# ---- design 1 ----
design_1/clock_wires.png
Scale: 6 px per um.
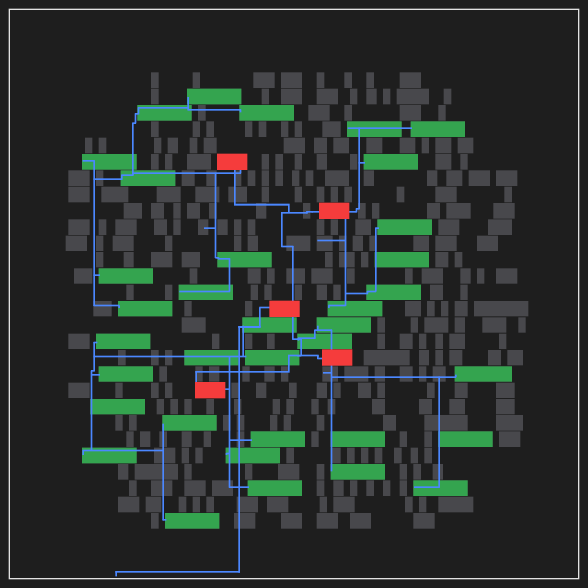

File: src/rtl/fifo_pkg.sv
// Shared definitions for the asynchronous FIFO read-side drain and write-side producer.
package fifo_pkg;

    localparam int DATA_W = 8;

    localparam logic [1:0] OCC_EMPTY = 2'd0;
    localparam logic [1:0] OCC_ONE   = 2'd1;
    localparam logic [1:0] OCC_TWO   = 2'd2;

    // Buffer slots committed once this cycle settles: held + arriving - leaving (2-bit wrap).
    function automatic logic [1:0] credit_use(input logic [1:0] occ,
                                              input logic       inflight,
                                              input logic       xfer);
        return occ + {1'b0, inflight} - {1'b0, xfer};
    endfunction

endpackage

File: src/rtl/fifo_rd_drain_if.sv
// Valid/ready byte stream presented by the read-side drain to downstream logic.
interface fifo_rd_drain_if #(
    parameter int DATA_W = fifo_pkg::DATA_W
);
    logic [DATA_W-1:0] data;
    logic              valid;
    logic              ready;

    modport master (output data, output valid, input ready);
    modport slave  (input data, input valid, output ready);
endinterface

File: src/rtl/fifo_rd_drain_chk.sv
// Invariants of the 2-entry skid buffer, bound in by the buffer itself.
module fifo_rd_drain_chk
    import fifo_pkg::*;
(
    input logic       clk,
    input logic       rst_n,
    input logic       in_valid,
    input logic [1:0] occ
);

    // The credit rule must never let a capture land on a full buffer.
    a_no_capture_when_full: assert property (@(posedge clk) disable iff (!rst_n)
        !(in_valid && (occ == OCC_TWO)));

    a_occ_legal: assert property (@(posedge clk) disable iff (!rst_n)
        (occ != 2'd3));

endmodule

File: src/rtl/fifo_rd_drain_skid_buf2.sv
// Two-entry skid buffer absorbing the FIFO read latency; head is always the stream output.
module skid_buf2
    import fifo_pkg::*;
#(
    parameter int DATA_W = fifo_pkg::DATA_W
) (
    input  logic              clk,
    input  logic              rst_n,
    input  logic              in_valid,
    input  logic [DATA_W-1:0] in_data,
    output logic              out_valid,
    output logic [DATA_W-1:0] out_data,
    input  logic              out_ready,
    output logic [1:0]        occ
);

    logic [1:0]        occ_r;
    logic [1:0]        occ_s;
    logic [DATA_W-1:0] head_r;
    logic [DATA_W-1:0] head_s;
    logic [DATA_W-1:0] tail_r;
    logic [DATA_W-1:0] tail_s;
    logic              xfer_s;

    assign out_valid = (occ_r != OCC_EMPTY);
    assign out_data  = head_r;
    assign occ       = occ_r;
    assign xfer_s    = out_valid & out_ready;

    // Next buffer state from capture and transfer; head only moves when it is consumed or empty.
    always_comb begin
        occ_s  = occ_r;
        head_s = head_r;
        tail_s = tail_r;
        case (occ_r)
            OCC_EMPTY: begin
                if (in_valid) begin
                    occ_s  = OCC_ONE;
                    head_s = in_data;
                end else begin
                    occ_s = OCC_EMPTY;
                end
            end
            OCC_ONE: begin
                if (in_valid && !xfer_s) begin
                    occ_s  = OCC_TWO;
                    tail_s = in_data;
                end else if (in_valid && xfer_s) begin
                    head_s = in_data;
                end else if (xfer_s) begin
                    occ_s = OCC_EMPTY;
                end else begin
                    occ_s = OCC_ONE;
                end
            end
            OCC_TWO: begin
                if (xfer_s) begin
                    occ_s  = OCC_ONE;
                    head_s = tail_r;
                end else begin
                    occ_s = OCC_TWO;
                end
            end
            default: begin
                occ_s = OCC_EMPTY;
            end
        endcase
    end

    // Buffer state and data registers.
    always_ff @(posedge clk or negedge rst_n) begin
        if (!rst_n) begin
            occ_r  <= OCC_EMPTY;
            head_r <= {DATA_W{1'b0}};
            tail_r <= {DATA_W{1'b0}};
        end else begin
            occ_r  <= occ_s;
            head_r <= head_s;
            tail_r <= tail_s;
        end
    end

    fifo_rd_drain_chk u_chk (
        .clk      (clk),
        .rst_n    (rst_n),
        .in_valid (in_valid),
        .occ      (occ_r)
    );

endmodule

File: src/rtl/fifo_rd_drain.sv
// Read-side drain: pops the FIFO under buffer credit and streams bytes out through a skid buffer.
module fifo_rd_drain
    import fifo_pkg::*;
#(
    parameter int DATA_W = fifo_pkg::DATA_W,
    parameter int CNT_W  = 16
) (
    input  logic              rd_clk,
    input  logic              rst_n,
    input  logic              en,
    input  logic              fifo_empty,
    input  logic [DATA_W-1:0] fifo_rdata,
    output logic              fifo_rd,
    fifo_rd_drain_if.master   m,
    output logic [CNT_W-1:0]  pop_count,
    output logic              busy
);

    logic              inflight_r;
    logic [1:0]        occ_s;
    logic              valid_s;
    logic [DATA_W-1:0] data_s;
    logic              xfer_s;
    logic [1:0]        credit_s;
    logic              pop_s;
    logic [CNT_W-1:0]  pop_count_r;

    assign xfer_s   = valid_s & m.ready;
    assign credit_s = credit_use(occ_s, inflight_r, xfer_s);
    // Gated by rst_n so no pop (and no lost FIFO byte) occurs while held in reset.
    assign pop_s    = rst_n & en & ~fifo_empty & (credit_s < 2'd2);

    assign fifo_rd   = pop_s;
    assign m.valid   = valid_s;
    assign m.data    = data_s;
    assign pop_count = pop_count_r;
    assign busy      = inflight_r | valid_s;

    // Read-latency tracker and wrapping pop counter.
    always_ff @(posedge rd_clk or negedge rst_n) begin
        if (!rst_n) begin
            inflight_r  <= 1'b0;
            pop_count_r <= {CNT_W{1'b0}};
        end else begin
            inflight_r <= pop_s;
            if (pop_s) begin
                pop_count_r <= pop_count_r + {{(CNT_W-1){1'b0}}, 1'b1};
            end else begin
                pop_count_r <= pop_count_r;
            end
        end
    end

    skid_buf2 #(
        .DATA_W (DATA_W)
    ) u_buf (
        .clk       (rd_clk),
        .rst_n     (rst_n),
        .in_valid  (inflight_r),
        .in_data   (fifo_rdata),
        .out_valid (valid_s),
        .out_data  (data_s),
        .out_ready (m.ready),
        .occ       (occ_s)
    );

endmodule

File: src/flat_wrapper.sv
// flat-port wrapper written by rule: the top's interface ports become plain ports
module fifo_rd_drain_flat import fifo_pkg::*;
#(
    parameter int DATA_W = fifo_pkg::DATA_W,
    parameter int CNT_W  = 16
)
  (rd_clk, rst_n, en, fifo_empty, fifo_rdata, fifo_rd, pop_count, busy, m_data, m_valid, m_ready);
  fifo_rd_drain_if #(.DATA_W(DATA_W)) m_i ();
  input  logic rd_clk;
  input  logic rst_n;
  input  logic en;
  input  logic fifo_empty;
  input  logic [DATA_W-1:0] fifo_rdata;
  output logic fifo_rd;
  output logic [CNT_W-1:0] pop_count;
  output logic busy;
  output wire logic [$bits(m_i.data)-1:0] m_data;
  output wire logic [$bits(m_i.valid)-1:0] m_valid;
  input wire logic [$bits(m_i.ready)-1:0] m_ready;
  assign m_data = m_i.data;
  assign m_valid = m_i.valid;
  assign m_i.ready = m_ready;
  fifo_rd_drain #(.DATA_W(DATA_W), .CNT_W(CNT_W)) u_core (.rd_clk(rd_clk), .rst_n(rst_n), .en(en), .fifo_empty(fifo_empty), .fifo_rdata(fifo_rdata), .fifo_rd(fifo_rd), .m(m_i), .pop_count(pop_count), .busy(busy));
endmodule
File: config.mk
export PLATFORM = sky130hd
export DESIGN_NAME = fifo_rd_drain_flat
export DESIGN_NICKNAME = d
export VERILOG_FILES = /design/src/rtl/fifo_pkg.sv /design/src/rtl/fifo_rd_drain_if.sv /design/src/rtl/fifo_rd_drain_chk.sv /design/src/rtl/fifo_rd_drain_skid_buf2.sv /design/src/rtl/fifo_rd_drain.sv /design/src/flat_wrapper.sv
export SDC_FILE = /design/constraint.sdc
export NUM_CORES = 1
export LEC_CHECK = 0
export ABC_AREA = 1
export CELL_PAD_IN_SITES_DETAIL_PLACEMENT = 1
export CELL_PAD_IN_SITES_GLOBAL_PLACEMENT = 1
export CORE_MARGIN = 8
export CORE_UTILIZATION = 33
export CTS_CLUSTER_SIZE = 25
export DETAILED_ROUTE_END_ITERATION = 8
export GPL_ROUTABILITY_DRIVEN = 0
export GPL_TIMING_DRIVEN = 0
export HOLD_SLACK_MARGIN = 0.1
export PLACE_DENSITY = 0.78
export SYNTH_ARGS = -nofsm -noshare
export SYNTH_HDL_FRONTEND = slang
export SYNTH_HIERARCHICAL = 1
export SYNTH_SLANG_ARGS = --single-unit
File: constraint.sdc
create_clock -name rd_clk -period 2.4 [get_ports rd_clk]
set_clock_uncertainty 0.2 [all_clocks]
set_input_delay 0.48 -clock rd_clk [delete_from_list [all_inputs] [get_ports rd_clk]]
set_output_delay 0.48 -clock rd_clk [all_outputs]
set_load 0.05 [all_outputs]
# ---- design 2 ----
[config.mk]
export PLATFORM = sky130hd
export DESIGN_NAME = lif_neuron_array
export DESIGN_NICKNAME = d
export VERILOG_FILES = /design/src/rtl/lif_neuron_array.sv
export SDC_FILE = /design/constraint.sdc
export NUM_CORES = 1
export LEC_CHECK = 0
export ABC_AREA = 1
export CELL_PAD_IN_SITES_DETAIL_PLACEMENT = 2
export CELL_PAD_IN_SITES_GLOBAL_PLACEMENT = 2
export CORE_AREA = 5 5 173 175
export CTS_CLUSTER_SIZE = 30
export DETAILED_ROUTE_END_ITERATION = 8
export DIE_AREA = 0 0 178 180
export PLACE_DENSITY = 0.79
export SYNTH_ARGS = -nofsm -noshare
export SYNTH_HDL_FRONTEND = slang
export SYNTH_SLANG_ARGS = --single-unit
[constraint.sdc]
create_clock -name clk -period 6.9 [get_ports clk]
set_input_delay 0.69 -clock clk [delete_from_list [all_inputs] [get_ports clk]]
set_output_delay 0.69 -clock clk [all_outputs]
set_load 0.02 [all_outputs]
[src/rtl/lif_neuron_array.sv]
// Array of N_CH leaky integrate-and-fire neurons sharing threshold, leak and
// refractory settings, with a saturating spike counter across all channels.
module lif_neuron_array #(
    parameter int N_CH     = 4,
    parameter int W        = 8,
    parameter int REFRAC_W = 4,
    parameter int CNT_W    = 16
) (
    input  logic                  clk,
    input  logic                  rst_n,
    input  logic                  en,
    input  logic [N_CH*W-1:0]     current,
    input  logic [W-1:0]          threshold,
    input  logic [2:0]            leak_shift,
    input  logic                  reset_mode,
    input  logic [REFRAC_W-1:0]   refrac_cycles,
    input  logic                  count_clr,
    output logic [N_CH*W-1:0]     state,
    output logic [N_CH-1:0]       spike,
    output logic [CNT_W-1:0]      spike_count
);

    localparam int PC_W = $clog2(N_CH + 1);

    function automatic logic [W-1:0] sat_state(input logic [W:0] v);
        return v[W] ? {W{1'b1}} : v[W-1:0];
    endfunction

    function automatic logic [CNT_W-1:0] sat_count(input logic [CNT_W:0] v);
        return v[CNT_W] ? {CNT_W{1'b1}} : v[CNT_W-1:0];
    endfunction

    logic [N_CH-1:0]  spike_p0;
    logic [N_CH-1:0]  spike_p1;
    logic [PC_W-1:0]  pop_p0;
    logic [CNT_W-1:0] count_p0;
    logic [CNT_W-1:0] count_p1;

    for (genvar ch = 0; ch < N_CH; ch++) begin : g_ch
        logic [W-1:0]        cur_p0;
        logic [W-1:0]        decay_p0;
        logic [W-1:0]        leaked_p0;
        logic [W:0]          sum_p0;
        logic [W-1:0]        sum_sat_p0;
        logic                refrac_busy_p0;
        logic                fire_p0;
        logic [W-1:0]        state_p1;
        logic [REFRAC_W-1:0] refrac_p1;

        // decay never exceeds state, so the leak subtraction cannot wrap
        assign cur_p0         = current[ch*W +: W];
        assign decay_p0       = (leak_shift == 3'd0) ? '0 : (state_p1 >> leak_shift);
        assign leaked_p0      = state_p1 - decay_p0;
        assign sum_p0         = {1'b0, leaked_p0} + {1'b0, cur_p0};
        assign sum_sat_p0     = sat_state(sum_p0);
        assign refrac_busy_p0 = (refrac_p1 != '0);
        assign fire_p0        = en && !refrac_busy_p0 && (sum_sat_p0 >= threshold);
        assign spike_p0[ch]   = fire_p0;

        // ---- stage p1: membrane and refractory registers ----
        always_ff @(posedge clk or negedge rst_n) begin
            if (!rst_n) begin
                state_p1  <= '0;
                refrac_p1 <= '0;
            end else if (en) begin
                if (refrac_busy_p0) begin
                    refrac_p1 <= refrac_p1 - REFRAC_W'(1);
                end else if (fire_p0) begin
                    refrac_p1 <= refrac_cycles;
                    state_p1  <= reset_mode ? (sum_sat_p0 - threshold) : '0;
                end else begin
                    state_p1  <= sum_sat_p0;
                end
            end
        end

        assign state[ch*W +: W] = state_p1;
    end

    always_comb begin
        pop_p0 = '0;
        for (int i = 0; i < N_CH; i++) begin
            pop_p0 = pop_p0 + PC_W'(spike_p0[i]);
        end
    end

    // Clear wins over the increment arriving on the same edge.
    assign count_p0 = count_clr ? '0
                    : sat_count({1'b0, count_p1} + (CNT_W + 1)'(pop_p0));

    // ---- stage p1: spike pulses and counter ----
    always_ff @(posedge clk or negedge rst_n) begin
        if (!rst_n) begin
            spike_p1 <= '0;
            count_p1 <= '0;
        end else begin
            spike_p1 <= spike_p0;
            count_p1 <= count_p0;
        end
    end

    assign spike       = spike_p1;
    assign spike_count = count_p1;

endmodule

# ---- design 3 ----
==> config.mk <==
export PLATFORM = sky130hd
export DESIGN_NAME = prog_cnt_timer
export DESIGN_NICKNAME = d
export VERILOG_FILES = /design/src/rtl/prog_cnt_timer.sv
export SDC_FILE = /design/constraint.sdc
export NUM_CORES = 1
export LEC_CHECK = 0
export ABC_AREA = 1
export CAP_MARGIN = 20
export CELL_PAD_IN_SITES_DETAIL_PLACEMENT = 0
export CELL_PAD_IN_SITES_GLOBAL_PLACEMENT = 1
export CORE_MARGIN = 5
export CORE_UTILIZATION = 40
export DETAILED_ROUTE_END_ITERATION = 16
export DONT_BUFFER_PORTS = 1
export GPL_TIMING_DRIVEN = 0
export HOLD_SLACK_MARGIN = 0.06
export PLACE_DENSITY_LB_ADDON = 0.1
export SETUP_SLACK_MARGIN = 0.05
export SLEW_MARGIN = 15
export SYNTH_ARGS = -nofsm -noshare
export SYNTH_HDL_FRONTEND = slang
export SYNTH_SLANG_ARGS = --single-unit
==> constraint.sdc <==
create_clock -name clk -period 2.2 [get_ports clk]
set_clock_uncertainty 0.05 [all_clocks]
set_input_delay 0.55 -clock clk [delete_from_list [all_inputs] [get_ports clk]]
set_output_delay 0.55 -clock clk [all_outputs]
set_load 0.01 [all_outputs]
==> src/rtl/prog_cnt_timer.sv <==
// prog_cnt_timer: parametrised loadable up/down counter-timer.
// It has run/pause/stop control, one-shot and auto-reload modes, a direction
// select sampled on start, and a registered terminal-count pulse.
// Optional feature macro: PRESCALE_EN. When it is defined, a PW-bit prescaler
// divides the step rate by presc+1. When it is undefined, the counter steps on
// every RUN cycle and presc is not used.
module prog_cnt_timer #(
    parameter int WIDTH = 8,
    parameter int PW    = 4
) (
    input  logic             clk,
    input  logic             rst,
    input  logic             ld,
    input  logic [WIDTH-1:0] init,
    input  logic             start,
    input  logic             stop,
    input  logic             dir,
    input  logic             mode_reload,
    input  logic [PW-1:0]    presc,
    output logic [WIDTH-1:0] count,
    output logic             nz,
    output logic             busy,
    output logic             tc
);

    typedef enum logic [1:0] {
        ST_IDLE  = 2'd0,
        ST_RUN   = 2'd1,
        ST_PAUSE = 2'd2
    } state_t;

    localparam logic [WIDTH-1:0] CNT_ZERO = {WIDTH{1'b0}};
    localparam logic [WIDTH-1:0] CNT_ONES = {WIDTH{1'b1}};
    localparam logic [WIDTH-1:0] CNT_ONE  = WIDTH'(1'b1);

    // Terminal value for a direction: all zeros counting down, all ones up.
    function automatic logic [WIDTH-1:0] term_val(input logic d);
        logic [WIDTH-1:0] t;
        if (d) begin
            t = CNT_ONES;
        end else begin
            t = CNT_ZERO;
        end
        return t;
    endfunction

    // One step in the given direction, modulo 2^WIDTH.
    function automatic logic [WIDTH-1:0] step_val(input logic [WIDTH-1:0] c,
                                                  input logic d);
        logic [WIDTH-1:0] n;
        if (d) begin
            n = c + CNT_ONE;
        end else begin
            n = c - CNT_ONE;
        end
        return n;
    endfunction

    state_t           state_r;
    logic [WIDTH-1:0] count_r;
    logic [WIDTH-1:0] reload_r;
    logic             dir_r;
    logic             mode_r;
    logic             busy_r;
    logic             tc_r;

    logic [WIDTH-1:0] term_s;
    logic [WIDTH-1:0] next_s;
    logic             at_term_s;
    logic             start_term_s;
    logic             tick_s;

    // Step/terminal decode for the running count and the start-time exception.
    always_comb begin
        term_s       = term_val(dir_r);
        next_s       = step_val(count_r, dir_r);
        // Checking the current count as well covers a reload value that
        // already equals the terminal value.
        at_term_s    = (next_s == term_s) || (count_r == term_s);
        // A one-shot start with the count already at the terminal value for
        // the requested direction only pulses tc and does not run.
        start_term_s = (count_r == term_val(dir)) && !mode_reload;
    end

`ifdef PRESCALE_EN
    localparam logic [PW-1:0] PRESC_ZERO = {PW{1'b0}};
    localparam logic [PW-1:0] PRESC_ONE  = PW'(1'b1);

    logic [PW-1:0] presc_cnt_r;

    assign tick_s = (presc_cnt_r == presc);

    // Prescaler advances only in RUN, clears on a tick, load or fresh start,
    // and holds through PAUSE so a resume continues the partial period.
    always_ff @(posedge clk or posedge rst) begin
        if (rst) begin
            presc_cnt_r <= PRESC_ZERO;
        end else if (ld) begin
            presc_cnt_r <= PRESC_ZERO;
        end else if (stop) begin
            presc_cnt_r <= presc_cnt_r;
        end else begin
            case (state_r)
                ST_IDLE: begin
                    if (start) begin
                        presc_cnt_r <= PRESC_ZERO;
                    end else begin
                        presc_cnt_r <= presc_cnt_r;
                    end
                end
                ST_RUN: begin
                    if (tick_s) begin
                        presc_cnt_r <= PRESC_ZERO;
                    end else begin
                        presc_cnt_r <= presc_cnt_r + PRESC_ONE;
                    end
                end
                ST_PAUSE: begin
                    presc_cnt_r <= presc_cnt_r;
                end
                default: begin
                    presc_cnt_r <= PRESC_ZERO;
                end
            endcase
        end
    end
`else
    // Without the prescaler every RUN cycle is a tick; presc is left unused.
    logic presc_unused_s;

    assign presc_unused_s = ^presc;
    assign tick_s         = 1'b1;
`endif

    // Main control: load beats stop, stop beats start, start beats a tick.
    always_ff @(posedge clk or posedge rst) begin
        if (rst) begin
            state_r  <= ST_IDLE;
            count_r  <= CNT_ZERO;
            reload_r <= CNT_ZERO;
            dir_r    <= 1'b0;
            mode_r   <= 1'b0;
            busy_r   <= 1'b0;
            tc_r     <= 1'b0;
        end else begin
            tc_r <= 1'b0;
            if (ld) begin
                count_r  <= init;
                reload_r <= init;
                state_r  <= ST_IDLE;
                busy_r   <= 1'b0;
            end else if (stop) begin
                // Stop only has an effect in RUN; it also masks start.
                case (state_r)
                    ST_RUN: begin
                        state_r <= ST_PAUSE;
                        busy_r  <= 1'b1;
                    end
                    ST_IDLE: begin
                        state_r <= ST_IDLE;
                        busy_r  <= 1'b0;
                    end
                    ST_PAUSE: begin
                        state_r <= ST_PAUSE;
                        busy_r  <= 1'b1;
                    end
                    default: begin
                        state_r <= ST_IDLE;
                        busy_r  <= 1'b0;
                    end
                endcase
            end else begin
                case (state_r)
                    ST_IDLE: begin
                        if (start) begin
                            if (start_term_s) begin
                                tc_r <= 1'b1;
                            end else begin
                                dir_r   <= dir;
                                mode_r  <= mode_reload;
                                state_r <= ST_RUN;
                                busy_r  <= 1'b1;
                            end
                        end else begin
                            busy_r <= 1'b0;
                        end
                    end
                    ST_PAUSE: begin
                        // Resume keeps the direction and mode from the first start.
                        if (start) begin
                            state_r <= ST_RUN;
                        end else begin
                            state_r <= ST_PAUSE;
                        end
                        busy_r <= 1'b1;
                    end
                    ST_RUN: begin
                        if (tick_s) begin
                            if (at_term_s) begin
                                tc_r <= 1'b1;
                                if (mode_r) begin
                                    count_r <= reload_r;
                                    busy_r  <= 1'b1;
                                end else begin
                                    count_r <= term_s;
                                    state_r <= ST_IDLE;
                                    busy_r  <= 1'b0;
                                end
                            end else begin
                                count_r <= next_s;
                                busy_r  <= 1'b1;
                            end
                        end else begin
                            busy_r <= 1'b1;
                        end
                    end
                    default: begin
                        // Unreachable encoding: fall back to a safe idle state.
                        state_r <= ST_IDLE;
                        busy_r  <= 1'b0;
                    end
                endcase
            end
        end
    end

    assign count = count_r;
    assign busy  = busy_r;
    assign tc    = tc_r;
    assign nz    = |count_r;

endmodule

==> screenshots <==
Clock wiring as the flow saved it.
shot_01.png
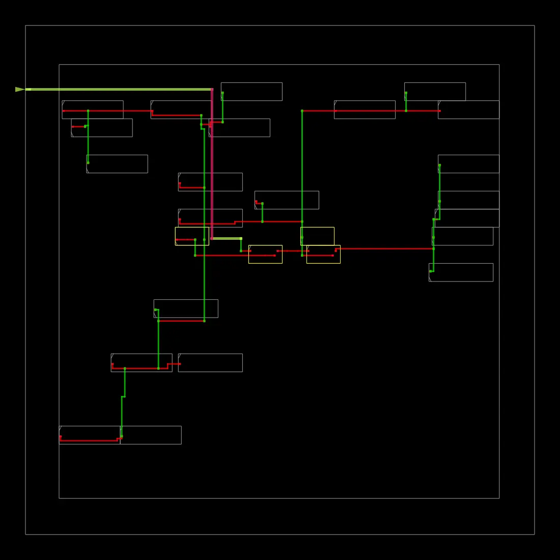
shot_02.png
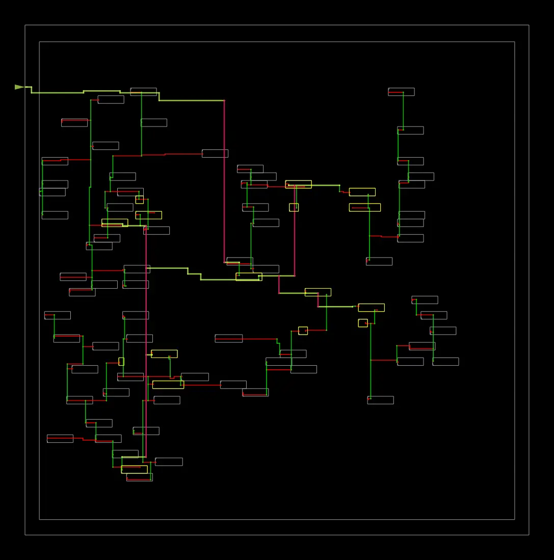
shot_03.png
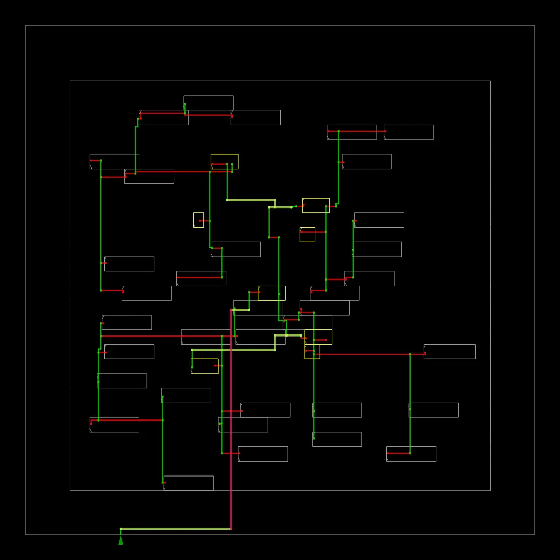
design 2: shot_02.png
design 1: shot_03.png
design 3: shot_01.png
Of these, most sequential cells: shot_02.png
Of these, most clock buffers: shot_02.png

design_3/class_map.png
Scale: 4 px per um. Fill, decap, tap and diode cells in gray.
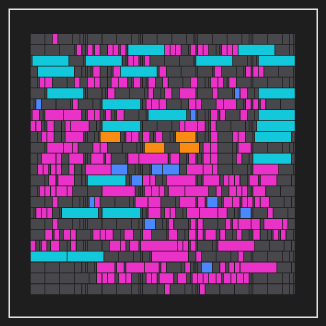
Cyan stands for sequential cells, cells 22, share of their area 27%. Magenta stands for remaining logic cells, cells 238, share of their area 67%. Orange stands for clock drivers and dummy loads, cells 4, share of their area 2.6%. Blue stands for remaining buffers and delay cells, cells 12, share of their area 3.9%.

==> flow_results.org, design 3 <==
#+TITLE: Implementation results

** Global route
- GRT Resource Usage Total :: 0.164
- Global-route met1 utilization :: 0.231

** Yosys
- Post-synthesis net count :: 294
- For this run, the register share of the synthesized area comes to 0.310.
- The cell-mix breakdown from Yosys lists the simple-gate area share as 0.393.
- Most numerous cell types in the synthesized netlist :: 85 x nand2_1, 30 x a21oi_1, 30 x nand3_1, 24 x inv_1, 22 x dfrtp_1

** Finish
- Register area :: 559 um^2
- The area taken by multi-input combinational cells is reported as 1280 um^2.
- The layout report gives the multi-input gate share of total cell area as 0.594.

** Timing
- Setup violations remaining at the end of the flow were counted as 12.
- Per the timing report, the achievable frequency comes out to 430 MHz.
- The critical path in the final layout is reported with a setup slack of -0.128 ns.

** Clock tree
- Clock latency at the later pin of the worst-skew pair :: 0.26 ns
- Clock transition time at the flip-flop clock pins of the worst setup and hold paths :: 0.08 ns

** Worst setup path
- CP dominant cell by count :: nand2_1

** Run status
- The checks that failed: negative setup slack.
- The flow ran to the end, but the final reports show violations.
[design 3: through the flow]
| stage | area [um^2] | TNS [ns] | util |
|---|---|---|---|
| after floorplan | 1780 | 0 | - |
| after global placement | 1840 | -1.85 | 0.426 |
| after detailed placement | 1840 | -1.91 | 0.426 |
| after CTS | 2030 | -0.323 | 0.469 |
| after global routing | 2160 | -3.09 | 0.500 |
| final | 2160 | -1.24 | 0.500 |
[design 3: layout by cell type (no fill, tap or decap), types with 2 or more instances in the layout]
cell      Yosys  routed
ha_4          0       4
buf_4         0       6
o21ai_0       2       2
nand3_2       3       4
nand2_2       5      10
dfrtp_1      22      15
inv_2         2       2
nand2_1      85      76
clkbuf_1      4       4
inv_1        24      23
nand2_4       2       5
nand2_8       0       2
dfrtp_2       0       7
xnor2_1       2       2
clkbuf_8      0       4
a21oi_2       0       6
nor2_1       20      19
nor2_4        0       2
nand4_1       2       2
nand3_4       0       2
nand3b_1      2       2
nand3_1      30      27
buf_6         1       2
a21oi_1      30      24
o21ai_1       3       3
nor3_1        2       2
xor2_1        2       2
ha_1         11       7
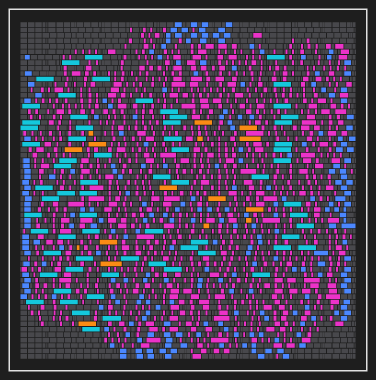
design_2/class_map.png
Scale: 2 px per um. Fill, decap, tap and diode cells in gray.
Cyan stands for sequential cells, cells 68, share of their area 15%. Blue stands for remaining buffers and delay cells, cells 251, share of their area 19%. Magenta stands for remaining logic cells, cells 1,275, share of their area 63%. Orange stands for clock drivers and dummy loads, cells 16, share of their area 2.9%.

==> flow_results.org, design 2 <==
#+TITLE: Implementation results

** Global route
- Global routing put the most usage on met2.

** Finish
- Ranked by flip-flop count, first place goes to g_ch.state_p1.
- The layout has 251 buffers outside the clock class.
- Leaving out buffers and inverters, the combinational logic in the layout accounts for 6320 um^2.
- After routing the design area is 11,800 um^2.
- Post-route insts no fill :: 1,994
- In the final layout, the fill cell count is 3,390.

** Yosys
- Register area share after synthesis :: 0.197
- The gate-level netlist out of Yosys references 45 unique cell types.
- Fraction of post-synthesis cell area in the top cell type by area :: 0.197
- The number of cells reported by Yosys stat comes to 1,361.
- Looking at area per cell type in the netlist, the leader is dfrtp_1.

** Worst setup path
- STA classifies the critical path startpoint as an input pin.
- Class of the most critical setup path :: in -> reg
- Slack of the worst reg-to-reg path :: 0.41 ns

** Clock tree
- Maximum count of clock buffers along a single path :: 2
- CTS sink cnt :: 68

** Timing
- Final setup TNS :: 0 ns
- Transition time at the pin with the least slew margin :: 0.997 ns
- Shortest period the worst path allows :: 6.57 ns

** Floorplanning
- The chip occupies 32,000 um^2.
- Fp util :: 0.305

** Run status
- Status :: finished clean

** Route
- The highest metal layer carrying signal wires in the routed design is met4.
- In the routed layout, each cell is associated on average with a via count of 5.06.
- Summed over all layers, the routed wires come to 37,200 um.
-- design 2: worst max path at each step --
stage | end | slack (ns) | cells past startpoint
floorplan | spike_count[14] | 0.31 | 43
global placement | spike_count[14] | -0.21 | 41
detailed placement | spike_count[10] | -0.69 | 45
CTS | spike_count[10] | 0.008 | 45
global route | spike_count[10] | -0.07 | 46
finish | spike_count[10] | 0.33 | 46
-- design 2: cells by family (layout without fill, tap and decap cells) --
logic type	after synthesis	count (layout)	share of synthesized area
multiplexers	8	8	0.00927
flip-flops	68	68	0.197
XOR/XNOR	45	45	0.0456
buffers and inverters	222	470	0.0983
adder cells (fa/ha/maj)	112	112	0.175
AND/OR/NAND/NOR	733	734	0.368
AND-OR/OR-AND	173	173	0.106
-- design 2: what timing repair did --
item | CTS | global route
pin swaps | 1 | 28
cloned | 0 | 1
buffers inserted | 1 | 8
resized | 11 | 84
setup endpoints to repair | 16 | 16
hold buffers | 0 | 0
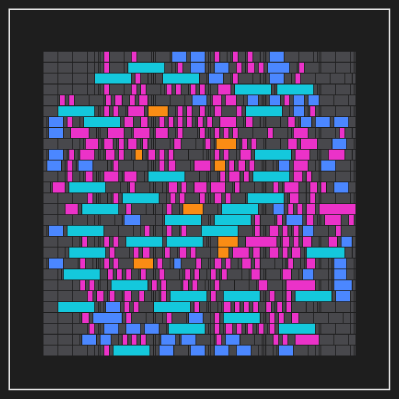
design_1/class_map.png
Scale: 4 px per um. Fill, decap, tap and diode cells in gray.
Orange stands for clock drivers and dummy loads, cells 8, share of their area 3.3%. Magenta stands for remaining logic cells, cells 236, share of their area 45%. Cyan stands for sequential cells, cells 35, share of their area 32%. Blue stands for remaining buffers and delay cells, cells 55, share of their area 20%.

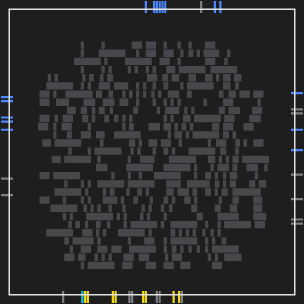
design_1/pinout.png
Scale: 3 px per um. Pins as bars across the die edge, other pins in gray.
Blue stands for pop_count, pins 16, direction output, edge 8 north, 5 west, 3 east. Yellow stands for fifo_rdata, pins 8, direction input, edge south. Cyan stands for rst_n, pins 1, direction input, edge south.

About design_1/clock_wires.png:
Blue stands for clock wires, length 532 um. Green stands for flip-flops, count 35. Red stands for clock-net drivers, count 5.
There are 6 routed clock nets.

==> flow_results.org, design 1 <==
#+TITLE: Implementation results

** Timing
- Across all setup checks in the final design, the least slack found is -0.0780 ns.
- The final timing report counts setup violations totalling 1.

** Worst setup path
- CP dominant cell by count :: nand2_2
- Cell type of the slowest stage on the worst timing path :: dfrtp_1
- Across all register-to-register paths, the minimum setup slack is 0.13 ns.
- The worst setup path is launched from a flop.
- Worst EP arrival :: 1.80 ns
- Setup crit start :: u_core/u_buf/occ[1]

** Route
- After detailed routing, the number of remaining DRC violations is 0.
- Wire length per cell after detailed routing :: 14.7 um
- Once detail routing completed, the nets flagged for antenna violations numbered 0.
- The first routing iteration left 43 violations.

** Finish
- The area growth from synthesis to layout is 36.9%.
- Number of flip-flops under the largest register name :: 16
- Multi-Input Combinational :: 207
- Logic area :: 1080 um^2
- Sequential cell area share :: 0.314

** Yosys
- Synth Instances :: 275
- The area fraction of the largest cell type after synthesis is 0.429.
- The synthesized netlist contains 23 unique library cells.

** Job
- Max-cap violations :: 0
- Tally of OpenROAD warnings :: 28

** Clock tree
- Maximum count of clock buffers along a single path :: 2

** Global route
- The number of global-route vias before repair came to 2,140.

** Floorplanning
- The floorplan step records an initial core utilization of 0.343.

** Run status
- Status :: finished with violations
- The final reports fail on negative setup slack.
design 1: cells by family (layout without fill, tap and decap cells):
kind of cell | after synthesis | after routing | share of synthesized area
simple gates | 182 | 182 | 0.417
compound gates | 16 | 16 | 0.0429
flops | 35 | 35 | 0.429
xor+xnor | 7 | 7 | 0.0300
fa+ha+maj | 2 | 2 | 0.0123
buf+inv | 33 | 92 | 0.0686
design 1: routing by layer:
metal	track usage	part of all wire	wire, um	vias to the layer above
met5	0	0	0	-
met4	0.0429	0.0067	40	0
met3	0.0254	0.027	160	2
met2	0.253	0.51	3060	26
met1	0.172	0.46	2750	979
li1	-	-	-	967
design 1: stage by stage:
step	area, um^2	std cells	TNS (ns)	hold WS (ns)	util
floorplan	2070	275	0	-0.0156	-
global placement	2560	389	-31.04	0.265	0.430
detailed placement	2550	389	-2.60	0.269	0.429
CTS	2750	405	-0.208	0.291	0.462
global route	2800	409	-0.173	0.325	0.470
finish	2800	409	-0.0780	0.284	0.470
design 1: critical path, delay by kind of cell (launching register included):
kind                       cells  cell delay, ns
adders and majority gates      1            0.22
and+or+nand+nor                6            0.46
DFF                            1            0.39
buffers and inverters          5            0.44

# ---- design 4 ----
## src/rtl/mul_issue_scheduler.sv

```systemverilog
// Issue scheduler for the multi-cycle multiplier: launches a MUL, tracks its destination,
// raises hazards for dependent instructions and arbitrates the regfile write port.
// Optional build macro: MUL_DONE_EXT_EN (BUSY ends on mul_done, counter becomes a watchdog).
module mul_issue_scheduler #(
    parameter int MUL_CYCLES = 4,
    parameter int REG_ADDR_W = 5
) (
    input  logic                  clk,
    input  logic                  rst,
    input  logic                  id_valid,
    input  logic [REG_ADDR_W-1:0] id_rs,
    input  logic [REG_ADDR_W-1:0] id_rt,
    input  logic [REG_ADDR_W-1:0] id_rd,
    input  logic                  id_wr_regfile,
    input  logic                  id_mul_start,
    input  logic                  id_jmp,
    input  logic                  ex_branch_taken,
    input  logic                  pipe_wb_active,
    input  logic                  mul_done,
    output logic                  mul_start,
    output logic                  stall,
    output logic                  bubble,
    output logic                  flush_ifid,
    output logic                  mul_wb_en,
    output logic [REG_ADDR_W-1:0] mul_wb_rd,
    output logic                  busy,
    output logic [1:0]            state_dbg
);

    typedef enum logic [1:0] {
        IDLE  = 2'd0,
        START = 2'd1,
        BUSY  = 2'd2,
        WB    = 2'd3
    } state_t;

    localparam int CNT_W = 8;
`ifdef MUL_DONE_EXT_EN
    localparam int LOAD_VAL = 4 * MUL_CYCLES - 1;
`else
    localparam int LOAD_VAL = MUL_CYCLES - 1;
`endif
    localparam logic [CNT_W-1:0] CNT_LOAD = CNT_W'(LOAD_VAL);

    state_t           state;
    state_t           state_next;
    logic [CNT_W-1:0] cnt;
    logic [CNT_W-1:0] cnt_next;
    logic             accept;
    logic             raw_hit;
    logic             waw_hit;
    logic             hz;

`ifndef MUL_DONE_EXT_EN
    logic unused_mul_done;
    assign unused_mul_done = mul_done;
`endif

    // The ID instruction is offered by id_valid and consumed in any cycle where
    // stall is low; while stall is high ID must hold the same instruction.
    always_comb begin
        raw_hit = (mul_wb_rd != '0) && ((id_rs == mul_wb_rd) || (id_rt == mul_wb_rd));
        waw_hit = id_wr_regfile && (id_rd == mul_wb_rd);
        hz      = (state != IDLE) && id_valid && (raw_hit || waw_hit || id_mul_start);
    end

    // A taken branch kills the stall; a JMP only flushes when it is not itself stalled.
    assign stall      = hz && !ex_branch_taken;
    assign bubble     = stall;
    assign flush_ifid = ex_branch_taken || (id_valid && id_jmp && !stall);
    assign busy       = (state != IDLE);
    assign state_dbg  = state;

    always_ff @(posedge clk) begin
        if (rst) begin
            state     <= IDLE;
            cnt       <= '0;
            mul_wb_rd <= '0;
        end else begin
            state <= state_next;
            cnt   <= cnt_next;
            if (accept) begin
                mul_wb_rd <= id_rd;
            end
        end
    end

    always_comb begin
        state_next = state;
        cnt_next   = cnt;
        accept     = 1'b0;
        mul_start  = 1'b0;
        mul_wb_en  = 1'b0;
        case (state)
            IDLE: begin
                if (id_valid && id_mul_start && !stall && !flush_ifid) begin
                    accept     = 1'b1;
                    state_next = START;
                end
            end
            START: begin
                mul_start  = 1'b1;
                cnt_next   = CNT_LOAD;
                state_next = BUSY;
            end
            BUSY: begin
`ifdef MUL_DONE_EXT_EN
                if (mul_done) begin
                    state_next = WB;
                end else if (cnt == '0) begin
                    state_next = IDLE;
                end else begin
                    cnt_next = cnt - CNT_W'(1);
                end
`else
                if (cnt == '0) begin
                    state_next = WB;
                end else begin
                    cnt_next = cnt - CNT_W'(1);
                end
`endif
            end
            WB: begin
                // Pipeline writeback owns the port; a result for r0 is dropped silently.
                if (!pipe_wb_active) begin
                    mul_wb_en  = (mul_wb_rd != '0);
                    state_next = IDLE;
                end
            end
            default: state_next = IDLE;
        endcase
    end

endmodule

```

## config.mk

```make
export PLATFORM = sky130hd
export DESIGN_NAME = mul_issue_scheduler
export DESIGN_NICKNAME = d
export VERILOG_FILES = /design/src/rtl/mul_issue_scheduler.sv
export SDC_FILE = /design/constraint.sdc
export NUM_CORES = 1
export LEC_CHECK = 0
export CAP_MARGIN = 20
export CORE_MARGIN = 2
export CORE_UTILIZATION = 47
export CTS_CLUSTER_SIZE = 20
export DETAILED_ROUTE_END_ITERATION = 12
export PLACE_DENSITY = 0.84
export SLEW_MARGIN = 20
export SYNTH_ARGS = -nofsm -noshare
export SYNTH_HDL_FRONTEND = slang
export SYNTH_SLANG_ARGS = --single-unit
```

## constraint.sdc

```tcl
create_clock -name clk -period 5.1 [get_ports clk]
set_input_delay 0.765 -clock clk [delete_from_list [all_inputs] [get_ports clk]]
set_output_delay 0.765 -clock clk [all_outputs]
set_load 0.005 [all_outputs]
```

# ---- design 5 ----
**src/rtl/cook_timer_pkg.sv**
```systemverilog
// rtl/cook_timer_pkg.sv - shared BCD types, constants and helpers for cook_timer
package cook_timer_pkg;

    typedef logic [3:0] bcd_digit_t;

    localparam bcd_digit_t BCD_MAX       = 4'd9;
    localparam bcd_digit_t SEC_TENS_WRAP = 4'd5;

    function automatic logic is_zero_time(input logic [15:0] t);
        return (t == 16'h0000);
    endfunction

endpackage

```
**src/rtl/cook_timer_bcd_digit_down.sv**
```systemverilog
// rtl/cook_timer_bcd_digit_down.sv - one BCD digit of a borrow-chained down counter
module bcd_digit_down
    import cook_timer_pkg::*;
(
    input  bcd_digit_t digit,
    input  logic       borrow_in,
    input  bcd_digit_t wrap_val,
    output bcd_digit_t digit_next,
    output logic       borrow_out
);

    always_comb begin
        digit_next = digit;
        borrow_out = 1'b0;
        if (borrow_in) begin
            if (digit == 4'd0) begin
                digit_next = wrap_val;
                borrow_out = 1'b1;
            end else begin
                digit_next = digit - 4'd1;
            end
        end
    end

endmodule

```
**src/rtl/cook_timer.sv**
```systemverilog
// rtl/cook_timer.sv - BCD MM:SS cook countdown timer; optional done beep via COOK_TIMER_BEEP_EN
module cook_timer
    import cook_timer_pkg::*;
#(
    parameter int TICKS_PER_SEC = 1000,
    parameter int BEEP_CYCLES   = 500
) (
    input  logic        clk,
    input  logic        rst,
    input  logic        key_valid,
    input  logic [3:0]  key_digit,
    input  logic        clearn,
    input  logic        mag_on,
    output logic [15:0] time_bcd,
    output logic        timer_done,
    output logic        done_beep
);

    localparam int PW = $clog2(TICKS_PER_SEC);

    generate
        if (TICKS_PER_SEC < 2 || BEEP_CYCLES < 1) begin : g_param_check
            $error("cook_timer: TICKS_PER_SEC must be >= 2 and BEEP_CYCLES >= 1");
        end
    endgenerate

    logic [PW-1:0] prescaler;
    logic [15:0]   time_dec;
    logic [3:0]    borrow;
    logic          time_zero;
    logic          tick;

    assign time_zero = is_zero_time(time_bcd);
    assign tick      = mag_on && !time_zero && (prescaler == PW'(TICKS_PER_SEC - 1));

    // Digits from sec_ones upward; the seconds-ones digit always borrows one.
    bcd_digit_down u_sec_ones (
        .digit      (time_bcd[3:0]),
        .borrow_in  (1'b1),
        .wrap_val   (BCD_MAX),
        .digit_next (time_dec[3:0]),
        .borrow_out (borrow[0])
    );

    bcd_digit_down u_sec_tens (
        .digit      (time_bcd[7:4]),
        .borrow_in  (borrow[0]),
        .wrap_val   (SEC_TENS_WRAP),
        .digit_next (time_dec[7:4]),
        .borrow_out (borrow[1])
    );

    bcd_digit_down u_min_ones (
        .digit      (time_bcd[11:8]),
        .borrow_in  (borrow[1]),
        .wrap_val   (BCD_MAX),
        .digit_next (time_dec[11:8]),
        .borrow_out (borrow[2])
    );

    bcd_digit_down u_min_tens (
        .digit      (time_bcd[15:12]),
        .borrow_in  (borrow[2]),
        .wrap_val   (BCD_MAX),
        .digit_next (time_dec[15:12]),
        .borrow_out (borrow[3])
    );

    always_ff @(posedge clk) begin
        if (rst) begin
            time_bcd  <= 16'h0000;
            prescaler <= '0;
        end else if (!clearn) begin
            time_bcd  <= 16'h0000;
            prescaler <= '0;
        end else if (mag_on) begin
            if (time_zero) begin
                prescaler <= '0;
            end else if (tick) begin
                time_bcd  <= time_dec;
                prescaler <= '0;
            end else begin
                prescaler <= prescaler + PW'(1);
            end
        end else begin
            // Idle: prescaler held at 0 so a resumed cook runs a full second first.
            prescaler <= '0;
            if (key_valid && (key_digit <= BCD_MAX)) begin
                time_bcd <= {time_bcd[11:0], key_digit};
            end
        end
    end

    assign timer_done = time_zero;

`ifdef COOK_TIMER_BEEP_EN
    localparam int BW = $clog2(BEEP_CYCLES + 1);

    logic [BW-1:0] beep_cnt;
    logic          beep_active;

    always_ff @(posedge clk) begin
        if (rst || !clearn) begin
            beep_cnt    <= '0;
            beep_active <= 1'b0;
        end else if (tick && (time_bcd == 16'h0001)) begin
            beep_cnt    <= BW'(BEEP_CYCLES - 1);
            beep_active <= 1'b1;
        end else if (beep_active) begin
            if (beep_cnt == '0) begin
                beep_active <= 1'b0;
            end else begin
                beep_cnt <= beep_cnt - BW'(1);
            end
        end
    end

    assign done_beep = beep_active;
`else
    assign done_beep = 1'b0;
`endif

    logic unused_borrow;
    assign unused_borrow = borrow[3];

endmodule

```
**config.mk**
```make
export PLATFORM = sky130hd
export DESIGN_NAME = cook_timer
export DESIGN_NICKNAME = d
export VERILOG_FILES = /design/src/rtl/cook_timer_pkg.sv /design/src/rtl/cook_timer_bcd_digit_down.sv /design/src/rtl/cook_timer.sv
export SDC_FILE = /design/constraint.sdc
export NUM_CORES = 1
export LEC_CHECK = 0
export ABC_AREA = 1
export CAP_MARGIN = 15
export CORE_ASPECT_RATIO = 1.1
export CORE_MARGIN = 4
export CORE_UTILIZATION = 50
export DETAILED_ROUTE_END_ITERATION = 16
export PLACE_DENSITY = 0.77
export SYNTH_ARGS = -nofsm -noshare
export SYNTH_HDL_FRONTEND = slang
export SYNTH_SLANG_ARGS = --single-unit
export TNS_END_PERCENT = 1
```
**constraint.sdc**
```tcl
create_clock -name clk -period 2.59 [get_ports clk]
set_input_delay 0.518 -clock clk [delete_from_list [all_inputs] [get_ports clk]]
set_output_delay 0.518 -clock clk [all_outputs]
set_load 0.005 [all_outputs]
```
# ---- design 6 ----
==> src/rtl/operand_fwd_stage_pkg.sv <==
// ----------------------------------------------------------------------------
// operand_fwd_stage_pkg
//   Shared constants, state encoding and small datapath helpers for the
//   operand forwarding stage.
//   Contents:
//     OPFWD_SEL_W / OPFWD_DATA_W : candidate-select and operand widths
//     opfwd_state_e              : occupancy state (EMPTY / ONE / TWO)
//     mux32_8way                 : 8-input 32-bit candidate mux
//     mux32_2way                 : 2-input 32-bit mux (main reload source)
//     even_parity                : even parity bit of a 32-bit operand
// ----------------------------------------------------------------------------
package operand_fwd_stage_pkg;

    localparam int OPFWD_SEL_W  = 3;
    localparam int OPFWD_DATA_W = 32;

    typedef enum logic [1:0] {
        OPFWD_EMPTY = 2'b00,
        OPFWD_ONE   = 2'b01,
        OPFWD_TWO   = 2'b10
    } opfwd_state_e;

    function automatic logic [OPFWD_DATA_W-1:0] mux32_8way(
        input logic [OPFWD_SEL_W-1:0]          sel,
        input logic [7:0][OPFWD_DATA_W-1:0]    cand
    );
        logic [OPFWD_DATA_W-1:0] res;
        case (sel)
            3'd0:    res = cand[0];
            3'd1:    res = cand[1];
            3'd2:    res = cand[2];
            3'd3:    res = cand[3];
            3'd4:    res = cand[4];
            3'd5:    res = cand[5];
            3'd6:    res = cand[6];
            3'd7:    res = cand[7];
            default: res = 32'h0000_0000;
        endcase
        return res;
    endfunction

    function automatic logic [OPFWD_DATA_W-1:0] mux32_2way(
        input logic                    sel,
        input logic [OPFWD_DATA_W-1:0] a,
        input logic [OPFWD_DATA_W-1:0] b
    );
        return sel ? b : a;
    endfunction

    function automatic logic even_parity(input logic [OPFWD_DATA_W-1:0] d);
        return ^d;
    endfunction

endpackage

==> src/rtl/operand_fwd_stage_skid_ctrl.sv <==
// ----------------------------------------------------------------------------
// operand_fwd_stage_skid_ctrl
//   Occupancy FSM of the 2-entry skid buffer. Produces the registered
//   handshake outputs and the load enables for the main and skid registers.
//   Ports:
//     clk, rst_n      : clock, async active-low reset
//     flush           : synchronous flush, forces EMPTY
//     in_valid        : upstream offers an operand
//     out_ready       : downstream consumes this cycle
//     in_ready        : stage can accept (registered, not a function of out_ready)
//     out_valid       : main register holds a valid operand (registered)
//     main_load       : load main register this cycle
//     main_from_skid  : main register reload source is the skid entry
//     skid_load       : load skid register with the incoming operand
// ----------------------------------------------------------------------------
module operand_fwd_stage_skid_ctrl
    import operand_fwd_stage_pkg::*;
(
    input  logic clk,
    input  logic rst_n,
    input  logic flush,
    input  logic in_valid,
    input  logic out_ready,
    output logic in_ready,
    output logic out_valid,
    output logic main_load,
    output logic main_from_skid,
    output logic skid_load
);

    opfwd_state_e state_r;
    opfwd_state_e state_nx_s;
    logic         in_ready_r;
    logic         out_valid_r;
    logic         in_fire_s;
    logic         out_fire_s;

    assign in_fire_s  = in_valid & in_ready_r;
    assign out_fire_s = out_valid_r & out_ready;
    assign in_ready   = in_ready_r;
    assign out_valid  = out_valid_r;

    // State register; handshake flags are decoded from the next state so they stay registered.
    always_ff @(posedge clk or negedge rst_n) begin
        if (!rst_n) begin
            state_r     <= OPFWD_EMPTY;
            in_ready_r  <= 1'b1;
            out_valid_r <= 1'b0;
        end else begin
            state_r     <= state_nx_s;
            in_ready_r  <= (state_nx_s != OPFWD_TWO);
            out_valid_r <= (state_nx_s != OPFWD_EMPTY);
        end
    end

    // Next-state logic; flush overrides every transition.
    always_comb begin
        state_nx_s = state_r;
        if (flush) begin
            state_nx_s = OPFWD_EMPTY;
        end else begin
            case (state_r)
                OPFWD_EMPTY: begin
                    if (in_fire_s) state_nx_s = OPFWD_ONE;
                    else           state_nx_s = OPFWD_EMPTY;
                end
                OPFWD_ONE: begin
                    if (in_fire_s && !out_fire_s)      state_nx_s = OPFWD_TWO;
                    else if (!in_fire_s && out_fire_s) state_nx_s = OPFWD_EMPTY;
                    else                               state_nx_s = OPFWD_ONE;
                end
                OPFWD_TWO: begin
                    if (out_fire_s) state_nx_s = OPFWD_ONE;
                    else            state_nx_s = OPFWD_TWO;
                end
                default: state_nx_s = OPFWD_EMPTY;
            endcase
        end
    end

    // Load enables: new operand goes to main when main is free or freed, otherwise to skid.
    always_comb begin
        main_load      = 1'b0;
        main_from_skid = 1'b0;
        skid_load      = 1'b0;
        if (flush) begin
            main_load      = 1'b0;
            main_from_skid = 1'b0;
            skid_load      = 1'b0;
        end else begin
            case (state_r)
                OPFWD_EMPTY: begin
                    main_load = in_fire_s;
                end
                OPFWD_ONE: begin
                    if (in_fire_s && out_fire_s) main_load = 1'b1;
                    else if (in_fire_s)          skid_load = 1'b1;
                    else                         main_load = 1'b0;
                end
                OPFWD_TWO: begin
                    if (out_fire_s) begin
                        main_load      = 1'b1;
                        main_from_skid = 1'b1;
                    end else begin
                        main_load      = 1'b0;
                    end
                end
                default: begin
                    main_load      = 1'b0;
                    main_from_skid = 1'b0;
                    skid_load      = 1'b0;
                end
            endcase
        end
    end

endmodule

==> src/rtl/operand_fwd_stage.sv <==
// ----------------------------------------------------------------------------
// operand_fwd_stage
//   Registered operand-forwarding stage with a 2-entry skid buffer. Selects
//   one of eight 32-bit forwarding candidates, captures it with its tag and
//   presents it downstream under a valid/ready handshake, in FIFO order.
//   Optional feature macro: OPFWD_PARITY_EN (stores even parity per entry and
//   drives out_parity; otherwise out_parity is tied 0).
//   Ports:
//     clk, rst_n            : clock, async active-low reset
//     flush                 : synchronous flush, empties the stage
//     in_valid / in_ready   : upstream handshake
//     in_sel, in_tag        : candidate select (0=a..7=h) and sideband tag
//     in_a .. in_h          : forwarding candidates
//     out_valid / out_ready : downstream handshake
//     out_data, out_tag     : selected operand and its tag
//     out_parity            : even parity of out_data
// ----------------------------------------------------------------------------
module operand_fwd_stage
    import operand_fwd_stage_pkg::*;
#(
    parameter int TAG_W = 4
) (
    input  logic                    clk,
    input  logic                    rst_n,
    input  logic                    flush,
    input  logic                    in_valid,
    output logic                    in_ready,
    input  logic [OPFWD_SEL_W-1:0]  in_sel,
    input  logic [TAG_W-1:0]        in_tag,
    input  logic [OPFWD_DATA_W-1:0] in_a,
    input  logic [OPFWD_DATA_W-1:0] in_b,
    input  logic [OPFWD_DATA_W-1:0] in_c,
    input  logic [OPFWD_DATA_W-1:0] in_d,
    input  logic [OPFWD_DATA_W-1:0] in_e,
    input  logic [OPFWD_DATA_W-1:0] in_f,
    input  logic [OPFWD_DATA_W-1:0] in_g,
    input  logic [OPFWD_DATA_W-1:0] in_h,
    output logic                    out_valid,
    input  logic                    out_ready,
    output logic [OPFWD_DATA_W-1:0] out_data,
    output logic [TAG_W-1:0]        out_tag,
    output logic                    out_parity
);

    logic [7:0][OPFWD_DATA_W-1:0] cand_s;
    logic [OPFWD_DATA_W-1:0]      sel_data_s;
    logic                         main_load_s;
    logic                         main_from_skid_s;
    logic                         skid_load_s;
    logic [OPFWD_DATA_W-1:0]      main_data_r;
    logic [TAG_W-1:0]             main_tag_r;
    logic [OPFWD_DATA_W-1:0]      skid_data_r;
    logic [TAG_W-1:0]             skid_tag_r;

    assign cand_s     = {in_h, in_g, in_f, in_e, in_d, in_c, in_b, in_a};
    assign sel_data_s = mux32_8way(in_sel, cand_s);

    operand_fwd_stage_skid_ctrl u_ctrl (
        .clk            (clk),
        .rst_n          (rst_n),
        .flush          (flush),
        .in_valid       (in_valid),
        .out_ready      (out_ready),
        .in_ready       (in_ready),
        .out_valid      (out_valid),
        .main_load      (main_load_s),
        .main_from_skid (main_from_skid_s),
        .skid_load      (skid_load_s)
    );

    // Main entry: refilled from the skid entry when draining TWO, else from the selected candidate.
    always_ff @(posedge clk or negedge rst_n) begin
        if (!rst_n) begin
            main_data_r <= 32'h0000_0000;
            main_tag_r  <= {TAG_W{1'b0}};
        end else if (flush) begin
            main_data_r <= 32'h0000_0000;
            main_tag_r  <= {TAG_W{1'b0}};
        end else if (main_load_s) begin
            main_data_r <= mux32_2way(main_from_skid_s, sel_data_s, skid_data_r);
            main_tag_r  <= main_from_skid_s ? skid_tag_r : in_tag;
        end
    end

    // Skid entry: catches the operand accepted while main is stalled.
    always_ff @(posedge clk or negedge rst_n) begin
        if (!rst_n) begin
            skid_data_r <= 32'h0000_0000;
            skid_tag_r  <= {TAG_W{1'b0}};
        end else if (flush) begin
            skid_data_r <= 32'h0000_0000;
            skid_tag_r  <= {TAG_W{1'b0}};
        end else if (skid_load_s) begin
            skid_data_r <= sel_data_s;
            skid_tag_r  <= in_tag;
        end
    end

    assign out_data = main_data_r;
    assign out_tag  = main_tag_r;

`ifdef OPFWD_PARITY_EN
    logic main_par_r;
    logic skid_par_r;
    logic sel_par_s;

    assign sel_par_s = even_parity(sel_data_s);

    // Parity travels with its entry so it stays aligned with out_data.
    always_ff @(posedge clk or negedge rst_n) begin
        if (!rst_n) begin
            main_par_r <= 1'b0;
            skid_par_r <= 1'b0;
        end else if (flush) begin
            main_par_r <= 1'b0;
            skid_par_r <= 1'b0;
        end else begin
            if (main_load_s) main_par_r <= main_from_skid_s ? skid_par_r : sel_par_s;
            if (skid_load_s) skid_par_r <= sel_par_s;
        end
    end

    assign out_parity = main_par_r;
`else
    assign out_parity = 1'b0;
`endif

endmodule

==> config.mk <==
export PLATFORM = sky130hd
export DESIGN_NAME = operand_fwd_stage
export DESIGN_NICKNAME = d
export VERILOG_FILES = /design/src/rtl/operand_fwd_stage_pkg.sv /design/src/rtl/operand_fwd_stage_skid_ctrl.sv /design/src/rtl/operand_fwd_stage.sv
export SDC_FILE = /design/constraint.sdc
export NUM_CORES = 1
export LEC_CHECK = 0
export CELL_PAD_IN_SITES_DETAIL_PLACEMENT = 1
export CELL_PAD_IN_SITES_GLOBAL_PLACEMENT = 1
export CORE_MARGIN = 8
export CORE_UTILIZATION = 31
export CTS_BUF_LIST = sky130_fd_sc_hd__clkbuf_8
export DETAILED_ROUTE_END_ITERATION = 8
export PLACE_DENSITY = 0.95
export SLEW_MARGIN = 10
export SYNTH_ARGS = -nofsm -noshare
export SYNTH_HDL_FRONTEND = slang
export SYNTH_SLANG_ARGS = --single-unit
==> constraint.sdc <==
create_clock -name clk -period 3.49 [get_ports clk]
set_input_delay 0.349 -clock clk [delete_from_list [all_inputs] [get_ports clk]]
set_output_delay 0.349 -clock clk [all_outputs]
set_load 0.01 [all_outputs]
# ---- design 7 ----
### src/rtl/intf_nested_responder.sv
// intf_nested_responder: register-file responder whose request capture lives in a nested interface.
// Optional INTF_RESP_BYPASS_EN drops the EXEC state so the operation runs at the accept edge.
interface req_if #(parameter int DATA_W = 8, parameter int ADDR_W = 3);
    logic              valid;
    logic              we;
    logic [ADDR_W-1:0] addr;
    logic [DATA_W-1:0] wdata;
endinterface

interface cap_if #(parameter int DATA_W = 8, parameter int ADDR_W = 3) (
    input logic              i_clk,
    input logic              rst,
    input logic              take,
    input logic              we,
    input logic [ADDR_W-1:0] addr,
    input logic [DATA_W-1:0] wdata
);
    logic              cap_we;
    logic [ADDR_W-1:0] cap_addr;
    logic [DATA_W-1:0] cap_wdata;
    always_ff @(posedge i_clk) begin
        if (rst) begin
            cap_we    <= 1'b0;
            cap_addr  <= '0;
            cap_wdata <= '0;
        end else if (take) begin
            cap_we    <= we;
            cap_addr  <= addr;
            cap_wdata <= wdata;
        end
    end
endinterface

interface chan_if #(parameter int DATA_W = 8, parameter int ADDR_W = 3) (input logic i_clk);
    logic rst;
    logic ready;
    logic take;
    req_if #(.DATA_W(DATA_W), .ADDR_W(ADDR_W)) u_req();
    cap_if #(.DATA_W(DATA_W), .ADDR_W(ADDR_W)) u_cap (
        .i_clk(i_clk), .rst(rst), .take(take),
        .we(u_req.we), .addr(u_req.addr), .wdata(u_req.wdata)
    );
    assign take = u_req.valid & ready;
endinterface

module intf_nested_responder #(
    parameter int DATA_W = 8,
    parameter int DEPTH  = 6,
    localparam int ADDR_W = $clog2(DEPTH)
) (
    input  logic              i_clk,
    input  logic              i_rst,
    input  logic              i_req_valid,
    output logic              o_req_ready,
    input  logic              i_req_we,
    input  logic [ADDR_W-1:0] i_req_addr,
    input  logic [DATA_W-1:0] i_req_wdata,
    output logic              o_rsp_valid,
    input  logic              i_rsp_ready,
    output logic [DATA_W-1:0] o_rsp_rdata,
    output logic              o_rsp_err,
    output logic              o_busy
);
`ifdef INTF_RESP_BYPASS_EN
    localparam bit BYP = 1'b1;
`else
    localparam bit BYP = 1'b0;
`endif
    localparam logic [ADDR_W:0] DEPTH_L = DEPTH[ADDR_W:0];

    typedef enum logic [1:0] {IDLE, EXEC, RESP} state_t;

    state_t            state, state_n;
    logic [DATA_W-1:0] regs [DEPTH];
    logic              accept, do_op, op_we, in_range;
    logic [ADDR_W-1:0] op_addr;
    logic [DATA_W-1:0] op_wdata;

    chan_if #(.DATA_W(DATA_W), .ADDR_W(ADDR_W)) u_chan (.i_clk(i_clk));

    assign u_chan.rst         = i_rst;
    assign u_chan.ready       = o_req_ready;
    assign u_chan.u_req.valid = i_req_valid;
    assign u_chan.u_req.we    = i_req_we;
    assign u_chan.u_req.addr  = i_req_addr;
    assign u_chan.u_req.wdata = i_req_wdata;

    assign o_req_ready = (state == IDLE) && !i_rst;
    assign o_rsp_valid = (state == RESP);
    assign o_busy      = (state != IDLE);
    assign accept      = u_chan.take;

    // Bypass operates on the live request; otherwise on the fields captured last edge.
    always_comb begin
        do_op    = BYP ? accept : (state == EXEC);
        op_we    = BYP ? i_req_we : u_chan.u_cap.cap_we;
        op_addr  = BYP ? i_req_addr : u_chan.u_cap.cap_addr;
        op_wdata = BYP ? i_req_wdata : u_chan.u_cap.cap_wdata;
        in_range = {1'b0, op_addr} < DEPTH_L;
        state_n  = (state == IDLE) ? (accept ? (BYP ? RESP : EXEC) : IDLE) :
                   (state == EXEC) ? RESP :
                   (i_rsp_ready ? IDLE : RESP);
    end

    always_ff @(posedge i_clk) begin
        if (i_rst) begin
            state       <= IDLE;
            o_rsp_rdata <= '0;
            o_rsp_err   <= 1'b0;
            for (int i = 0; i < DEPTH; i++) regs[i] <= '0;
        end else begin
            state <= state_n;
            if (do_op) begin
                if (in_range && op_we) regs[op_addr] <= op_wdata;
                o_rsp_rdata <= (in_range && !op_we) ? regs[op_addr] : '0;
                o_rsp_err   <= !in_range;
            end else if (state == RESP && i_rsp_ready) begin
                o_rsp_rdata <= '0;
                o_rsp_err   <= 1'b0;
            end
        end
    end
endmodule

### config.mk
export PLATFORM = sky130hd
export DESIGN_NAME = intf_nested_responder
export DESIGN_NICKNAME = d
export VERILOG_FILES = /design/src/rtl/intf_nested_responder.sv
export SDC_FILE = /design/constraint.sdc
export NUM_CORES = 1
export LEC_CHECK = 0
export CORE_MARGIN = 5
export CORE_UTILIZATION = 50
export CTS_CLUSTER_SIZE = 12
export DETAILED_ROUTE_END_ITERATION = 16
export HOLD_SLACK_MARGIN = 0.15
export PLACE_DENSITY = 0.79
export SLEW_MARGIN = 40
export SYNTH_ARGS = -nofsm -noshare
export SYNTH_HDL_FRONTEND = slang
export SYNTH_SLANG_ARGS = --single-unit
export TNS_END_PERCENT = 20
### constraint.sdc
create_clock -name i_clk -period 2.1 [get_ports i_clk]
set_clock_uncertainty 0.2 [all_clocks]
set_input_delay 0.21 -clock i_clk [delete_from_list [all_inputs] [get_ports i_clk]]
set_output_delay 0.21 -clock i_clk [all_outputs]
set_load 0.02 [all_outputs]

==> layout pictures side by side <==
Pin placement.
panel A
Scale: 2 px per um. Pins as bars across the die edge, other pins in gray.
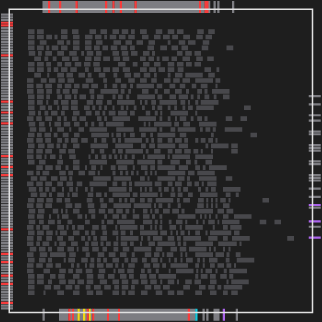
panel B
Scale: 6 px per um. Pins as bars across the die edge, other pins in gray.
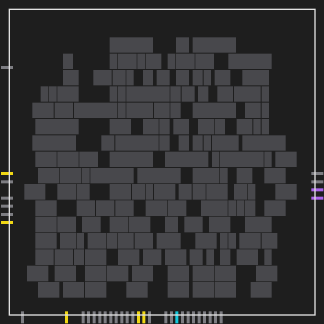
panel C
Scale: 4 px per um. Pins as bars across the die edge, other pins in gray.
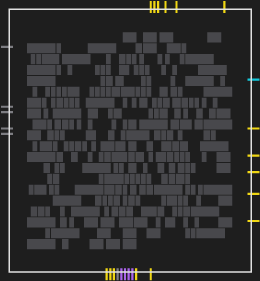
panel D
Scale: 3 px per um. Pins as bars across the die edge, other pins in gray.
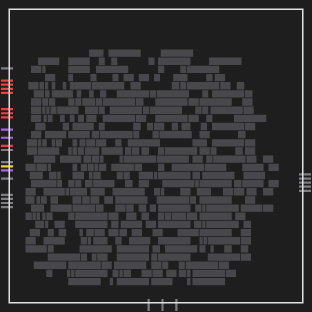
- smallest die: panel B
- most pins: panel A
| from | picture |
|---|---|
| design 6 | panel A |
| design 5 | panel C |
| design 7 | panel D |
| design 4 | panel B |

Key to panel C:
Cyan stands for done_beep, pins 1, direction output, edge east. Yellow stands for time_bcd, pins 16, direction output, edge 6 north, 5 south, 5 east. Purple stands for key_digit, pins 4, direction input, edge south.
All pins by edge: 10 south, 6 east, 6 north, 5 west.

design_7/m2.png
Scale: 4 px per um. Cells faint in the background.
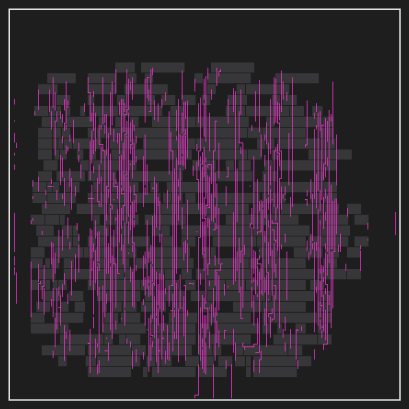
The layer carries 3,680 um of wire. 299 nets have wire on it. The layer holds 50% of the routed length. The longest straight run is 47.4 um.

==> flow_results.org, design 7 <==
#+TITLE: Implementation results

** Finish
- Counting the fill cells in the layout gives 582.
- Fraction of layout cells with a size suffix above 1 :: 0.120
- Number of ordinary and repair buffers in the finished layout :: 42
- Logic area :: 1370 um^2

** Clock tree
- The H-tree was split into 3 levels.
- Root Buffer Master :: clkbuf_8
- The number of gates resized after CTS was 1.
- Post-CTS Repair Setup Buffers :: 0

** Yosys
- Per the Yosys statistics, synthesis produced 282 cells.
- Ys Warns :: 0
- A synthesized cell averages 13.5 um^2.

** Global route
- Entering global routing, the biggest net connects 28 pins.

** Timing
- Setup WS post-layout :: 0.164 ns
- In the final report, the number of pins over their slew limit comes to 0.

** Route
- Met1 layer wirelength in the final routing :: 3120 um
- Highest routed layer :: met4

** Worst setup path
- Looking at the reg2reg group, the worst path ends at regs[4][2].
- Class of the most critical setup path :: reg -> out
- The critical path contains buffers and inverters numbering 2 combined.

** Placement
- Placement Setup Slack :: 0.0824 ns

** Pwr
- The flow reports power dissipated in sequential cells as 2.04 mW.

** Run status
- Status :: finished clean
design 7: cell usage after synthesis:
cell       instances  area (um^2)
edfxtp_1          64         1920
and2_1            48          300
mux2i_1           32          320
dfxtp_1           26          521
a22oi_1           16          120
nand2_1           14         52.6
nand2b_1          14         87.6
o21ai_1           12         60.1
a32o_1             8         80.1
buf_2              8         40.0
nor2_1             8         30.0
a21o_1             4         30.0
clkbuf_1           4         15.0
nor2b_1            4         25.0
nor3_2             4         40.0
nor4_2             2         25.0
o21bai_1           2         15.0
and3b_1            1         8.76
and4_1             1         8.76
and4b_1            1         10.0
buf_1              1         3.75
conb_1             1         3.75
nand4b_1           1         8.76
nand4bb_1          1         11.3
nor3_4             1         16.3
nor4_1             1         6.26
nor4_4             1         21.3
nor4b_4            1         23.8
or2_1              1         6.26
design 7: logic make-up after synthesis:
logic type | share of synthesized area
flip-flops | 0.641
AND/OR/NAND/NOR | 0.179
other | 0.000984
AND-OR/OR-AND | 0.0801
buffers and inverters | 0.0154
multiplexers | 0.0840
design 7: worst register-to-register path, cell delays in order, from the launching register on:
cell      delay, ns
dfxtp_1        0.39
nand2b_1       0.23
o21bai_1       0.66
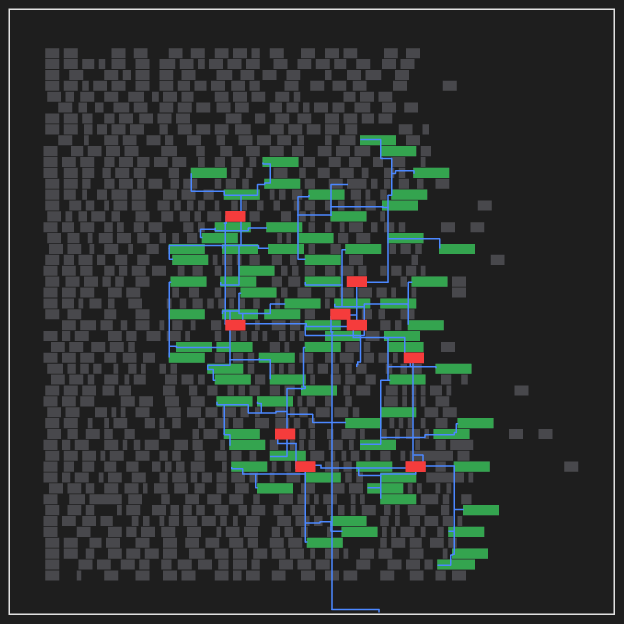
design_6/clock_wires.png
Scale: 4 px per um.
Blue stands for clock wires, length 990 um. Red stands for clock-net drivers, count 9. Green stands for flip-flops, count 76.
There are 10 routed clock nets.

==> flow_results.org, design 6 <==
#+TITLE: Implementation results

** Run status
- Status :: finished clean

** Yosys
- Synth Instances :: 654
- Post-synthesis register bit count :: 76
- Register area share after synthesis :: 0.337
- Area share of and/or/nand/nor cells after synthesis :: 0.176
- The synthesis report lists the most area-consuming cells as dfrtp_1 33%, mux2i_1 7.3%, a21oi_1 5.0%, nand2_1 4.5%, a22oi_1 4.4%.
- Area share of fa/ha/maj cells after synthesis :: 0.00444
- Netlist cell types :: 48

** Finish
- After layout, the clock buffer instance count stands at 10.
- Number of ordinary and repair buffers in the finished layout :: 322
- Non-clk invs :: 7
- The layout report lists the combined flip-flop and latch area as 1900 um^2.
- Per the layout area report, the combinational gate area comes to 3380 um^2.

** Clock tree
- CTS saw 76 sinks.
- Number of buffers created by CTS :: 9
- CTS tree :: built

** Global route
- Routing resource usage on met1 recorded by global route was 0.284.
- The global routing report lists met3 layer usage as 0.0681.

** Worst setup path
- Worst R2R Path Depth :: 7
- Critical Path Start Type :: flop
- Largest fanout of any net on the critical path :: 21
- The setup check on the worst reg-to-reg path leaves a slack of 1.17 ns.
- According to the timing report, the data required time at the worst endpoint equals 3.76 ns.

** Route
- Per the detail_route log, met3 wirelength is 2130 um.
- After the first detailed-routing iteration, the DRC count stood at 551.
- Summed over all nets, wire length on met2 after detailed routing comes to 14,800 um.
- The first detailed-routing pass took 6 iterations.
- The script logs the ratio of routed vias to standard cells as 5.82.

** Floorplanning
- Placeable core region :: 17,900 um^2
- During tapcell insertion the tool placed 229 well taps.
-- design 6: state kept, by name, indices dropped and copies added, names as in the netlist --
register / flops
skid_tag_r: 4
u_ctrl.state_r: 2
out_tag: 4
skid_data_r: 32
u_ctrl.out_valid: 1
out_data: 32
u_ctrl.in_ready: 1
-- design 6: cell usage in the layout, fill, tap and decap left out, types with 17 or more instances in the layout --
cell / netlist / routed
mux2i_1: 41 / 41
a211o_1: 17 / 17
dfrtp_1: 75 / 75
nand2b_1: 19 / 19
o21ai_1: 17 / 17
clkdlybuf4s50_1: 0 / 300
nand2_1: 68 / 67
buf_4: 6 / 20
nand3b_1: 29 / 29
o21ai_0: 34 / 34
a21oi_1: 56 / 56
nor2_1: 34 / 32
a22oi_1: 33 / 33
-- design 6: report_power, final --
part / switching (mW) / leakage, nW / internal [mW]
clock: 0.347 / 0.0910 / 0.348
sequential: 0.0607 / 1.03 / 0.947
combinational: 0.449 / 2.45 / 0.536
-- design 6: metrics by stage --
step	util	setup WS, ns	power [mW]	cells
floorplan	-	1.63	1.42	654
finish	0.501	1.17	2.69	1158
global route	0.501	1.04	2.80	1158
detailed placement	0.490	0.842	2.00	1137
global placement	0.490	0.975	1.96	1137
CTS	0.501	1.20	2.69	1152
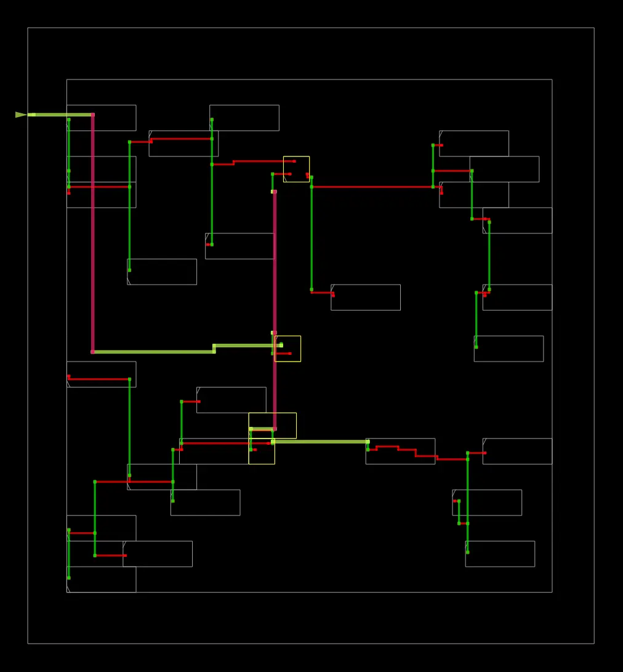
design_5/clock_nets.png
power attributed to the clock group: 210 uW
clock tree buffer count of the final layout: 4
number of buffers created by CTS: 3

==> flow_results.org, design 5 <==
#+TITLE: Implementation results

** Global route
- The global route stage reports its total congestion overflow as 0.
- On met2, the global router reports a usage of 0.299.
- Maximum number of pins on one net before global-route repair :: 21
- Peak-usage layer in the global routing report :: met2
- Met3 usage in global routing :: 0.0255
- Global-route met1 utilization :: 0.241

** Yosys
- Synth Instances :: 233
- Number of cells in Yosys stat :: 233
- Area share of and/or/nand/nor cells after synthesis :: 0.358
- The share of synthesized area in the top cell type comes to 0.348.

** Worst setup path
- Cell type of the slowest stage on the worst timing path :: clkdlybuf4s50_1
- Worst EP arrival :: 1.81 ns
- The critical path starts at time_bcd[8].

** Finish
- Counting the fill cells in the layout gives 269.
- Most instantiated logic cell after routing :: nor2_1

** Clock tree
- Clock latency at the later pin of the worst-skew pair :: 0.33 ns
- For this design, the CTS-stage hold fixing added 0 buffers.
- H-tree level count :: 1
- The registers of the reported paths see a clock transition of 0.14 ns.

** Route
- Wire segments on met2 add up to 1620 um in the final route.

** Run status
- Status :: finished clean

** Placement
- During placement, the flow inserted port buffers numbering 25.
- Placement Setup Slack :: 0.479 ns

** Floorplanning
- The initial utilization of the core area, before any placement, comes to 0.533.
- The die is 65.3 um tall.

** Timing
- The final timing report derives a shortest allowable period of 2.33 ns.

** Job
- Max-cap violations :: 0

** Pwr
- Across the VDD grid, the largest voltage drop is 349 uV.
- Of the total power, the clock network draws 0.276.
design 5: stage by stage:
step	total power, mW	utilization	hold slack, ns
after floorplan	0.511	-	0.418
after global placement	0.559	0.629	0.432
after detailed placement	0.559	0.629	0.442
after CTS	0.765	0.642	0.461
after global routing	0.805	0.642	0.501
final	0.761	0.642	0.458
design 5: registers in the layout, indices dropped and copies added, names as in the netlist:
signal     flops
prescaler     10
time_bcd      16
design 5: area by class of cell:
| cell class | instances | area, um^2 | area share |
|---|---|---|---|
| timing repair buffer | 27 | 265 | 0.147 |
| tap | 33 | 41.3 | 0.0229 |
| inverter | 30 | 113 | 0.0626 |
| sequential | 26 | 520 | 0.289 |
| multi-input combinational | 171 | 823 | 0.458 |
| clock buffer | 4 | 36.3 | 0.0202 |
design 5: kinds of logic (layout without fill, tap and decap cells):
| family | after synthesis | count (layout) |
|---|---|---|
| and+or+nand+nor | 123 | 123 |
| AOI/OAI and AO/OA | 42 | 42 |
| buffers and inverters | 36 | 61 |
| DFF | 26 | 26 |
| xor gates and xnor gates | 4 | 4 |
| adders and majority gates | 1 | 1 |
| other | 1 | 1 |
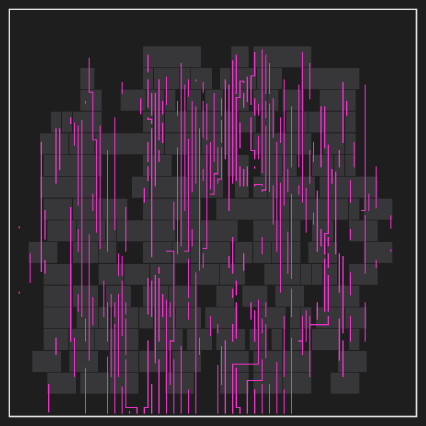
design_4/m2.png
Scale: 8 px per um. Cells faint in the background.
152 nets have wire on it. The longest straight run is 24.5 um. The wires run mostly vertical. The layer carries 1,210 um of wire. The layer holds 51% of the routed length.

==> flow_results.org, design 4 <==
#+TITLE: Implementation results

** Clock tree
- The report lists the number of cells resized after CTS as 0.
- Per the skew report, the later register of the worst-skew pair sees a clock latency of 0.29 ns.
- Maximum count of clock buffers along a single path :: 2
- CTS saw 15 sinks.

** Finish
- After the flow finishes, the layout carries non-filler instances totaling 184.
- Number of nets in the layout :: 188
- Register containing the most flip-flops in the final layout :: cnt

** Timing
- Worst clock skew on the final layout :: 0.00724 ns
- Looking at the max-slew report, the worst-margin pin has a slew of 0.598 ns.
- Setup repair after global routing left no endpoint under its margin.
- Max frequency :: 283 MHz

** Yosys
- Per the post-synthesis report, the nets total 152.
- Leading area contributor after synthesis :: dfxtp_1
- The synthesis run shows the most used standard cells to be 15 x dfxtp_1, 15 x nor2_1, 9 x xor2_1, 8 x inv_1, 8 x xnor2_1.
- Synth Instances :: 122

** Worst hold path
- Counting instances, the worst hold path has a depth of 1.

** Run status
- Status :: finished clean

** Placement
- The HPWL after detailed placement is 1940 um.

** Global route
- The first global-routing pass estimated 4110 um of wire.

** Worst setup path
- Top delay family on crit path :: buffers and inverters

** Route
- Detailed Routing Iterations Pass 1 :: 4
- Highest routed layer :: met4

** Floorplanning
- The die covers 2570 um^2.
design 4: logic make-up after synthesis:
| family | count (synthesis) |
|---|---|
| buf+inv | 12 |
| simple gates | 43 |
| mux | 7 |
| xor+xnor | 17 |
| flops | 15 |
| compound gates | 22 |
| fa+ha+maj | 6 |
design 4: power groups by stage:
stage / logic [mW] / clock network, mW / registers [mW]
after floorplan: 0.183 / 0 / 0.169
after global placement: 0.262 / 0 / 0.173
after detailed placement: 0.269 / 0 / 0.176
after CTS: 0.272 / 0.0699 / 0.173
after global routing: 0.304 / 0.0740 / 0.179
final: 0.272 / 0.0694 / 0.173
design 4: area by class of cell:
type | count | area share
Clock buffer | 3 | 0.0159
Clock inverter | 1 | 0.00354
Inverter | 8 | 0.0212
Multi-Input combinational cell | 95 | 0.476
Sequential cell | 15 | 0.212
Tap cell | 27 | 0.0239
Timing Repair Buffer | 35 | 0.248
design 4: stage by stage:
| step | instance area [um^2] | setup WS, ns |
|---|---|---|
| final | 1420 | 1.57 |
| after global routing | 1420 | 1.46 |
| after CTS | 1420 | 1.57 |
| after detailed placement | 1390 | 1.57 |
| after global placement | 1390 | 1.55 |
| after floorplan | 1030 | 2.47 |


## Gallery

M2 wires.
(a)
Scale: 4 px per um. Cells faint in the background.
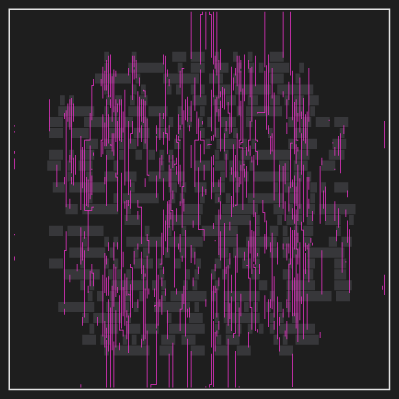
(b)
Scale: 2 px per um. Cells faint in the background.
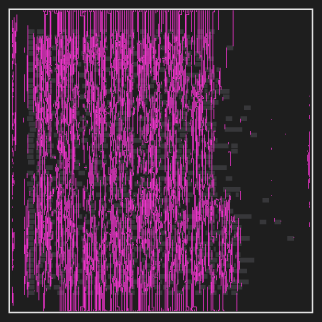
(c)
Scale: 4 px per um. Cells faint in the background.
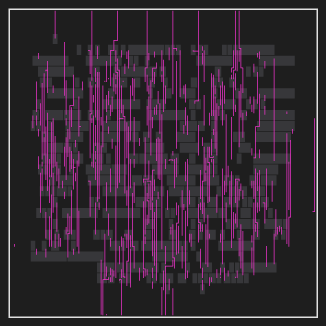
(d)
Scale: 2 px per um. Cells faint in the background.
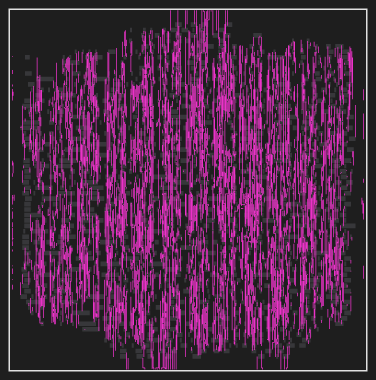
(e)
Scale: 6 px per um. Cells faint in the background.
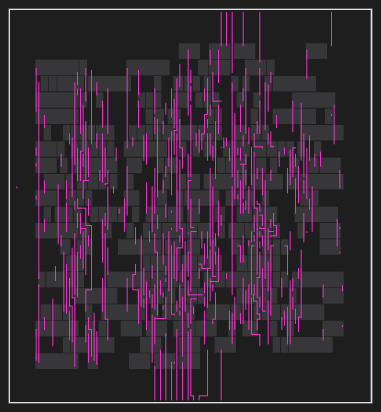
- design 2 = (d)
- design 3 = (c)
- design 1 = (a)
- design 5 = (e)
- design 6 = (b)
- smallest die: (e)


==> screenshots <==
Placed cells, one color a class.
picture 1
Scale: 2 px per um. Fill, decap, tap and diode cells in gray.
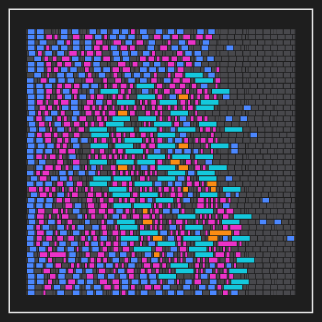
picture 2
Scale: 8 px per um. Fill, decap, tap and diode cells in gray.
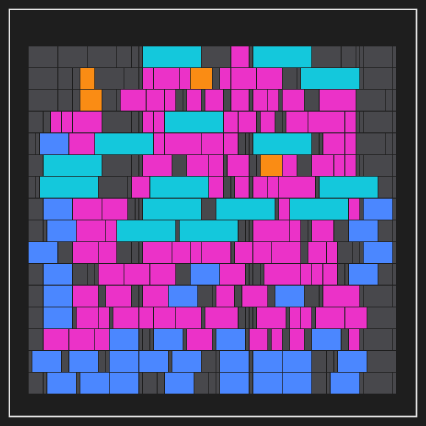
picture 3
Scale: 4 px per um. Fill, decap, tap and diode cells in gray.
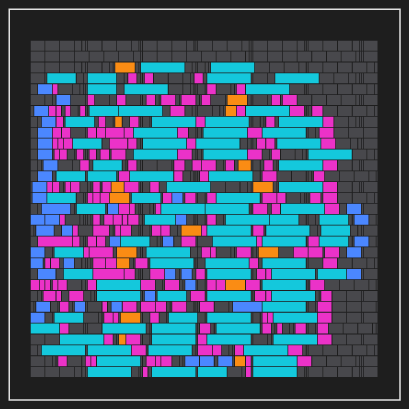
picture 4
Scale: 6 px per um. Fill, decap, tap and diode cells in gray.
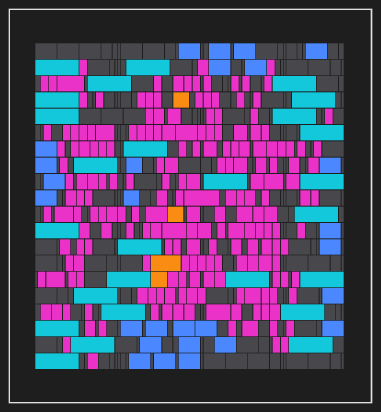
- picture 4 = design 5
- picture 2 = design 4
- picture 3 = design 7
- picture 1 = design 6
- smallest die: picture 2

Power figures rest on the tool's default switching activity, not on a simulated workload.
